=== design 1 ===
Figure 1. Wiring by layer (design 1).
Only two layers are drawn.
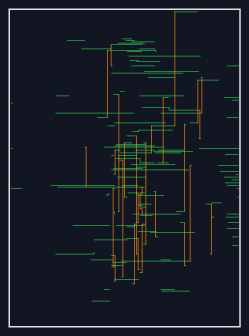

## config.mk

```make
export PLATFORM = sky130hd
export DESIGN_NAME = uart_rx_fifo
export DESIGN_NICKNAME = d
export VERILOG_FILES = /design/src/rtl/uart_pkg.sv /design/src/rtl/uart_fifo_mem.sv /design/src/rtl/uart_rx_fifo.sv
export SDC_FILE = /design/constraint.sdc
export NUM_CORES = 1
export LEC_CHECK = 0
export CORE_ASPECT_RATIO = 1.4
export CORE_MARGIN = 3
export CORE_UTILIZATION = 54
export CTS_CLUSTER_DIAMETER = 40
export DETAILED_ROUTE_END_ITERATION = 10
export GPL_ROUTABILITY_DRIVEN = 0
export PLACE_DENSITY = 0.84
export REMOVE_ABC_BUFFERS = 1
export SETUP_SLACK_MARGIN = 0.02
export SLEW_MARGIN = 30
export SYNTH_ARGS = -nofsm -noshare
export SYNTH_HDL_FRONTEND = slang
export SYNTH_SLANG_ARGS = --single-unit
```

## constraint.sdc

```tcl
create_clock -name clk_rx -period 2.3 [get_ports clk_rx]
set_input_delay 0.23 -clock clk_rx [delete_from_list [all_inputs] [get_ports clk_rx]]
set_output_delay 0.23 -clock clk_rx [all_outputs]
set_load 0.01 [all_outputs]
```

## src/rtl/uart_pkg.sv

```systemverilog
// Shared UART definitions: error-word layout, default widths and the
// parity/stop encodings used by the receiver, transmitter and RX FIFO.
package uart_pkg;

  // Error word layout, {PAR, FRAME, DO}
  localparam int unsigned ERR_DO    = 0;
  localparam int unsigned ERR_FRAME = 1;
  localparam int unsigned ERR_PAR   = 2;

  localparam int unsigned UART_EW = 3;
  localparam int unsigned UART_DW = 8;

  typedef enum logic [1:0] {
    ParNone = 2'b00,
    ParEven = 2'b01,
    ParOdd  = 2'b10
  } parity_e;

  typedef enum logic {
    Stop1 = 1'b0,
    Stop2 = 1'b1
  } stop_e;

endpackage

```

## src/rtl/uart_fifo_mem.sv

```systemverilog
// Storage array for the UART RX FIFO.
// Ports:
//   clk_rx      - sole clock
//   reset       - async active-high reset (read register only, array is not reset)
//   we/waddr/wdata - synchronous write port
//   re/raddr    - read request; rdata loads on the next edge and holds otherwise
//   rdata       - registered read data
module uart_fifo_mem #(
  parameter int unsigned AW = 4,
  parameter int unsigned W  = 11
) (
  input  logic          clk_rx,
  input  logic          reset,
  input  logic          we,
  input  logic [AW-1:0] waddr,
  input  logic [W-1:0]  wdata,
  input  logic          re,
  input  logic [AW-1:0] raddr,
  output logic [W-1:0]  rdata
);

  localparam int unsigned Depth = 2 ** AW;

  logic [W-1:0] mem_q [Depth];
  logic [W-1:0] rdata_q;

  always_ff @(posedge clk_rx) begin
    if (we) begin
      mem_q[waddr] <= wdata;
    end
  end

  // Read uses the pre-edge contents, so a same-address write/read (full FIFO)
  // returns the old entry.
  always_ff @(posedge clk_rx or posedge reset) begin
    if (reset) begin
      rdata_q <= '0;
    end else if (re) begin
      rdata_q <= mem_q[raddr];
    end
  end

  assign rdata = rdata_q;

endmodule

```

## src/rtl/uart_rx_fifo.sv

```systemverilog
// UART receive FIFO: queues {data, error word} pairs from the receiver for the
// host, with a 1-cycle registered read, and detects/reports data overrun.
// Ports:
//   clk_rx, reset         - clock, async active-high reset
//   wr_en, din, err_in    - one write strobe per received frame
//   rd_en                 - host read request
//   ovr_clr               - clears the sticky overrun flag
//   dout, err_out         - read data and its error word (hold between reads)
//   dout_valid            - one-cycle strobe when dout/err_out are updated
//   empty, full, count    - occupancy status
//   overrun               - sticky, set when a write is dropped
module uart_rx_fifo
  import uart_pkg::*;
#(
  parameter int unsigned DW = UART_DW,
  parameter int unsigned AW = 4,
  parameter int unsigned EW = UART_EW
) (
  input  logic          clk_rx,
  input  logic          reset,
  input  logic          wr_en,
  input  logic [DW-1:0] din,
  input  logic [EW-1:0] err_in,
  input  logic          rd_en,
  input  logic          ovr_clr,
  output logic [DW-1:0] dout,
  output logic [EW-1:0] err_out,
  output logic          dout_valid,
  output logic          empty,
  output logic          full,
  output logic [AW:0]   count,
  output logic          overrun
);

  localparam int unsigned Depth = 2 ** AW;

  logic [AW-1:0] wr_ptr_q, wr_ptr_d;
  logic [AW-1:0] rd_ptr_q, rd_ptr_d;
  logic [AW:0]   count_q, count_d;
  logic          empty_q, full_q;
  logic          overrun_q, overrun_d;
  logic          pend_do_q, pend_do_d;
  logic          dout_valid_q;

  logic          wr_acc, wr_drop, rd_acc;
  logic [EW-1:0] err_store;
  logic [DW+EW-1:0] rdata;

  // A read frees the slot of a full FIFO in the same cycle; a write into an
  // empty FIFO cannot be read back until it is stored.
  assign wr_acc  = wr_en & (~full_q | rd_en);
  assign wr_drop = wr_en & full_q & ~rd_en;
  assign rd_acc  = rd_en & ~empty_q;

  always_comb begin
    err_store         = err_in;
    err_store[ERR_DO] = err_in[ERR_DO] | pend_do_q;
  end

  always_comb begin
    wr_ptr_d  = wr_ptr_q;
    rd_ptr_d  = rd_ptr_q;
    count_d   = count_q;
    pend_do_d = pend_do_q;
    overrun_d = overrun_q;

    if (wr_acc) begin
      wr_ptr_d = wr_ptr_q + AW'(1);
    end
    if (rd_acc) begin
      rd_ptr_d = rd_ptr_q + AW'(1);
    end

    unique case ({wr_acc, rd_acc})
      2'b10:   count_d = count_q + (AW+1)'(1);
      2'b01:   count_d = count_q - (AW+1)'(1);
      default: count_d = count_q;
    endcase

    // The entry after a drop carries DO so the host learns where data was lost.
    if (wr_acc) begin
      pend_do_d = 1'b0;
    end else if (wr_drop) begin
      pend_do_d = 1'b1;
    end

    // A drop in the same cycle as ovr_clr keeps the flag set.
    if (wr_drop) begin
      overrun_d = 1'b1;
    end else if (ovr_clr) begin
      overrun_d = 1'b0;
    end
  end

  always_ff @(posedge clk_rx or posedge reset) begin
    if (reset) begin
      wr_ptr_q     <= '0;
      rd_ptr_q     <= '0;
      count_q      <= '0;
      empty_q      <= 1'b1;
      full_q       <= 1'b0;
      overrun_q    <= 1'b0;
      pend_do_q    <= 1'b0;
      dout_valid_q <= 1'b0;
    end else begin
      wr_ptr_q     <= wr_ptr_d;
      rd_ptr_q     <= rd_ptr_d;
      count_q      <= count_d;
      empty_q      <= (count_d == '0);
      full_q       <= (count_d == (AW+1)'(Depth));
      overrun_q    <= overrun_d;
      pend_do_q    <= pend_do_d;
      dout_valid_q <= rd_acc;
    end
  end

  uart_fifo_mem #(
    .AW (AW),
    .W  (DW + EW)
  ) u_mem (
    .clk_rx (clk_rx),
    .reset  (reset),
    .we     (wr_acc),
    .waddr  (wr_ptr_q),
    .wdata  ({din, err_store}),
    .re     (rd_acc),
    .raddr  (rd_ptr_q),
    .rdata  (rdata)
  );

  assign dout       = rdata[DW+EW-1:EW];
  assign err_out    = rdata[EW-1:0];
  assign dout_valid = dout_valid_q;
  assign empty      = empty_q;
  assign full       = full_q;
  assign count      = count_q;
  assign overrun    = overrun_q;

endmodule

```

=== design 2 ===
## src/rtl/wb_rsp_encoder.sv

```systemverilog
// Response-channel encoder: buffers 34-bit Wishbone response words in a small FIFO
// and serialises each one into an ASCII packet, one byte at a time, toward a UART TX.
module wb_rsp_encoder #(
    parameter int LGFIFO = 2
) (
    input  logic        i_clk,
    input  logic        i_reset,
    input  logic        i_rsp_stb,
    input  logic [33:0] i_rsp_word,
    output logic        o_tx_stb,
    output logic [7:0]  o_tx_data,
    input  logic        i_tx_busy,
    output logic        o_overflow,
    output logic        o_idle
);

    localparam int DEPTH = 1 << LGFIFO;

    typedef enum logic [1:0] {IDLE, HEAD, BODY, TAIL} state_t;

    state_t        state_reg, state_next;
    logic [LGFIFO:0] wr_ptr_reg, wr_ptr_next;
    logic [LGFIFO:0] rd_ptr_reg, rd_ptr_next;
    logic [33:0]   mem [DEPTH];
    logic [33:0]   rd_word;
    logic [33:0]   shift_reg, shift_next;
    logic [3:0]    cnt_reg, cnt_next;
    logic          tx_stb_reg, tx_stb_next;
    logic [7:0]    tx_data_reg, tx_data_next;
    logic          overflow_reg, overflow_next;
    logic          idle_reg, idle_next;
    logic          empty, full, accept, pop, push, last_nibble, is_special;

    function automatic logic [7:0] hex_char(input logic [3:0] n);
        return (n < 4'd10) ? (8'h30 + {4'h0, n}) : (8'h37 + {4'h0, n});
    endfunction

    function automatic logic [7:0] head_char(input logic [1:0] sub);
        case (sub)
            2'b00:   return 8'h52;  // 'R'
            2'b01:   return 8'h4B;  // 'K'
            2'b10:   return 8'h41;  // 'A'
            default: return 8'h53;  // 'S'
        endcase
    endfunction

    assign empty       = (wr_ptr_reg == rd_ptr_reg);
    assign full        = (wr_ptr_reg[LGFIFO] != rd_ptr_reg[LGFIFO]) &&
                         (wr_ptr_reg[LGFIFO-1:0] == rd_ptr_reg[LGFIFO-1:0]);
    assign accept      = tx_stb_reg && !i_tx_busy;
    assign last_nibble = (cnt_reg == 4'd1);
    assign is_special  = (shift_reg[33:32] == 2'b11);
    assign rd_word     = mem[rd_ptr_reg[LGFIFO-1:0]];

    // A pop on a full FIFO frees the slot the same-cycle push lands in.
    assign push          = i_rsp_stb && (!full || pop);
    assign wr_ptr_next   = push ? wr_ptr_reg + 1'b1 : wr_ptr_reg;
    assign rd_ptr_next   = pop  ? rd_ptr_reg + 1'b1 : rd_ptr_reg;
    assign overflow_next = overflow_reg || (i_rsp_stb && !push);
    assign idle_next     = (wr_ptr_next == rd_ptr_next) && (state_next == IDLE) && !tx_stb_next;

    always_ff @(posedge i_clk) begin
        if (i_reset && push) begin
            mem[wr_ptr_reg[LGFIFO-1:0]] <= i_rsp_word;
        end
    end

    always_ff @(posedge i_clk) begin
        if (!i_reset) begin
            state_reg    <= IDLE;
            wr_ptr_reg   <= '0;
            rd_ptr_reg   <= '0;
            shift_reg    <= '0;
            cnt_reg      <= '0;
            tx_stb_reg   <= 1'b0;
            tx_data_reg  <= 8'h00;
            overflow_reg <= 1'b0;
            idle_reg     <= 1'b1;
        end else begin
            state_reg    <= state_next;
            wr_ptr_reg   <= wr_ptr_next;
            rd_ptr_reg   <= rd_ptr_next;
            shift_reg    <= shift_next;
            cnt_reg      <= cnt_next;
            tx_stb_reg   <= tx_stb_next;
            tx_data_reg  <= tx_data_next;
            overflow_reg <= overflow_next;
            idle_reg     <= idle_next;
        end
    end

    always_comb begin
        state_next = state_reg;
        pop        = 1'b0;
        case (state_reg)
            IDLE: begin
                if (!empty) begin
                    pop        = 1'b1;
                    state_next = HEAD;
                end
            end
            HEAD: begin
                if (accept) begin
                    state_next = (shift_reg[33:32] == 2'b01) ? TAIL : BODY;
                end
            end
            BODY: begin
                if (accept && last_nibble) begin
                    state_next = TAIL;
                end
            end
            TAIL: begin
                if (accept) begin
                    if (!empty) begin
                        pop        = 1'b1;
                        state_next = HEAD;
                    end else begin
                        state_next = IDLE;
                    end
                end
            end
            default: state_next = IDLE;
        endcase
    end

    always_comb begin
        shift_next   = shift_reg;
        cnt_next     = cnt_reg;
        tx_stb_next  = tx_stb_reg;
        tx_data_next = tx_data_reg;
        if (pop) begin
            shift_next   = rd_word;
            tx_stb_next  = 1'b1;
            tx_data_next = head_char(rd_word[33:32]);
        end else begin
            case (state_reg)
                HEAD: begin
                    if (accept) begin
                        if (shift_reg[33:32] == 2'b01) begin
                            tx_data_next = 8'h0A;
                        end else if (is_special) begin
                            cnt_next     = 4'd1;
                            tx_data_next = hex_char({1'b0, shift_reg[31:29]});
                        end else begin
                            cnt_next     = 4'd8;
                            tx_data_next = hex_char(shift_reg[31:28]);
                        end
                    end
                end
                BODY: begin
                    if (accept) begin
                        cnt_next = cnt_reg - 4'd1;
                        if (last_nibble) begin
                            tx_data_next = 8'h0A;
                        end else begin
                            shift_next[31:0] = {shift_reg[27:0], 4'h0};
                            tx_data_next     = hex_char(shift_reg[27:24]);
                        end
                    end
                end
                TAIL: begin
                    if (accept) begin
                        tx_stb_next = 1'b0;
                    end
                end
                default: ;
            endcase
        end
    end

    assign o_tx_stb   = tx_stb_reg;
    assign o_tx_data  = tx_data_reg;
    assign o_overflow = overflow_reg;
    assign o_idle     = idle_reg;

endmodule

```

## config.mk

```make
export PLATFORM = sky130hd
export DESIGN_NAME = wb_rsp_encoder
export DESIGN_NICKNAME = d
export VERILOG_FILES = /design/src/rtl/wb_rsp_encoder.sv
export SDC_FILE = /design/constraint.sdc
export NUM_CORES = 1
export LEC_CHECK = 0
export CAP_MARGIN = 20
export CORE_MARGIN = 4
export CORE_UTILIZATION = 53
export DETAILED_ROUTE_END_ITERATION = 10
export GPL_TIMING_DRIVEN = 0
export PLACE_DENSITY = 0.75
export SLEW_MARGIN = 20
export SYNTH_ARGS = -nofsm -noshare
export SYNTH_HDL_FRONTEND = slang
export SYNTH_SLANG_ARGS = --single-unit
```

## constraint.sdc

```tcl
create_clock -name i_clk -period 3.14 [get_ports i_clk]
set_input_delay 0.628 -clock i_clk [delete_from_list [all_inputs] [get_ports i_clk]]
set_output_delay 0.628 -clock i_clk [all_outputs]
set_load 0.02 [all_outputs]
```

=== design 3 ===
`src/rtl/div_issue_hilo_pkg.sv`:
```
// Shared types and constants for the divide issue / HI-LO control slice.
// The divider datapath is fixed at 32 bits.
package div_issue_hilo_pkg;

  localparam int DIV_DW = 32;

  typedef enum logic [1:0] {
    ST_IDLE  = 2'd0,
    ST_ISSUE = 2'd1,
    ST_WAIT  = 2'd2,
    ST_DRAIN = 2'd3
  } state_t;

  // Divide-by-zero result: LO is all ones, HI takes the dividend.
  localparam logic [DIV_DW-1:0] DZ_LO = {DIV_DW{1'b1}};

  // Combined HI/LO write from a divide commit.
  typedef struct packed {
    logic              we;
    logic [DIV_DW-1:0] hi;
    logic [DIV_DW-1:0] lo;
  } hilo_wr_t;

  function automatic logic is_hilo_op(input logic div, input logic mthi,
                                      input logic mtlo, input logic rd);
    return div | mthi | mtlo | rd;
  endfunction

endpackage

```
`src/rtl/div_issue_hilo_hilo_regs.sv`:
```
// HI and LO architectural registers. A divide commit overrides any
// simultaneous MTHI/MTLO write.
module div_issue_hilo_hilo_regs
  import div_issue_hilo_pkg::*;
(
  input  logic              i_clk,
  input  logic              i_resetn,
  input  hilo_wr_t          i_cm,
  input  logic              i_mthi_we,
  input  logic              i_mtlo_we,
  input  logic [DIV_DW-1:0] i_mt_data,
  output logic [DIV_DW-1:0] o_hi,
  output logic [DIV_DW-1:0] o_lo
);

  logic [DIV_DW-1:0] r_hi;
  logic [DIV_DW-1:0] r_lo;

  // HI/LO update with commit priority
  always_ff @(posedge i_clk) begin
    if (!i_resetn) begin
      r_hi <= {DIV_DW{1'b0}};
      r_lo <= {DIV_DW{1'b0}};
    end else if (i_cm.we) begin
      r_hi <= i_cm.hi;
      r_lo <= i_cm.lo;
    end else begin
      if (i_mthi_we) r_hi <= i_mt_data;
      if (i_mtlo_we) r_lo <= i_mt_data;
    end
  end

  assign o_hi = r_hi;
  assign o_lo = r_lo;

endmodule

```
`src/rtl/div_issue_hilo.sv`:
```
// EX-stage divide launcher and HI/LO owner: issues one divide at a time,
// commits on the divider's completion flag, and drains on flush.
module div_issue_hilo
  import div_issue_hilo_pkg::*;
#(
  parameter int DW = DIV_DW
) (
  input  logic          div_clk,
  input  logic          resetn,
  input  logic          op_valid,
  input  logic          op_div,
  input  logic          op_signed,
  input  logic          op_mthi,
  input  logic          op_mtlo,
  input  logic          op_hilo_rd,
  input  logic [DW-1:0] op_x,
  input  logic [DW-1:0] op_y,
  input  logic          flush,
  output logic          dv_req,
  output logic          dv_signed,
  output logic [DW-1:0] dv_x,
  output logic [DW-1:0] dv_y,
  input  logic [DW-1:0] dv_s,
  input  logic [DW-1:0] dv_r,
  input  logic          dv_complete,
  output logic [DW-1:0] hi,
  output logic [DW-1:0] lo,
  output logic          busy,
  output logic          stall,
  output logic          done
);

  state_t        r_state;
  state_t        w_state_nxt;
  logic          r_dv_req;
  logic          r_dv_signed;
  logic [DW-1:0] r_dv_x;
  logic [DW-1:0] r_dv_y;
  logic          r_busy;
  logic          r_done;

  logic          w_idle;
  logic          w_div_go;
  logic          w_mthi_we;
  logic          w_mtlo_we;
  hilo_wr_t      w_cm;

  assign w_idle   = (r_state == ST_IDLE);
  assign w_div_go = w_idle & op_valid & op_div & (op_y != {DW{1'b0}});

  // Next state, divide commit and MTxx write enables
  always_comb begin
    w_state_nxt = r_state;
    w_cm.we     = 1'b0;
    w_cm.hi     = dv_r;
    w_cm.lo     = dv_s;
    w_mthi_we   = 1'b0;
    w_mtlo_we   = 1'b0;
    case (r_state)
      ST_IDLE: begin
        if (op_valid & op_div) begin
          if (op_y != {DW{1'b0}}) begin
            w_state_nxt = ST_ISSUE;
          end else begin
            w_cm.we = 1'b1;
            w_cm.hi = op_x;
            w_cm.lo = DZ_LO;
          end
        end else if (op_valid & op_mthi) begin
          w_mthi_we = 1'b1;
        end else if (op_valid & op_mtlo) begin
          w_mtlo_we = 1'b1;
        end else begin
          w_state_nxt = ST_IDLE;
        end
      end
      ST_ISSUE: begin
        if (flush) w_state_nxt = ST_DRAIN;
        else       w_state_nxt = ST_WAIT;
      end
      ST_WAIT: begin
        // A completion arriving with flush still commits.
        if (dv_complete) begin
          w_cm.we     = 1'b1;
          w_state_nxt = ST_IDLE;
        end else if (flush) begin
          w_state_nxt = ST_DRAIN;
        end else begin
          w_state_nxt = ST_WAIT;
        end
      end
      ST_DRAIN: begin
        if (dv_complete) w_state_nxt = ST_IDLE;
        else             w_state_nxt = ST_DRAIN;
      end
      default: w_state_nxt = ST_IDLE;
    endcase
  end

  // State, divider request/operands and status outputs
  always_ff @(posedge div_clk) begin
    if (!resetn) begin
      r_state     <= ST_IDLE;
      r_dv_req    <= 1'b0;
      r_dv_signed <= 1'b0;
      r_dv_x      <= {DW{1'b0}};
      r_dv_y      <= {DW{1'b0}};
      r_busy      <= 1'b0;
      r_done      <= 1'b0;
    end else begin
      r_state  <= w_state_nxt;
      r_dv_req <= (w_state_nxt == ST_ISSUE);
      r_busy   <= (w_state_nxt != ST_IDLE);
      r_done   <= w_cm.we;
      if (w_div_go) begin
        r_dv_x      <= op_x;
        r_dv_y      <= op_y;
        r_dv_signed <= op_signed;
      end
    end
  end

  div_issue_hilo_hilo_regs u_hilo (
    .i_clk     (div_clk),
    .i_resetn  (resetn),
    .i_cm      (w_cm),
    .i_mthi_we (w_mthi_we),
    .i_mtlo_we (w_mtlo_we),
    .i_mt_data (op_x),
    .o_hi      (hi),
    .o_lo      (lo)
  );

  assign dv_req    = r_dv_req;
  assign dv_signed = r_dv_signed;
  assign dv_x      = r_dv_x;
  assign dv_y      = r_dv_y;
  assign busy      = r_busy;
  assign done      = r_done;
  assign stall     = (r_busy & op_valid & is_hilo_op(op_div, op_mthi, op_mtlo, op_hilo_rd))
                   | w_div_go;

endmodule

```
`config.mk`:
```
export PLATFORM = sky130hd
export DESIGN_NAME = div_issue_hilo
export DESIGN_NICKNAME = d
export VERILOG_FILES = /design/src/rtl/div_issue_hilo_pkg.sv /design/src/rtl/div_issue_hilo_hilo_regs.sv /design/src/rtl/div_issue_hilo.sv
export SDC_FILE = /design/constraint.sdc
export NUM_CORES = 1
export LEC_CHECK = 0
export ABC_AREA = 1
export CAP_MARGIN = 20
export CORE_UTILIZATION = 45
export DETAILED_ROUTE_END_ITERATION = 8
export PLACE_DENSITY = 0.94
export REMOVE_ABC_BUFFERS = 1
export SLEW_MARGIN = 20
export SYNTH_ARGS = -nofsm -noshare
export SYNTH_HDL_FRONTEND = slang
export SYNTH_SLANG_ARGS = --single-unit
```
`constraint.sdc`:
```
create_clock -name div_clk -period 3 [get_ports div_clk]
set_clock_uncertainty 0.05 [all_clocks]
set_input_delay 0.3 -clock div_clk [delete_from_list [all_inputs] [get_ports div_clk]]
set_output_delay 0.3 -clock div_clk [all_outputs]
set_load 0.05 [all_outputs]
```
=== design 4 ===
[config.mk]
export PLATFORM = sky130hd
export DESIGN_NAME = bus_transfer_sched
export DESIGN_NICKNAME = d
export VERILOG_FILES = /design/src/rtl/bus_transfer_sched.sv
export SDC_FILE = /design/constraint.sdc
export NUM_CORES = 1
export LEC_CHECK = 0
export ABC_CLOCK_PERIOD_IN_PS = 5000
export CAP_MARGIN = 15
export CORE_ASPECT_RATIO = 0.6
export CORE_MARGIN = 1
export CORE_UTILIZATION = 30
export DETAILED_ROUTE_END_ITERATION = 10
export GPL_TIMING_DRIVEN = 0
export PLACE_DENSITY = 0.57
export SYNTH_ARGS = -nofsm -noshare
export SYNTH_HDL_FRONTEND = slang
export SYNTH_SLANG_ARGS = --single-unit
[constraint.sdc]
create_clock -name clk -period 5 [get_ports clk]
set_clock_uncertainty 0.1 [all_clocks]
set_input_delay 1.5 -clock clk [delete_from_list [all_inputs] [get_ports clk]]
set_output_delay 1.5 -clock clk [all_outputs]
set_load 0.005 [all_outputs]
[src/rtl/bus_transfer_sched.sv]
// Round-robin scheduler for register-to-register moves on the shared CPU data bus.
// Drives the active-low assert/load strobes of the bus registers; all outputs registered.
module bus_transfer_sched #(
  parameter int NUM_REQ       = 4,
  parameter int NUM_REG       = 8,
  parameter int SEL_W         = 3,
  parameter int SETTLE_CYCLES = 1
) (
  input  logic                     clk,
  input  logic                     reset,
  input  logic [NUM_REQ-1:0]       req,
  input  logic [NUM_REQ*SEL_W-1:0] req_src,
  input  logic [NUM_REQ*SEL_W-1:0] req_dst,
  output logic [NUM_REQ-1:0]       done,
  output logic                     err,
  output logic                     busy,
  output logic [NUM_REG-1:0]       assert_n,
  output logic [NUM_REG-1:0]       load_n
);

  localparam int PTR_W = (NUM_REQ > 1) ? $clog2(NUM_REQ) : 1;
  localparam int CNT_W = (SETTLE_CYCLES > 1) ? $clog2(SETTLE_CYCLES) : 1;

  localparam logic [1:0] IDLE  = 2'd0;
  localparam logic [1:0] DRIVE = 2'd1;
  localparam logic [1:0] LOAD  = 2'd2;
  localparam logic [1:0] DONE  = 2'd3;

  logic [1:0]       state, state_nx;
  logic [CNT_W-1:0] cnt, cnt_nx;
  logic [PTR_W-1:0] rr_ptr, ptr_nx;
  logic [PTR_W-1:0] gnt, gnt_nx;
  logic [SEL_W-1:0] src, src_nx;
  logic [SEL_W-1:0] dst, dst_nx;
  logic             bad, bad_nx;
  logic             found;
  logic [PTR_W-1:0] sel;
  int unsigned      idx;

  always_comb begin
    state_nx = state;
    cnt_nx   = cnt;
    ptr_nx   = rr_ptr;
    gnt_nx   = gnt;
    src_nx   = src;
    dst_nx   = dst;
    bad_nx   = bad;
    found    = 1'b0;
    sel      = '0;
    idx      = 0;
    case (state)
      IDLE: begin
        if (|req) begin
          for (int unsigned i = 0; i < NUM_REQ; i++) begin
            idx = (32'(rr_ptr) + i) % NUM_REQ;
            if (!found && req[PTR_W'(idx)]) begin
              found = 1'b1;
              sel   = PTR_W'(idx);
            end
          end
          for (int unsigned i = 0; i < NUM_REQ; i++) begin
            if (sel == PTR_W'(i)) begin
              src_nx = req_src[i*SEL_W +: SEL_W];
              dst_nx = req_dst[i*SEL_W +: SEL_W];
            end
          end
          gnt_nx   = sel;
          ptr_nx   = (sel == PTR_W'(NUM_REQ - 1)) ? '0 : sel + 1'b1;
          // Extra MSB keeps the range check correct when NUM_REG == 2**SEL_W.
          bad_nx   = ({1'b0, src_nx} >= (SEL_W+1)'(NUM_REG)) ||
                     ({1'b0, dst_nx} >= (SEL_W+1)'(NUM_REG)) ||
                     (src_nx == dst_nx);
          cnt_nx   = CNT_W'(SETTLE_CYCLES - 1);
          state_nx = bad_nx ? DONE : DRIVE;
        end
      end
      DRIVE: begin
        if (cnt == '0) state_nx = LOAD;
        else           cnt_nx   = cnt - 1'b1;
      end
      LOAD:    state_nx = DONE;
      default: state_nx = IDLE;
    endcase
  end

  // Outputs are decoded from the next state so strobes line up with the state they belong to.
  always_ff @(posedge clk) begin
    if (reset) begin
      state    <= IDLE;
      cnt      <= '0;
      rr_ptr   <= '0;
      gnt      <= '0;
      src      <= '0;
      dst      <= '0;
      bad      <= 1'b0;
      done     <= '0;
      err      <= 1'b0;
      busy     <= 1'b0;
      assert_n <= '1;
      load_n   <= '1;
    end else begin
      state    <= state_nx;
      cnt      <= cnt_nx;
      rr_ptr   <= ptr_nx;
      gnt      <= gnt_nx;
      src      <= src_nx;
      dst      <= dst_nx;
      bad      <= bad_nx;
      busy     <= (state_nx != IDLE);
      err      <= (state_nx == DONE) && bad_nx;
      for (int unsigned k = 0; k < NUM_REG; k++) begin
        assert_n[k] <= !(((state_nx == DRIVE) || (state_nx == LOAD)) && (src_nx == SEL_W'(k)));
        load_n[k]   <= !((state_nx == LOAD) && (dst_nx == SEL_W'(k)));
      end
      for (int unsigned k = 0; k < NUM_REQ; k++) begin
        done[k] <= (state_nx == DONE) && (gnt_nx == PTR_W'(k));
      end
    end
  end

endmodule
Figure 2. Cells colored by class (design 3).
Scale bar: 20 um.
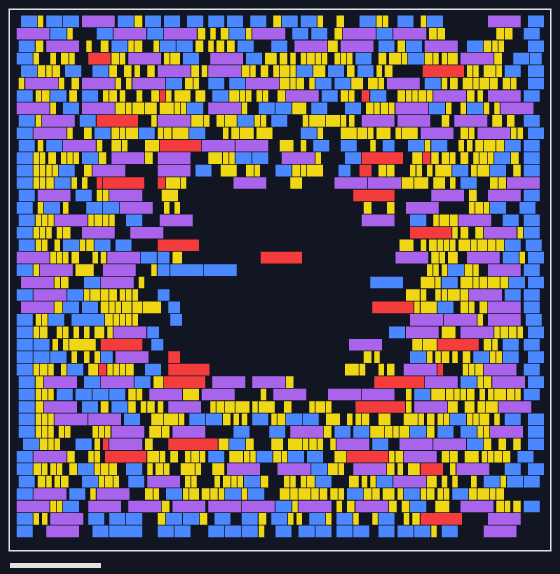
Key: red = clock drivers and dummy loads [cells 32]; purple = flops [cells 134]; yellow = combinational and other logic [cells 641]; blue = other buffers and delay cells [cells 284]
Seq area share: 0.283
CORE AREA: 13200 um^2
cell row count: 42

==> CHANGELOG.md, design 3 <==
## Implementation

- Hold Startpoint: resetn
- Registers, synthesis: 134
- Cycle use final: 0.800
- Die Area: 13900 um^2
- Initial antenna violation count: 0
- Basic Gates by Area: 0.249
- Final hold violation count: 0
- Yosys stat chip area: 6060 um^2
- Slowest CP cell: clkdlybuf4s50_1
- Distinct lib cells used: 26
- WL met1: 7730 um
- Place WS: 627 ps
- Comb area leader: simple AND/OR/NAND/NOR gates
- Die Wd: 118 um
- Cell area power density: 612 nW/um^2
- CP endpoint: stall
- Highest Clock Rate: 417 MHz
- Adder share: 0
- Drt total wl: 19200 um
- Min-Delay Endpoint: u_hilo.o_lo[2]
- CP Cell Sequence: clkdlybuf4s50_1 -> nor2_1 -> nand2_1 -> nor2_1 -> nand2_1 -> nor2_4 -> nor3_4 -> inv_2 -> o21ai_0 -> buf_12
- Max Slew Vio Count: 0
- Compound-gate portion of the synthesized area: 0.219
- Clock tree buffer depth: 2
- Worst Path Arrival: 2050 ps
- Vias per cell: 5.10
- I/O pins: 271
- DR DRC count: 0
- Worst slew margin: 0.626
- Wire length per cell: 15.1 um
- Final WS setup: 601 ps
- Post-route cell area: 9460 um^2
- Sequential Power Share: 0.351
- Status: finished clean
==> design 3: critical path: cells and delay by family <==
kind	cells	cell delay [ps]
buffers and inverters	3	840
and+or+nand+nor	6	680
AOI/OAI and AO/OA	1	220
==> design 3: stage by stage <==
stage               power (uW)  utilization  hold slack (ps)
finish                    5790        0.717              328
floorplan                 3010            -              373
detailed placement        3700        0.672              445
CTS                       5810        0.717              312
global placement          3670        0.672              442
global route              6020        0.717              354
==> design 3: kinds of logic (layout without fill, tap and decap cells) <==
logic type / Yosys count / count (layout)
buffers and inverters: 129 / 386
and+or+nand+nor: 342 / 342
DFF: 134 / 134
AOI/OAI and AO/OA: 229 / 229
==> design 3: area by class of cell <==
class	count	area (um^2)	share of cell area
clock buffers	23	468	0.0495
clock inverters	9	125	0.0132
inverters	70	263	0.0278
multi-input cells	571	2840	0.300
flip-flops and latches	134	2680	0.283
well taps	176	220	0.0233
repair buffers	284	2870	0.303
==> design 3: power by group through the flow <==
stage	combinational, uW	clock, uW	sequential, uW
2_1_floorplan	395	0	2620
3_3_place_gp	1610	0	2050
3_5_place_dp	1640	0	2060
4_1_cts	1650	2140	2030
5_1_grt	1740	2230	2050
6_report	1640	2110	2030
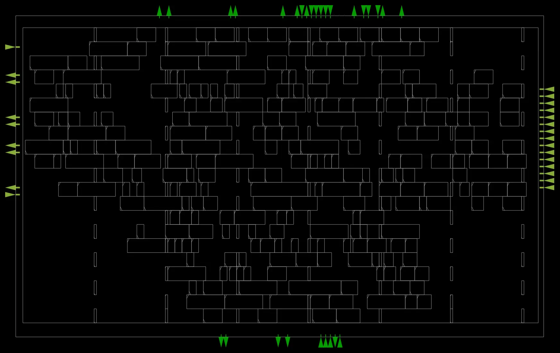
Figure 3: design 4, placed standard cells.
Cell Count, Final, Fillers Out: 335
CORE AREA: 5700 um^2

==> CHANGELOG.md, design 4 <==
## Implementation

- Worst Path Max Fanout: 10
- Max incr delay on CP: 370 ps
- Slowest CP cell: or3b_1
- Fin Setup TNS: 0 ps
- Dpl hpwl: 3470 um
- I/O pins: 52
- Crit Path Category: input pin to register
- Top cell type by total area after synthesis: dfxtp_1
- Fin Hold WS: 391 ps
- Number of cells after detailed placement: 326
- Post-synth seq share: 0.387
- CP endpoint: assert_n[7]
- Synth Area per Inst: 9.28 um^2
- R2r worst-path depth: 14
- Async S/R FF share, synth: 0
- Status: finished clean
- Most numerous logic cells after layout: clkdlybuf4s50_1, dfxtp_1, nor2_1
- Cell row count: 21
- NumNets Final: 294
- Min-Delay Path Depth: 2
- Syn nets: 235
- Highest Clock Rate: 212 MHz
[design 4: state kept, by name, indices dropped and copies added, names as in the netlist]
signal    count
busy          1
err           1
gnt           2
src           3
bad           1
load_n        8
dst           3
done          4
state         2
rr_ptr        2
assert_n      8
[design 4: Yosys cell counts (all sizes together) (3+ instances only)]
cell type	instances
dfxtp	35
nor2	24
nand2	21
nor2b	12
nand2b	11
ha	10
inv	6
mux2	6
a21oi	5
nand3	5
o211ai	4
o31a	4
a21boi	3
buf	3
clkbuf	3
or3	3
[design 4: area by class of cell]
cell class              instances  area [um^2]
well taps                      80          100
multi-input cells             148         1070
clock buffers                   5         68.8
repair buffers                 52          524
flip-flops and latches         35          701
fillers                       544         3130
clock inverters                 3         43.8
plain buffers                   6         35.0
inverters                       6         22.5
[design 4: critical path: cells and delay by family]
| family | cells | cell delay (ps) |
|---|---|---|
| simple gates | 6 | 1230 |
| compound gates | 3 | 630 |
| xor+xnor | 1 | 230 |
| buf+inv | 3 | 670 |
| fa+ha+maj | 2 | 510 |
[design 4: routing by layer]
layer,wire [um],global-route usage
met5,0,0
met3,316,0.0394
met2,1620,0.193
met4,26,0.0429
met1,2460,0.237
Figure 4. PDN straps and rails (design 1).
Scale bar: 20 um. Pins as bars on the die edge.
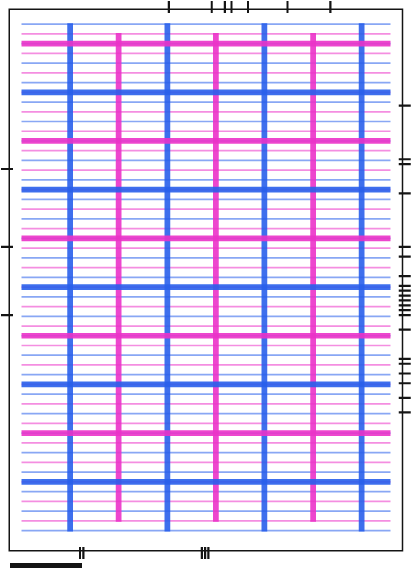
Key: blue = VSS; magenta = VDD
The core has 52 rows. 7 straps on met4. 10 straps on met5. 53 met1 rails follow the rows. 36 signal pins sit on the boundary.
Worst IR Drop VDD: 0.834 mV
DIE HEIGHT: 151 um
Die Wd: 109 um
CORE AREA: 14600 um^2

## Picture notes: Figure 1
Key: green = metal 3 [wire length 1210 um]; orange = metal 4 [wire length 761 um]

==> CHANGELOG.md, design 1 <==
## Implementation

- Synthesis Warnings: 0
- Grt met2 use: 0.399
- Status: finished clean
- XOR/XNOR share of the synthesized area: 0.0119
- Cell depth of the worst setup path: 9
- Met3 Use GR: 0.0333
- Leak: 0.00328 uW
- Post-synth seq share: 0.743
- Area fraction in mux cells: 0.153
- Critical path launch point type: register
- Starting Density: 0.555
- Hold Crit Class: input pin to async pin
- R2R Path End: full
- Sequential Power Share: 0.429
- Clk latency of the worst-skew pair: 490 ps
- Adder share: 0.0108
- Clock power share: 0.257
- FF+latch area: 6010 um^2
- Via count: 4317
- NumNets Final: 511
- Fillers: 933
==> design 1: synthesized netlist by cell type, types with 2 or more instances <==
library cell,instances,area [um^2]
buf_6,3,33.8
a21oi_1,4,20.0
dfrtp_1,28,701
nor3_1,13,65.1
and2_1,2,12.5
buf_2,3,15.0
buf_1,4,15.0
nand2b_1,4,25.0
ha_1,7,87.6
edfxtp_1,176,5290
o21ai_0,3,15.0
mux2_2,12,135
nand2_1,13,48.8
and4bb_2,2,25.0
o311ai_0,3,26.3
mux4_2,44,991
nor2_1,19,71.3
xor2_1,4,35.0
a221o_1,9,90.1
mux2i_1,11,110
o22ai_1,2,12.5
clkbuf_1,13,48.8
xnor2_1,7,61.3
nand3_1,2,10.0
nand4_1,2,12.5
inv_1,10,37.5
==> design 1: registers in the layout, summed over array words and instances (netlist names) <==
register,cells
rd_ptr_q,4
u_mem.mem_q,176
u_mem.rdata,11
full,1
overrun,1
pend_do_q,1
dout_valid,1
empty,1
count,5
wr_ptr_q,4
==> design 1: what timing repair did <==
item,CTS,global route
setup buffers,0,1
endpoints found under the hold margin,0,0
gates resized,0,6
endpoints found under the setup margin,0,2
Figure 5. Cells colored by class (design 2).
Scale bar: 50 um.
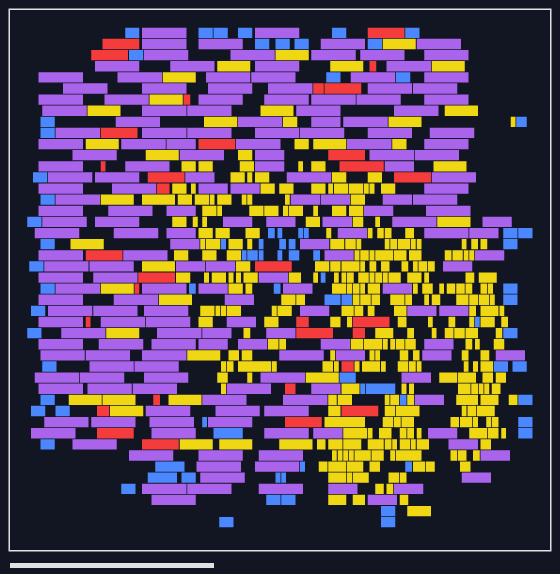
Key: purple = flops [cells 192]; red = clock drivers and dummy loads [cells 32]; blue = other buffers and delay cells [cells 79]; yellow = combinational and other logic [cells 329]
cell row count: 45
CORE AREA: 15100 um^2
post-route cell area: 9530 um^2

==> CHANGELOG.md, design 2 <==
## Implementation

- DIE HEIGHT: 132 um
- NumNets Final: 674
- Mapped Cells: 550
- Syn nets: 605
- GR peak layer: met2
- Met3 Use GR: 0.0382
- Core Util, Final: 0.629
- PortBufs: 46
- I/O pins: 49
- Top FF cell, synth: edfxtp_1
- RR Startpoint: state_reg[0]
- CTS clk-pin slew, worst paths: 70 ps
- DR DRC count: 0
- TritonRoute pass-1 iters: 4
- Synth top area cells: edfxtp_1, dfxtp_1, mux4_2
- Total GRT Usage: 0.188
- Fillers: 1088
- Final clock skew: 7.04 ps
- Share of cells above drive strength 1: 0.149
- Final setup viols: 0
- Basic Gates by Area: 0.0652
- Starting Density: 0.539
- Vias in the first global route: 4840
- Post-synth seq share: 0.638
- Synthesis Warnings: 0
- Worst IR Drop VDD: 0.525 mV
- RSZ-0062 raised after global routing: no
- Post_cts resized: 0
- Max incr delay on CP: 560 ps
- Worst setup path start: state_reg[0]
- Status: finished clean
- Dpl hpwl: 10900 um
- Clock root cell: clkbuf_16
- TritonCTS clock tree: done
- Via count: 4770
- Registers, synthesis: 192
- Fin Setup TNS: 0 ps
- Worst Max-Slew Pin Slew: 828 ps
- Fin Hold WS: 483 ps
## design 2: power by group
group	internal, uW	switching, uW
registers	3020	210
clock network	1150	921
logic	1070	1270
## design 2: cells in the mapped netlist, types with 2 or more instances
library cell,n
o211a_1,29
o21ai_2,2
o31ai_1,2
nor3_1,4
nand3_1,5
and2_1,7
a211oi_1,4
xnor2_1,6
xor2_1,2
edfxtp_1,136
xnor2_2,2
o22ai_1,4
nand2b_1,2
buf_2,8
buf_6,2
a21boi_0,9
o211ai_1,5
or4_1,2
o221ai_1,2
nor2_1,18
ha_1,17
dfxtp_1,56
a21oi_1,17
clkbuf_1,15
inv_1,23
a31oi_1,3
o21a_1,2
buf_4,4
mux2i_1,27
nand2_1,53
o21ai_0,14
mux4_2,34
nor2b_1,11
## design 2: cell type report
cell class / count / area (um^2) / area share
clock buffer: 21 / 462 / 0.0484
clock inverter: 11 / 104 / 0.0109
buffer: 29 / 149 / 0.0156
inverter: 23 / 86.3 / 0.00906
multi-input combinational: 306 / 2750 / 0.288
sequential: 192 / 5200 / 0.546
timing repair buffer: 50 / 541 / 0.0567
tap: 188 / 235 / 0.0247

==> screenshots <==
Clock network drawn from the DEF.
(a)
Scale bar: 20 um.
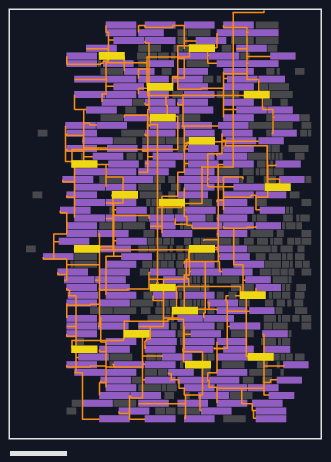
(b)
Scale bar: 20 um.
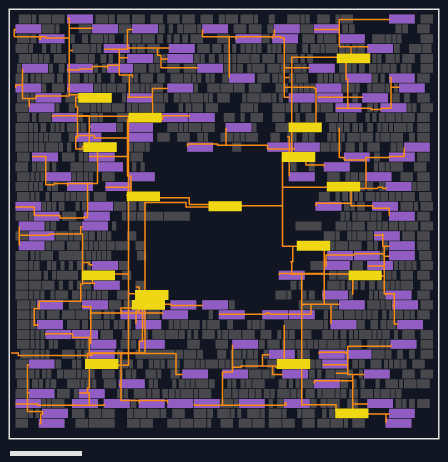
(c)
Scale bar: 20 um.
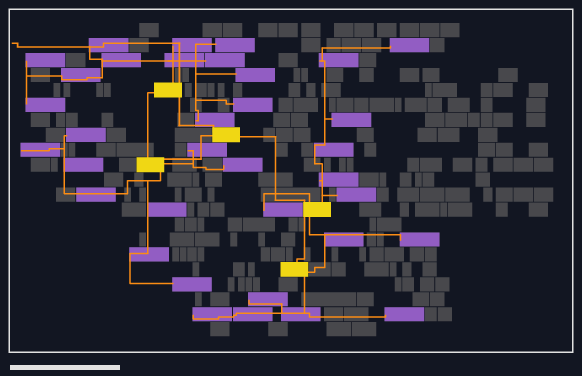
(d)
Scale bar: 50 um.
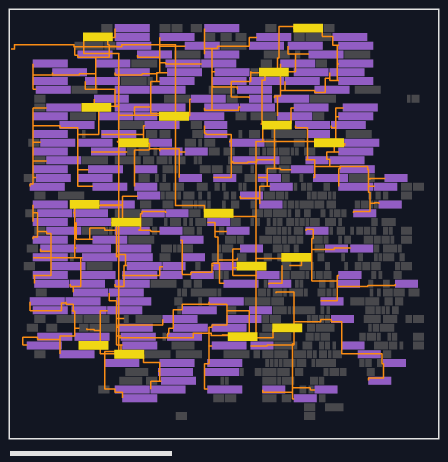
Of these, fewest sequential cells: (c)
Of these, smallest die: (c)
| picture | from |
|---|---|
| (d) | design 2 |
| (c) | design 4 |
| (b) | design 3 |
| (a) | design 1 |


=== design 5 ===
Figure 6. Wiring by layer (design 5).
Only two layers are drawn.
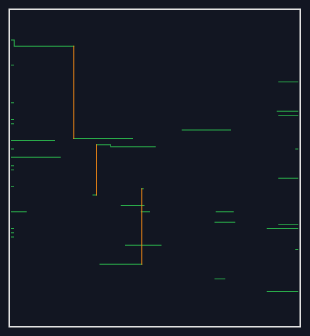

[src/rtl/video_timing_gen.sv]
// Raster timing generator: pixel/line counters with DE, HS, VS and frame pulses.
// Stopping is deferred to the end of the current frame so no partial frame ever leaves the block.
module video_timing_gen #(
  parameter int H_ACTIVE = 1920,
  parameter int H_FP     = 88,
  parameter int H_SYNC   = 44,
  parameter int H_BP     = 148,
  parameter int V_ACTIVE = 1080,
  parameter int V_FP     = 4,
  parameter int V_SYNC   = 5,
  parameter int V_BP     = 36,
  parameter bit HS_POL   = 1'b1,
  parameter bit VS_POL   = 1'b1
) (
  input  logic        pixel_clk,
  input  logic        pixel_rst_n,
  input  logic        enable,
  output logic [11:0] pixel_x,
  output logic [11:0] pixel_y,
  output logic        pixel_de,
  output logic        pixel_hs,
  output logic        pixel_vs,
  output logic        frame_start,
  output logic [15:0] frame_cnt,
  output logic        busy
);

  // state    | meaning
  // S_IDLE   | counters parked at (0,0), sync lines inactive
  // S_RUN    | scanning, enable held high
  // S_STOP   | scanning out the rest of the frame after enable dropped

  localparam int H_TOTAL = H_ACTIVE + H_FP + H_SYNC + H_BP;
  localparam int V_TOTAL = V_ACTIVE + V_FP + V_SYNC + V_BP;

  if (H_TOTAL > 4096 || V_TOTAL > 4096 || H_ACTIVE < 1 || H_FP < 1 || H_SYNC < 1 || H_BP < 1 ||
      V_ACTIVE < 1 || V_FP < 1 || V_SYNC < 1 || V_BP < 1) begin : g_bad_geometry
    $error("video_timing_gen: illegal timing geometry");
  end

  localparam logic [11:0] H_LAST = 12'(H_TOTAL - 1);
  localparam logic [11:0] V_LAST = 12'(V_TOTAL - 1);
  localparam logic [11:0] H_ACT  = 12'(H_ACTIVE);
  localparam logic [11:0] V_ACT  = 12'(V_ACTIVE);
  localparam logic [11:0] HS_BEG = 12'(H_ACTIVE + H_FP);
  localparam logic [11:0] HS_END = 12'(H_ACTIVE + H_FP + H_SYNC);
  localparam logic [11:0] VS_BEG = 12'(V_ACTIVE + V_FP);
  localparam logic [11:0] VS_END = 12'(V_ACTIVE + V_FP + V_SYNC);

  typedef enum logic [1:0] {S_IDLE, S_RUN, S_STOP} state_t;

  state_t      r_state, w_state_nxt;
  logic [11:0] r_x, r_y, w_x_nxt, w_y_nxt;
  logic        r_de, r_hs, r_vs, r_fs, r_busy;
  logic [15:0] r_frame_cnt;
  logic        w_last, w_run_nxt, w_de_nxt, w_hs_nxt, w_vs_nxt, w_fs_nxt;

  assign w_last = (r_x == H_LAST) && (r_y == V_LAST);

  always_ff @(posedge pixel_clk or negedge pixel_rst_n) begin
    if (!pixel_rst_n) r_state <= S_IDLE;
    else              r_state <= w_state_nxt;
  end

  always_comb begin
    w_state_nxt = r_state;
    case (r_state)
      S_IDLE:       if (enable) w_state_nxt = S_RUN;
      S_RUN, S_STOP: begin
        if (enable)      w_state_nxt = S_RUN;
        else if (w_last) w_state_nxt = S_IDLE;
        else             w_state_nxt = S_STOP;
      end
      default:      w_state_nxt = S_IDLE;
    endcase
  end

  // Outputs are computed for the position shown next cycle, then registered.
  always_comb begin
    w_run_nxt = (w_state_nxt != S_IDLE);
    w_x_nxt   = 12'd0;
    w_y_nxt   = 12'd0;
    if (r_state != S_IDLE && w_run_nxt && !w_last) begin
      if (r_x == H_LAST) begin
        w_y_nxt = r_y + 12'd1;
      end else begin
        w_x_nxt = r_x + 12'd1;
        w_y_nxt = r_y;
      end
    end
    w_de_nxt = w_run_nxt && (w_x_nxt < H_ACT) && (w_y_nxt < V_ACT);
    w_hs_nxt = (w_run_nxt && w_x_nxt >= HS_BEG && w_x_nxt < HS_END) ? HS_POL : ~HS_POL;
    w_vs_nxt = (w_run_nxt && w_y_nxt >= VS_BEG && w_y_nxt < VS_END) ? VS_POL : ~VS_POL;
    w_fs_nxt = w_run_nxt && (w_x_nxt == 12'd0) && (w_y_nxt == 12'd0);
  end

  always_ff @(posedge pixel_clk or negedge pixel_rst_n) begin
    if (!pixel_rst_n) begin
      r_x         <= 12'd0;
      r_y         <= 12'd0;
      r_de        <= 1'b0;
      r_hs        <= ~HS_POL;
      r_vs        <= ~VS_POL;
      r_fs        <= 1'b0;
      r_busy      <= 1'b0;
      r_frame_cnt <= 16'd0;
    end else begin
      r_x    <= w_x_nxt;
      r_y    <= w_y_nxt;
      r_de   <= w_de_nxt;
      r_hs   <= w_hs_nxt;
      r_vs   <= w_vs_nxt;
      r_fs   <= w_fs_nxt;
      r_busy <= w_run_nxt;
      if (w_fs_nxt) r_frame_cnt <= r_frame_cnt + 16'd1;
    end
  end

  assign pixel_x     = r_x;
  assign pixel_y     = r_y;
  assign pixel_de    = r_de;
  assign pixel_hs    = r_hs;
  assign pixel_vs    = r_vs;
  assign frame_start = r_fs;
  assign frame_cnt   = r_frame_cnt;
  assign busy        = r_busy;

endmodule

[config.mk]
export PLATFORM = sky130hd
export DESIGN_NAME = video_timing_gen
export DESIGN_NICKNAME = d
export VERILOG_FILES = /design/src/rtl/video_timing_gen.sv
export SDC_FILE = /design/constraint.sdc
export NUM_CORES = 1
export LEC_CHECK = 0
export CELL_PAD_IN_SITES_DETAIL_PLACEMENT = 0
export CELL_PAD_IN_SITES_GLOBAL_PLACEMENT = 2
export CORE_ASPECT_RATIO = 1.1
export CORE_MARGIN = 4
export CORE_UTILIZATION = 33
export CTS_CLUSTER_DIAMETER = 120
export DETAILED_ROUTE_END_ITERATION = 12
export GPL_TIMING_DRIVEN = 0
export PLACE_DENSITY_LB_ADDON = 0.08
export RECOVER_POWER = 100
export SLEW_MARGIN = 25
export SYNTH_ARGS = -nofsm -noshare
export SYNTH_HDL_FRONTEND = slang
export SYNTH_SLANG_ARGS = --single-unit
[constraint.sdc]
create_clock -name pixel_clk -period 3.35 [get_ports pixel_clk]
set_input_delay 0.5025 -clock pixel_clk [delete_from_list [all_inputs] [get_ports pixel_clk]]
set_output_delay 0.5025 -clock pixel_clk [all_outputs]
set_load 0.01 [all_outputs]
=== design 6 ===
**config.mk**
```make
export PLATFORM = sky130hd
export DESIGN_NAME = serial_subtractor_flat
export DESIGN_NICKNAME = d
export VERILOG_FILES = /design/src/rtl/serial_arith_pkg.sv /design/src/rtl/serial_subtractor_if.sv /design/src/rtl/serial_subtractor_full_subtractor.sv /design/src/rtl/serial_subtractor.sv /design/src/flat_wrapper.sv
export SDC_FILE = /design/constraint.sdc
export NUM_CORES = 1
export LEC_CHECK = 0
export CORE_ASPECT_RATIO = 0.8
export CORE_MARGIN = 10
export CORE_UTILIZATION = 30
export CTS_CLUSTER_SIZE = 28
export DETAILED_ROUTE_END_ITERATION = 8
export GPL_TIMING_DRIVEN = 0
export PLACE_DENSITY = 0.57
export SLEW_MARGIN = 20
export SYNTH_ARGS = -nofsm -noshare
export SYNTH_HDL_FRONTEND = slang
export SYNTH_SLANG_ARGS = --single-unit
```
**constraint.sdc**
```tcl
create_clock -name clk -period 2.8 [get_ports clk]
set_input_delay 0.7 -clock clk [delete_from_list [all_inputs] [get_ports clk]]
set_output_delay 0.7 -clock clk [all_outputs]
set_load 0.01 [all_outputs]
```
**src/rtl/serial_arith_pkg.sv**
```systemverilog
// Shared types and helpers for the bit-serial arithmetic units.
package serial_arith_pkg;

    localparam int SERIAL_W_DEFAULT = 8;

    typedef enum logic [1:0] {
        IDLE  = 2'd0,
        SHIFT = 2'd1,
        DONE  = 2'd2
    } state_e;

    // Bit counter width: one spare bit so cnt+1 on the last shift still fits.
    function automatic int cnt_width(input int w);
        return $clog2(w) + 1;
    endfunction

endpackage

```
**src/rtl/serial_subtractor_if.sv**
```systemverilog
// Start/ready/done handshake and operand/result bus of the serial subtractor.
interface serial_subtractor_if
    import serial_arith_pkg::*;
#(
    parameter int W = SERIAL_W_DEFAULT
) ();
    logic         start;
    logic [W-1:0] a;
    logic [W-1:0] b;
    logic         ready;
    logic         done;
    logic [W-1:0] diff;
    logic         borrow;
    logic         overflow;

    modport master (
        output start, a, b,
        input  ready, done, diff, borrow, overflow
    );

    modport slave (
        input  start, a, b,
        output ready, done, diff, borrow, overflow
    );
endinterface

```
**src/rtl/serial_subtractor_full_subtractor.sv**
```systemverilog
// Combinational one-bit full subtractor cell: x - y - bin = d - 2*bout.
module full_subtractor (
    input  logic x,
    input  logic y,
    input  logic bin,
    output logic d,
    output logic bout
);
    assign d    = x ^ y ^ bin;
    assign bout = (~x & y) | (~(x ^ y) & bin);
endmodule

```
**src/rtl/serial_subtractor.sv**
```systemverilog
// Bit-serial W-bit subtractor (diff = a - b), LSB first, one bit per clock.
module serial_subtractor
    import serial_arith_pkg::*;
#(
    parameter int W = SERIAL_W_DEFAULT
) (
    input  logic                clk,
    input  logic                rst,
    serial_subtractor_if.slave  sub_if
);
    localparam int CW = cnt_width(W);

    state_e          state_q, state_d;
    logic [W-1:0]    areg_q, areg_d;
    logic [W-1:0]    breg_q, breg_d;
    logic [W-1:0]    res_q, res_d;
    logic            bff_q, bff_d;
    logic [CW-1:0]   cnt_q, cnt_d;
    logic            amsb_q, amsb_d;
    logic            bmsb_q, bmsb_d;
    logic [W-1:0]    diff_q, diff_d;
    logic            borrow_q, borrow_d;
    logic            ovf_q, ovf_d;

    logic            fs_d, fs_bout;
    logic            last_bit;

    assign last_bit = (cnt_q == CW'(W - 1));

    full_subtractor u_fs (
        .x    (areg_q[0]),
        .y    (breg_q[0]),
        .bin  (bff_q),
        .d    (fs_d),
        .bout (fs_bout)
    );

    // State register; async reset aborts any operation in flight.
    always_ff @(posedge clk or posedge rst) begin
        if (rst) state_q <= IDLE;
        else     state_q <= state_d;
    end

    // Next-state: IDLE -> SHIFT on start, SHIFT -> DONE after W bits, DONE -> IDLE.
    always_comb begin
        state_d = state_q;
        case (state_q)
            IDLE:    if (sub_if.start) state_d = SHIFT;
            SHIFT:   if (last_bit)     state_d = DONE;
            DONE:    state_d = IDLE;
            default: state_d = IDLE;
        endcase
    end

    // Outputs: handshake decoded from state, results straight from their registers.
    always_comb begin
        sub_if.ready    = (state_q == IDLE);
        sub_if.done     = (state_q == DONE);
        sub_if.diff     = diff_q;
        sub_if.borrow   = borrow_q;
        sub_if.overflow = ovf_q;
    end

    // Datapath next-state: capture on start, shift one bit per SHIFT cycle,
    // publish results on the last shift so they are stable during DONE.
    always_comb begin
        areg_d   = areg_q;
        breg_d   = breg_q;
        res_d    = res_q;
        bff_d    = bff_q;
        cnt_d    = cnt_q;
        amsb_d   = amsb_q;
        bmsb_d   = bmsb_q;
        diff_d   = diff_q;
        borrow_d = borrow_q;
        ovf_d    = ovf_q;
        case (state_q)
            IDLE: begin
                if (sub_if.start) begin
                    areg_d = sub_if.a;
                    breg_d = sub_if.b;
                    res_d  = '0;
                    bff_d  = 1'b0;
                    cnt_d  = '0;
                    amsb_d = sub_if.a[W-1];
                    bmsb_d = sub_if.b[W-1];
                end
            end
            SHIFT: begin
                areg_d = areg_q >> 1;
                breg_d = breg_q >> 1;
                res_d  = {fs_d, res_q[W-1:1]};
                bff_d  = fs_bout;
                cnt_d  = cnt_q + CW'(1);
                if (last_bit) begin
                    diff_d   = {fs_d, res_q[W-1:1]};
                    borrow_d = fs_bout;
                    // Operand signs differ and result sign differs from minuend.
                    ovf_d    = (amsb_q != bmsb_q) && (fs_d != amsb_q);
                end
            end
            default: ;
        endcase
    end

    // Datapath registers.
    always_ff @(posedge clk or posedge rst) begin
        if (rst) begin
            areg_q   <= '0;
            breg_q   <= '0;
            res_q    <= '0;
            bff_q    <= 1'b0;
            cnt_q    <= '0;
            amsb_q   <= 1'b0;
            bmsb_q   <= 1'b0;
            diff_q   <= '0;
            borrow_q <= 1'b0;
            ovf_q    <= 1'b0;
        end else begin
            areg_q   <= areg_d;
            breg_q   <= breg_d;
            res_q    <= res_d;
            bff_q    <= bff_d;
            cnt_q    <= cnt_d;
            amsb_q   <= amsb_d;
            bmsb_q   <= bmsb_d;
            diff_q   <= diff_d;
            borrow_q <= borrow_d;
            ovf_q    <= ovf_d;
        end
    end
endmodule
```
**src/flat_wrapper.sv**
```systemverilog
// flat-port wrapper written by rule: the top's interface ports become plain ports
module serial_subtractor_flat import serial_arith_pkg::*;
#(
    parameter int W = SERIAL_W_DEFAULT
)
  (clk, rst, sub_if_start, sub_if_a, sub_if_b, sub_if_ready, sub_if_done, sub_if_diff, sub_if_borrow, sub_if_overflow);
  serial_subtractor_if #(.W(W)) sub_if_i ();
  input  logic clk;
  input  logic rst;
  input wire logic [$bits(sub_if_i.start)-1:0] sub_if_start;
  input wire logic [$bits(sub_if_i.a)-1:0] sub_if_a;
  input wire logic [$bits(sub_if_i.b)-1:0] sub_if_b;
  output wire logic [$bits(sub_if_i.ready)-1:0] sub_if_ready;
  output wire logic [$bits(sub_if_i.done)-1:0] sub_if_done;
  output wire logic [$bits(sub_if_i.diff)-1:0] sub_if_diff;
  output wire logic [$bits(sub_if_i.borrow)-1:0] sub_if_borrow;
  output wire logic [$bits(sub_if_i.overflow)-1:0] sub_if_overflow;
  assign sub_if_i.start = sub_if_start;
  assign sub_if_i.a = sub_if_a;
  assign sub_if_i.b = sub_if_b;
  assign sub_if_ready = sub_if_i.ready;
  assign sub_if_done = sub_if_i.done;
  assign sub_if_diff = sub_if_i.diff;
  assign sub_if_borrow = sub_if_i.borrow;
  assign sub_if_overflow = sub_if_i.overflow;
  serial_subtractor #(.W(W)) u_core (.clk(clk), .rst(rst), .sub_if(sub_if_i));
endmodule
```
=== design 7 ===
<file path="src/rtl/fall_pkg.sv">
// fall_pkg: shared state encoding and widths for the fall classifier.
package fall_pkg;

  typedef enum logic [2:0] {
    IDLE        = 3'd0,
    FREEFALL    = 3'd1,
    IMPACT_WAIT = 3'd2,
    SETTLE      = 3'd3,
    STILL       = 3'd4,
    ALARM       = 3'd5
  } fall_state_t;

  localparam int FALL_CNT_W = 16;

endpackage

</file>
<file path="src/rtl/fall_mag_sq.sv">
// fall_mag_sq: two-stage squared-magnitude pipeline for a signed 3-axis sample.
// Stage 1 registers the three squares, stage 2 registers their sum with mag_valid.
module fall_mag_sq #(
  parameter int DATA_W = 16
) (
  input  logic                       clk,
  input  logic                       rst,
  input  logic                       in_valid,
  input  logic signed [DATA_W-1:0]   ax,
  input  logic signed [DATA_W-1:0]   ay,
  input  logic signed [DATA_W-1:0]   az,
  output logic [2*DATA_W-1:0]        mag_sq,
  output logic                       mag_valid
);

  localparam int MAG_W = 2 * DATA_W;

  logic signed [MAG_W-1:0] ax_ext, ay_ext, az_ext;
  logic signed [MAG_W-1:0] prod_x, prod_y, prod_z;
  logic [MAG_W-1:0]        sq_x_p1_d, sq_x_p1_q;
  logic [MAG_W-1:0]        sq_y_p1_d, sq_y_p1_q;
  logic [MAG_W-1:0]        sq_z_p1_d, sq_z_p1_q;
  logic                    vld_p1_d, vld_p1_q;
  logic [MAG_W-1:0]        mag_p2_d, mag_p2_q;
  logic                    vld_p2_d, vld_p2_q;

  // Squares are non-negative and fit in MAG_W, so they are kept unsigned from here on
  always_comb begin
    ax_ext    = MAG_W'(ax);
    ay_ext    = MAG_W'(ay);
    az_ext    = MAG_W'(az);
    prod_x    = ax_ext * ax_ext;
    prod_y    = ay_ext * ay_ext;
    prod_z    = az_ext * az_ext;
    // stage 1: squares
    sq_x_p1_d = in_valid ? $unsigned(prod_x) : sq_x_p1_q;
    sq_y_p1_d = in_valid ? $unsigned(prod_y) : sq_y_p1_q;
    sq_z_p1_d = in_valid ? $unsigned(prod_z) : sq_z_p1_q;
    vld_p1_d  = in_valid;
    // stage 2: sum of squares (three full-scale squares stay below 2^MAG_W)
    mag_p2_d  = vld_p1_q ? (sq_x_p1_q + sq_y_p1_q + sq_z_p1_q) : mag_p2_q;
    vld_p2_d  = vld_p1_q;
  end

  // Pipeline registers; reset drops any in-flight sample
  always_ff @(posedge clk or posedge rst) begin
    if (rst) begin
      sq_x_p1_q <= '0;
      sq_y_p1_q <= '0;
      sq_z_p1_q <= '0;
      vld_p1_q  <= 1'b0;
      mag_p2_q  <= '0;
      vld_p2_q  <= 1'b0;
    end else begin
      sq_x_p1_q <= sq_x_p1_d;
      sq_y_p1_q <= sq_y_p1_d;
      sq_z_p1_q <= sq_z_p1_d;
      vld_p1_q  <= vld_p1_d;
      mag_p2_q  <= mag_p2_d;
      vld_p2_q  <= vld_p2_d;
    end
  end

  assign mag_sq    = mag_p2_q;
  assign mag_valid = vld_p2_q;

endmodule

</file>
<file path="src/rtl/fall_classifier.sv">
// fall_classifier: recognises free-fall -> impact -> settle -> stillness on the
// squared magnitude of a 3-axis stream and latches an alarm until acknowledged.
// Build option FALL_CLASSIFIER_FREEFALL_EN: when defined the free-fall and
// impact-window phases are included; when undefined an impact seen from IDLE
// starts the settle phase directly.
module fall_classifier
  import fall_pkg::*;
#(
  parameter int DATA_W         = 16,
  parameter int FF_MIN_SAMPLES = 5,
  parameter int IMPACT_WIN     = 50,
  parameter int SETTLE_SAMPLES = 20,
  parameter int STILL_SAMPLES  = 200
) (
  input  logic                     clk,
  input  logic                     rst,
  input  logic                     in_valid,
  input  logic signed [DATA_W-1:0] ax,
  input  logic signed [DATA_W-1:0] ay,
  input  logic signed [DATA_W-1:0] az,
  input  logic [2*DATA_W-1:0]      ff_thresh_sq,
  input  logic [2*DATA_W-1:0]      impact_thresh_sq,
  input  logic [2*DATA_W-1:0]      still_lo_sq,
  input  logic [2*DATA_W-1:0]      still_hi_sq,
  input  logic                     alarm_ack,
  output logic                     fall_pulse,
  output logic                     fall_alarm,
  output logic [15:0]              fall_count,
  output logic [2:0]               state_o
);

  localparam int MAG_W   = 2 * DATA_W;
  localparam int WIN_A   = (FF_MIN_SAMPLES > IMPACT_WIN) ? FF_MIN_SAMPLES : IMPACT_WIN;
  localparam int WIN_B   = (SETTLE_SAMPLES > STILL_SAMPLES) ? SETTLE_SAMPLES : STILL_SAMPLES;
  localparam int WIN_MAX = (WIN_A > WIN_B) ? WIN_A : WIN_B;
  localparam int CNT_W   = $clog2(WIN_MAX) + 1;

  logic [MAG_W-1:0]      mag_sq;
  logic                  mag_valid;
  fall_state_t           state_d, state_q;
  logic [CNT_W-1:0]      cnt_d, cnt_q;
  logic                  pulse_d, pulse_q;
  logic [FALL_CNT_W-1:0] fall_count_d, fall_count_q;
  logic                  is_impact, in_band;

  function automatic logic [CNT_W-1:0] sat_inc_cnt(input logic [CNT_W-1:0] v);
    return (&v) ? v : v + 1'b1;
  endfunction

  function automatic logic [FALL_CNT_W-1:0] sat_inc_falls(input logic [FALL_CNT_W-1:0] v);
    return (&v) ? v : v + 1'b1;
  endfunction

  fall_mag_sq #(.DATA_W(DATA_W)) u_mag (
    .clk       (clk),
    .rst       (rst),
    .in_valid  (in_valid),
    .ax        (ax),
    .ay        (ay),
    .az        (az),
    .mag_sq    (mag_sq),
    .mag_valid (mag_valid)
  );

  assign is_impact = (mag_sq > impact_thresh_sq);
  assign in_band   = (mag_sq >= still_lo_sq) && (mag_sq <= still_hi_sq);

`ifdef FALL_CLASSIFIER_FREEFALL_EN
  logic is_ff, ff_long_enough;
  assign is_ff          = (mag_sq < ff_thresh_sq);
  assign ff_long_enough = (cnt_q >= CNT_W'(FF_MIN_SAMPLES - 1));
`else
  logic unused_ff_thresh;
  assign unused_ff_thresh = ^ff_thresh_sq;
`endif

  // State, sample counter, pulse and fall counter registers
  always_ff @(posedge clk or posedge rst) begin
    if (rst) begin
      state_q      <= IDLE;
      cnt_q        <= '0;
      pulse_q      <= 1'b0;
      fall_count_q <= '0;
    end else begin
      state_q      <= state_d;
      cnt_q        <= cnt_d;
      pulse_q      <= pulse_d;
      fall_count_q <= fall_count_d;
    end
  end

  // Next-state logic; everything but the ALARM exit waits for a magnitude
  always_comb begin
    state_d = state_q;
    case (state_q)
      IDLE: begin
`ifdef FALL_CLASSIFIER_FREEFALL_EN
        if (mag_valid && is_ff) state_d = FREEFALL;
`else
        if (mag_valid && is_impact) state_d = SETTLE;
`endif
      end
`ifdef FALL_CLASSIFIER_FREEFALL_EN
      FREEFALL: begin
        if (mag_valid && !is_ff) begin
          if (!ff_long_enough) state_d = IDLE;
          else if (is_impact)  state_d = SETTLE;
          else                 state_d = IMPACT_WAIT;
        end
      end
      IMPACT_WAIT: begin
        if (mag_valid) begin
          if (is_impact)                              state_d = SETTLE;
          else if (cnt_q == CNT_W'(IMPACT_WIN - 1))   state_d = IDLE;
        end
      end
`endif
      SETTLE: begin
        if (mag_valid && cnt_q == CNT_W'(SETTLE_SAMPLES - 1)) state_d = STILL;
      end
      STILL: begin
        if (mag_valid) begin
          if (!in_band)                                  state_d = IDLE;
          else if (cnt_q == CNT_W'(STILL_SAMPLES - 1))   state_d = ALARM;
        end
      end
      ALARM: begin
        if (alarm_ack) state_d = IDLE;
      end
      default: state_d = IDLE;
    endcase
  end

  // Shared counter restarts on any state change; alarm entry bumps the fall count
  always_comb begin
    cnt_d        = cnt_q;
    pulse_d      = (state_d == ALARM) && (state_q != ALARM);
    fall_count_d = pulse_d ? sat_inc_falls(fall_count_q) : fall_count_q;
    if (state_d != state_q) cnt_d = '0;
    else if (mag_valid)     cnt_d = sat_inc_cnt(cnt_q);
  end

  // Outputs decoded from registered state
  always_comb begin
    fall_alarm = (state_q == ALARM);
    fall_pulse = pulse_q;
    fall_count = fall_count_q;
    state_o    = state_q;
  end

endmodule

</file>
<file path="config.mk">
export PLATFORM = sky130hd
export DESIGN_NAME = fall_classifier
export DESIGN_NICKNAME = d
export VERILOG_FILES = /design/src/rtl/fall_pkg.sv /design/src/rtl/fall_mag_sq.sv /design/src/rtl/fall_classifier.sv
export SDC_FILE = /design/constraint.sdc
export NUM_CORES = 2
export LEC_CHECK = 0
export CAP_MARGIN = 20
export CORE_MARGIN = 2
export CORE_UTILIZATION = 50
export CTS_BUF_LIST = sky130_fd_sc_hd__clkbuf_8
export DETAILED_ROUTE_END_ITERATION = 8
export DONT_BUFFER_PORTS = 1
export GPL_TIMING_DRIVEN = 0
export SLEW_MARGIN = 10
export SYNTH_ARGS = -nofsm -noshare
export SYNTH_HDL_FRONTEND = slang
export SYNTH_SLANG_ARGS = --single-unit
export TNS_END_PERCENT = 50
</file>
<file path="constraint.sdc">
create_clock -name clk -period 8.96 [get_ports clk]
set_clock_uncertainty 0.1 [all_clocks]
set_input_delay 0.896 -clock clk [delete_from_list [all_inputs] [get_ports clk]]
set_output_delay 0.896 -clock clk [all_outputs]
set_load 0.05 [all_outputs]
</file>
=== design 8 ===
$ cat config.mk
export PLATFORM = sky130hd
export DESIGN_NAME = grey_scan
export DESIGN_NICKNAME = d
export VERILOG_FILES = /design/src/rtl/grey_scan.sv
export SDC_FILE = /design/constraint.sdc
export NUM_CORES = 1
export LEC_CHECK = 0
export CAP_MARGIN = 20
export CORE_ASPECT_RATIO = 1.1
export CORE_MARGIN = 3
export CORE_UTILIZATION = 45
export CTS_CLUSTER_DIAMETER = 50
export CTS_CLUSTER_SIZE = 10
export DETAILED_ROUTE_END_ITERATION = 10
export PLACE_DENSITY = 0.68
export SLEW_MARGIN = 20
export SYNTH_ARGS = -nofsm -noshare
export SYNTH_HDL_FRONTEND = slang
export SYNTH_SLANG_ARGS = --single-unit
$ cat constraint.sdc
create_clock -name i_clk -period 6.47 [get_ports i_clk]
set_clock_uncertainty 0.15 [all_clocks]
set_input_delay 0.9705 -clock i_clk [delete_from_list [all_inputs] [get_ports i_clk]]
set_output_delay 0.9705 -clock i_clk [all_outputs]
set_load 0.1 [all_outputs]
$ cat src/rtl/grey_scan.sv
// Time-multiplexed 7-segment scanner for the 12-digit grey-coded decimal counter.
// Takes one snapshot per frame, then shows digits 11..0 with leading-zero blanking and error flagging.
module grey_scan #(
   parameter int unsigned DWELL = 4
) (
   input  logic        i_clk,
   input  logic        i_rst,
   input  logic [59:0] i_digits,
   input  logic        i_hold,
   output logic [6:0]  o_seg,
   output logic [3:0]  o_dig,
   output logic        o_frame,
   output logic        o_err
);

   // state | meaning
   // SNAP  | one cycle: capture digits into shadow (unless held), rewind scan
   // SHOW  | step through digits 11..0, each held DWELL cycles
   typedef enum logic {SNAP, SHOW} state_t;

   localparam logic [15:0] CNT_LAST  = 16'(DWELL - 1);
   localparam logic [4:0]  ZERO_CODE = 5'b10001;
   localparam logic [6:0]  SEG_ERR   = 7'h79;

   state_t      state_q;
   logic [59:0] shadow_q;
   logic [3:0]  idx_q;
   logic [15:0] cnt_q;
   logic        blank_q;
   logic [6:0]  seg_q;
   logic [3:0]  dig_q;
   logic        frame_q;
   logic        err_q;

   logic [4:0]  code_d;
   logic [6:0]  seg_dec_d;
   logic        valid_d;

   always_comb begin
      code_d = '0;
      for (int i = 0; i < 12; i++) begin
         if (idx_q == 4'(i)) code_d = shadow_q[i*5 +: 5];
      end
   end

   always_comb begin
      valid_d   = 1'b1;
      seg_dec_d = SEG_ERR;
      case (code_d)
         5'b10001: seg_dec_d = 7'h3F;
         5'b00001: seg_dec_d = 7'h06;
         5'b00011: seg_dec_d = 7'h5B;
         5'b00010: seg_dec_d = 7'h4F;
         5'b00110: seg_dec_d = 7'h66;
         5'b00100: seg_dec_d = 7'h6D;
         5'b01100: seg_dec_d = 7'h7D;
         5'b01000: seg_dec_d = 7'h07;
         5'b11000: seg_dec_d = 7'h7F;
         5'b10000: seg_dec_d = 7'h6F;
         default:  valid_d   = 1'b0;
      endcase
   end

   always_ff @(posedge i_clk or posedge i_rst) begin
      if (i_rst) begin
         state_q  <= SNAP;
         shadow_q <= {12{ZERO_CODE}};
         idx_q    <= 4'd11;
         cnt_q    <= '0;
         blank_q  <= 1'b1;
         seg_q    <= 7'h00;
         dig_q    <= 4'hF;
         frame_q  <= 1'b0;
         err_q    <= 1'b0;
      end else begin
         frame_q <= 1'b0;
         case (state_q)
            SNAP: begin
               if (!i_hold) shadow_q <= i_digits;
               blank_q <= 1'b1;
               idx_q   <= 4'd11;
               cnt_q   <= '0;
               state_q <= SHOW;
            end
            SHOW: begin
               if (cnt_q == '0) begin
                  dig_q   <= idx_q;
                  frame_q <= (idx_q == 4'd11);
                  if (!valid_d) begin
                     seg_q   <= SEG_ERR;
                     err_q   <= 1'b1;
                     blank_q <= 1'b0;
                  end else if (blank_q && code_d == ZERO_CODE && idx_q != 4'd0) begin
                     seg_q <= 7'h00;
                  end else begin
                     seg_q   <= seg_dec_d;
                     blank_q <= 1'b0;
                  end
               end
               // With DWELL=1 the load and the advance happen on the same edge.
               if (cnt_q == CNT_LAST) begin
                  cnt_q <= '0;
                  if (idx_q == 4'd0) state_q <= SNAP;
                  else               idx_q   <= idx_q - 4'd1;
               end else begin
                  cnt_q <= cnt_q + 16'd1;
               end
            end
            default: state_q <= SNAP;
         endcase
      end
   end

   assign o_seg   = seg_q;
   assign o_dig   = dig_q;
   assign o_frame = frame_q;
   assign o_err   = err_q;

endmodule


## Gallery

Wiring by layer.
Only two layers are drawn.
picture 1
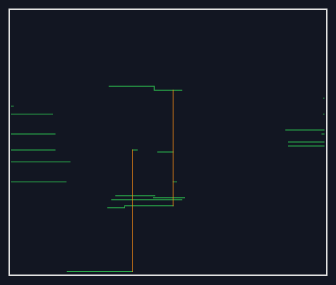
picture 2
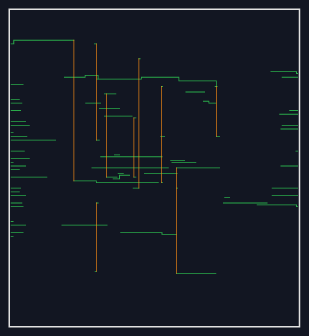
picture 3
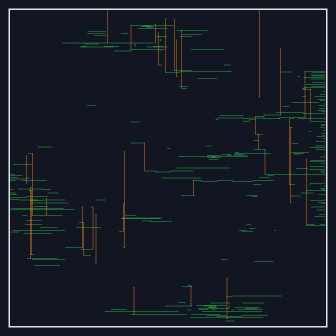
design 8 -> picture 2
design 7 -> picture 3
design 6 -> picture 1
- least wire: picture 1

Key to picture 3:
Key: orange = metal 4 [wire length 1270 um]; green = metal 3 [wire length 3340 um]

Figure 7. PDN straps and rails (design 6).
Scale bar: 20 um. Pins as bars on the die edge.
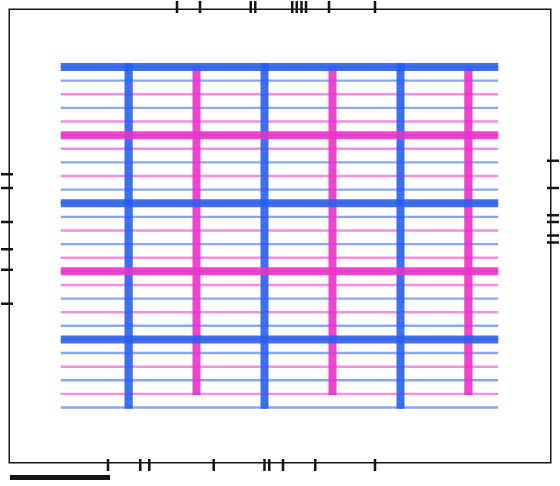
Key: blue = VSS; magenta = VDD
6 straps on met4. The core has 25 rows. 31 signal pins sit on the boundary. 26 met1 rails follow the rows.
Die Wd: 108 um
CORE AREA: 5940 um^2
DIE HEIGHT: 90.3 um

==> CHANGELOG.md, design 6 <==
## Implementation

- CTS clk-pin slew, worst paths: 80 ps
- Clock tree buffer depth: 2
- Reg-to-reg setup timing slack: 1210 ps
- Hold Startpoint: u_core.areg_q[2]
- Ys cells: 167
- Initial antenna violation count: 0
- Synth Area per Inst: 11.1 um^2
- Registers, synthesis: 42
- Vias in the first global route: 1361
- Clk sinks: 42
- Grt met2 use: 0.134
- Top FF cell, synth: dfrtp_1
- I/O pins: 31
- Global-route wire length before repair: 6770 um
- Cell row count: 25
- GR Util met1: 0.104
- Fillers: 600
- Status: finished clean
- Fin Hold WS: 485 ps
- Worst Max-Slew Pin Slew: 557 ps
- Post-synth seq share: 0.568
- TritonCTS clock tree: done
- Post_cts resized: 0
- Crit. End Element: output pin
- Basic Gates by Area: 0.201
- Starting Density: 0.312
- CP endpoint: sub_if_done
- Max Cap Viol: 0
- Min-Delay Path Depth: 2
- Total GRT Usage: 0.0878
- Yosys top cell by instances: nand2_1
- Cell Count, Final, Fillers Out: 287
==> design 6: flip-flops by register name (all words and copies together) (netlist names), 2 cells and up <==
name and flops:
u_core.cnt_q 4, u_core.state_q 2, u_core.breg_q 8, u_core.res_q 7, u_core.areg_q 8, u_core.sub_if.diff 8
==> design 6: metal layers <==
metal	up-vias	wire length, um	share of wire
met5	-	0	0
met4	0	80	0.021
met3	6	249	0.064
met2	27	1760	0.45
met1	621	1780	0.46
li1	639	-	-
==> design 6: area by class of cell <==
type	count	area, um^2	share of cell area
buffer	10	96.3	0.0404
clock buffer	5	68.8	0.0289
clock inverter	3	40.0	0.0168
inverter	4	15.0	0.00630
multi-input combinational	111	689	0.289
sequential	42	1050	0.441
tap	81	101	0.0425
timing repair buffer	31	320	0.134
==> design 6: worst max-delay path: stages, from the launching register on <==
cell and delay, ps:
dfrtp_1 370, buf_6 130, and2b_1 180, clkdlybuf4s50_1 530
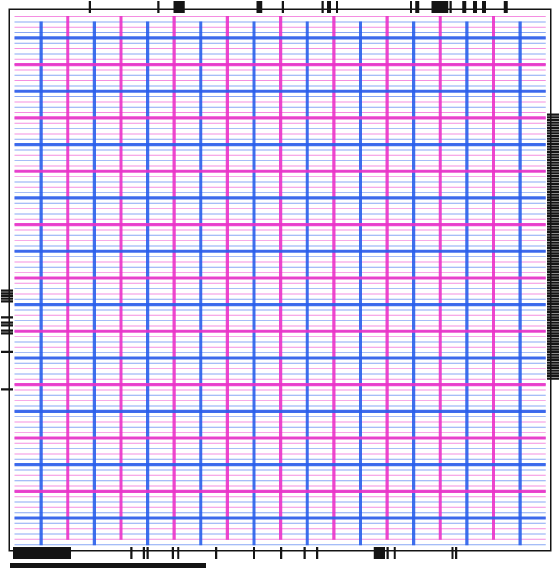
Figure 8: design 7, PDN straps and rails.
Scale bar: 100 um. Pins as bars on the die edge.
Key: magenta = VDD; blue = VSS
19 straps on met5. 201 signal pins sit on the boundary.
Die Wd: 275 um

==> CHANGELOG.md, design 7 <==
## Implementation

- Status: finished clean
- Area fraction in mux cells: 0.0330
- Wire length on met2: 40300 um
- Clock tree buffer depth: 2
- GR peak layer: met2
- Clk sinks: 156
- Pin count of the biggest net entering global routing: 105
- Yosys top cell by instances: inv_1
- Critical Path RT: 9250 ps
- Synth Area per Inst: 9.53 um^2
- Cell area after synthesis: 36800 um^2
- Fillers: 6883
- Top cell type by total area after synthesis: fa_1
- Gate Area: 28700 um^2
- Worst setup path start: az[5]
- I/O pins: 201
- Highest Clock Rate: 125 MHz
- Final setup viols: 0
- Fin Hold WS: 148 ps
- Top FF cell, synth: dfrtp_1
- Number of cells after detailed placement: 4825
- Drt total wl: 84500 um
- Critical path launch point type: input pin
- Wire length per cell: 17.4 um
- Crit Path Category: input pin to register
- Yosys stat chip area: 36800 um^2
## design 7: final cells by class
cell class                      count  area share
Timing Repair Buffer                1    0.000716
Inverter                         1038       0.101
Antenna cell                        2    0.000130
Tap cell                          959      0.0312
Clock inverter                     15     0.00442
Buffer                             88     0.00862
Multi-Input combinational cell   2583       0.746
Sequential cell                   156       0.101
Clock buffer                       17     0.00608
## design 7: worst max-delay path, cell delays in order
cell and delay (ps):
clkbuf_1 430, clkbuf_1 640, nand2_1 230, fa_1 550, inv_1 70, fa_1 810
fa_1 540, fa_1 510, fa_1 500, inv_1 50, fa_1 480, inv_1 40
ha_1 340, a21oi_1 190, nand2_1 70, or3_1 340, o211ai_1 270, a31oi_1 190
or4_1 440, a31oi_1 220, xnor2_1 170, mux2_2 300
## design 7: registers in the layout, summed over array words and instances (netlist names)
name,cells
u_mag.mag_sq,32
u_mag.sq_x_p1_q,31
u_mag.sq_y_p1_q,31
u_mag.sq_z_p1_q,31
fall_count,16
cnt_q,9
state_o,3
fall_pulse,1
u_mag.mag_valid,1
u_mag.vld_p1_q,1
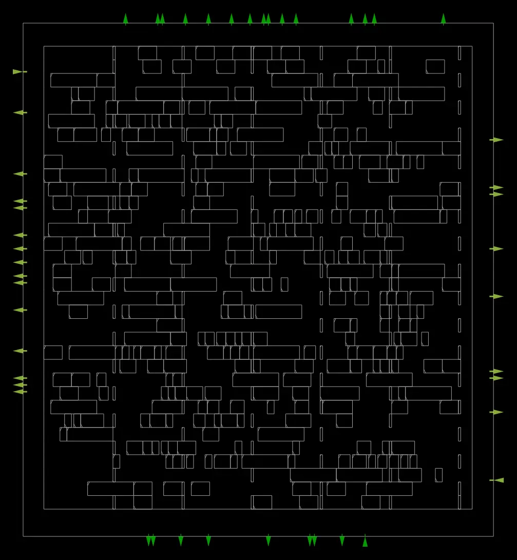
Figure 9: design 5, placed standard cells.
Core Util, Final: 0.429
Cell Count, Final, Fillers Out: 443
cell row count: 34
Seq area share: 0.346

About Figure 6:
Key: orange = metal 4 [wire length 70.7 um]; green = metal 3 [wire length 224 um]

==> CHANGELOG.md, design 5 <==
## Implementation

- Non-clock inverters: 12
- Max Cap Viol: 1
- Final setup viols: 0
- Compound-gate portion of the synthesized area: 0.0877
- CP Cell Sequence: or4b_4 -> nor3_4 -> nand4_1 -> xnor2_1 -> a21oi_1 -> nand4_4 -> buf_6 -> nor4_1 -> xor2_1
- Number of cells after detailed placement: 434
- Failing checks: max-capacitance violations, max-slew violations
- Cell area after synthesis: 2680 um^2
- Status: complete, but fails checks
- Clock tree buffer depth: 2
- Logic share of the area: 0.417
- Drt total wl: 6830 um
- Number of diodes: 0
- Worst Path Arrival: 3350 ps
- Yosys stat chip area: 2680 um^2
- NumNets Final: 343
- Max Slew Vio Count: 48
- Synthesis Warnings: 0
- Fin Setup TNS: 0 ps
- Min Tclk post-route: 3120 ps
- Via count: 2230
- Area growth, synth to finish: 26.7%
- XOR/XNOR share of the synthesized area: 0.111
- Post_cts resized: 0
- Most numerous logic cells after layout: dfrtp_1, dlygate4sd3_1, nor2_1
-- design 5: cell usage after synthesis (2+ instances only) --
library cell	instances	area share
a21oi_1	12	0.022
a21oi_2	2	0.0065
a31oi_1	2	0.0047
and3_1	5	0.012
clkbuf_1	8	0.011
dfrtp_1	47	0.44
ha_1	6	0.028
inv_1	12	0.017
nand2_1	25	0.035
nand3_1	21	0.039
nand3b_1	2	0.0056
nand4_1	9	0.021
nor2_1	28	0.039
nor3_1	10	0.019
nor3b_1	2	0.0056
nor4_1	7	0.016
nor4_2	3	0.014
nor4b_1	5	0.016
o21ai_0	6	0.011
or3_1	3	0.0070
xnor2_1	10	0.033
xor2_1	24	0.078
-- design 5: state kept, by name, indices dropped and copies added, names as in the netlist --
signal	flops
pixel_y	12
frame_start	1
busy	1
pixel_hs	1
pixel_vs	1
pixel_x	12
pixel_de	1
r_state	2
frame_cnt	16
-- design 5: routing by layer --
layer	share of wire	track usage
met5	0	0
met2	0.48	0.242
met3	0.033	0.0292
met4	0.010	0.0411
met1	0.48	0.209
Figure 10. Cells colored by class (design 8).
Scale bar: 20 um.
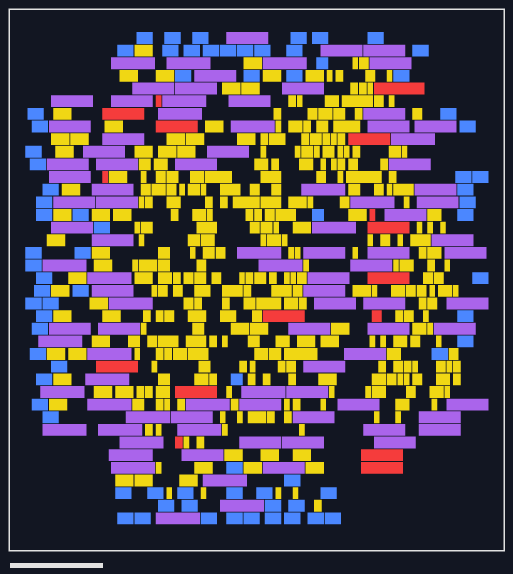
Key: red = clock drivers and dummy loads [cells 16]; blue = other buffers and delay cells [cells 78]; purple = flops [cells 95]; yellow = combinational and other logic [cells 330]

Figure 11. PDN straps and rails (design 8).
Scale bar: 20 um. Pins as bars on the die edge.
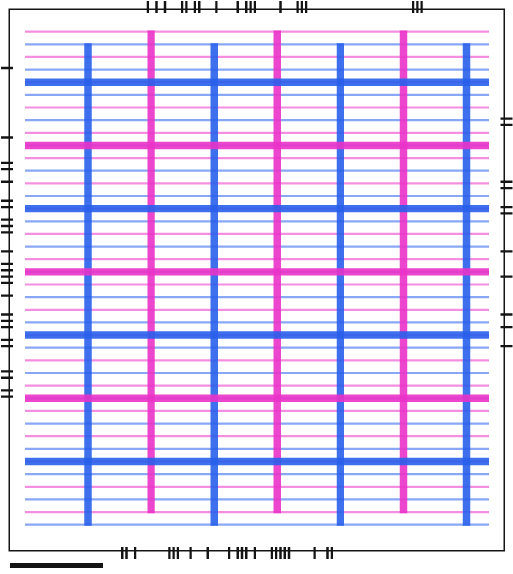
Key: blue = VSS; magenta = VDD
The core has 39 rows. 76 signal pins sit on the boundary. 40 met1 rails follow the rows.
DIE HEIGHT: 116 um
Die Wd: 106 um
CORE AREA: 10600 um^2

==> CHANGELOG.md, design 8 <==
## Implementation

- Syn nets: 522
- R2r worst-path depth: 9
- Stage-log warning count: 30
- Registers, synthesis: 95
- Final setup viols: 0
- DR DRC count: 0
- Synthesis Warnings: 0
- Clk sinks: 95
- Wire length on met2: 5560 um
- CTS clk-pin slew, worst paths: 70 ps
- Post-route ant nets: 0
- Top cells by count, synth: dfrtp_1, mux2_2, nand2_1, nor2_1, dfstp_2
- Status: finished clean
- Cell Count, Final, Fillers Out: 662
- Min-Delay Endpoint: o_err
- Wire length per cell: 17.0 um
-- design 8: per-stage QoR --
stage	cell area, um^2
2_1_floorplan	4970
3_3_place_gp	5740
3_5_place_dp	5740
4_1_cts	6040
5_1_grt	6040
6_report	6040
-- design 8: cells by family after synthesis --
family	after synthesis	synth area share
adders and majority gates	6	0.0151
muxes	57	0.129
buffers and inverters	49	0.0532
AOI/OAI and AO/OA	94	0.137
DFF	95	0.487
and+or+nand+nor	134	0.147
xor gates and xnor gates	18	0.0317
-- design 8: area by class of cell --
class	instances	area share
Multi-Input combinational cell	309	0.379
Sequential cell	95	0.400
Timing Repair Buffer	78	0.128
Clock buffer	13	0.0433
Inverter	21	0.0132
Tap cell	143	0.0296
Clock inverter	3	0.00683
-- design 8: layer usage --
layer  vias up  GRT usage
li1       1754          -
met1      1789      0.249
met2        95      0.319
met3        20     0.0514
met4         0     0.0786
met5         -          0
-- design 8: state kept, by name, summed over array words and instances, names as in the netlist --
register,cells
o_frame,1
cnt_q,16
o_err,1
state_q,1
idx_q,4
o_seg,7
blank_q,1
o_dig,4
shadow_q,60


==> gallery <==
Clock network drawn from the DEF.
image #1
Scale bar: 20 um.
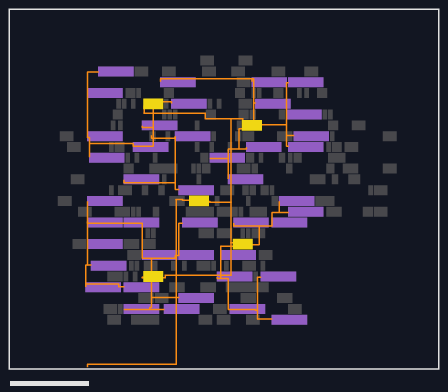
image #2
Scale bar: 20 um.
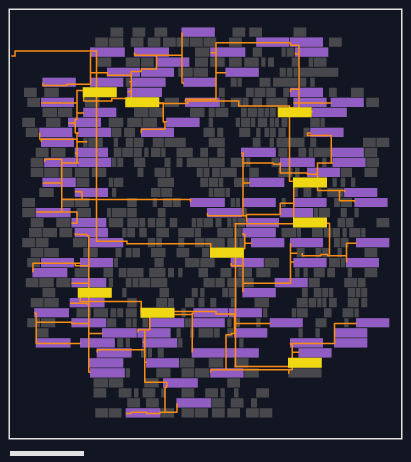
image #3
Scale bar: 100 um.
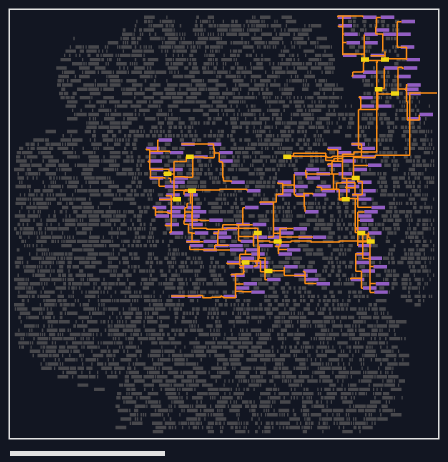
image #4
Scale bar: 20 um.
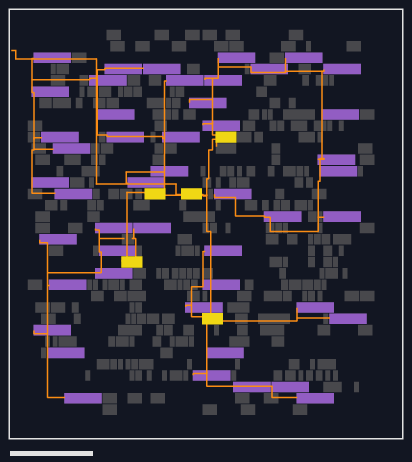
Of these, largest die: image #3
Of these, most sequential cells: image #3
Design 7 is image #3.
Design 6 is image #1.
Design 5 is image #4.
Design 8 is image #2.


## Gallery

Cells colored by class.
panel A
Scale bar: 20 um.
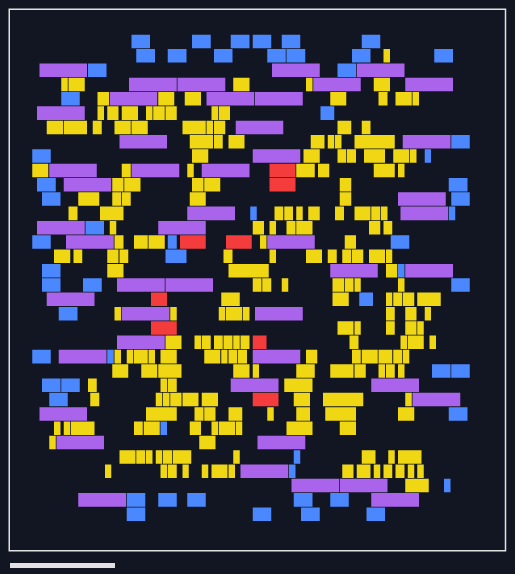
panel B
Scale bar: 20 um.
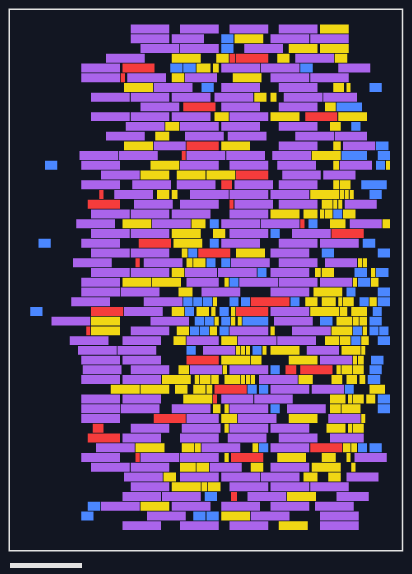
panel C
Scale bar: 20 um.
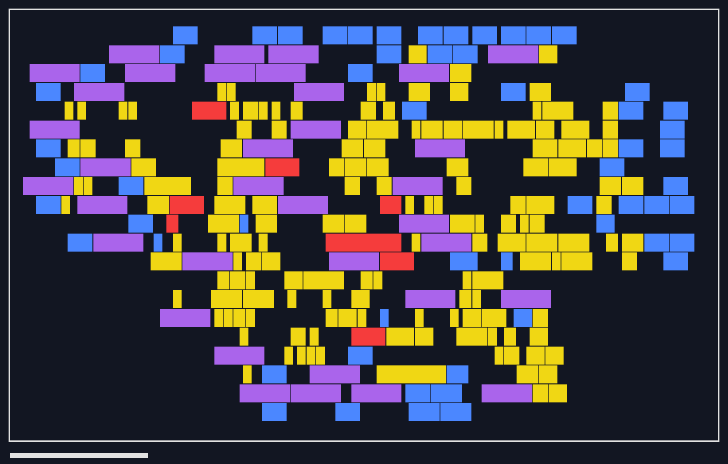
panel D
Scale bar: 100 um.
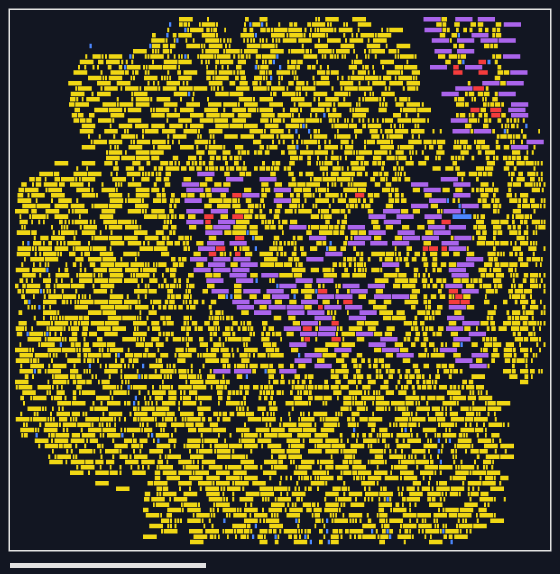
panel E
Scale bar: 20 um.
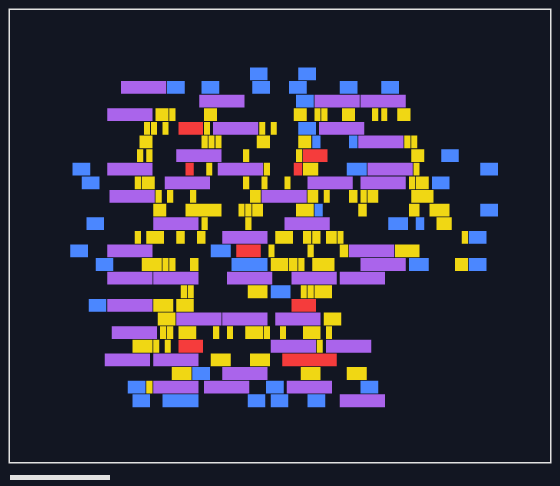
The one with the smallest die is panel C.
The one with the fewest cells is panel E.
For design 4, see panel C.
For design 6, see panel E.
For design 1, see panel B.
For design 7, see panel D.
For design 5, see panel A.

Power figures rest on the tool's default switching activity, not on a simulated workload.
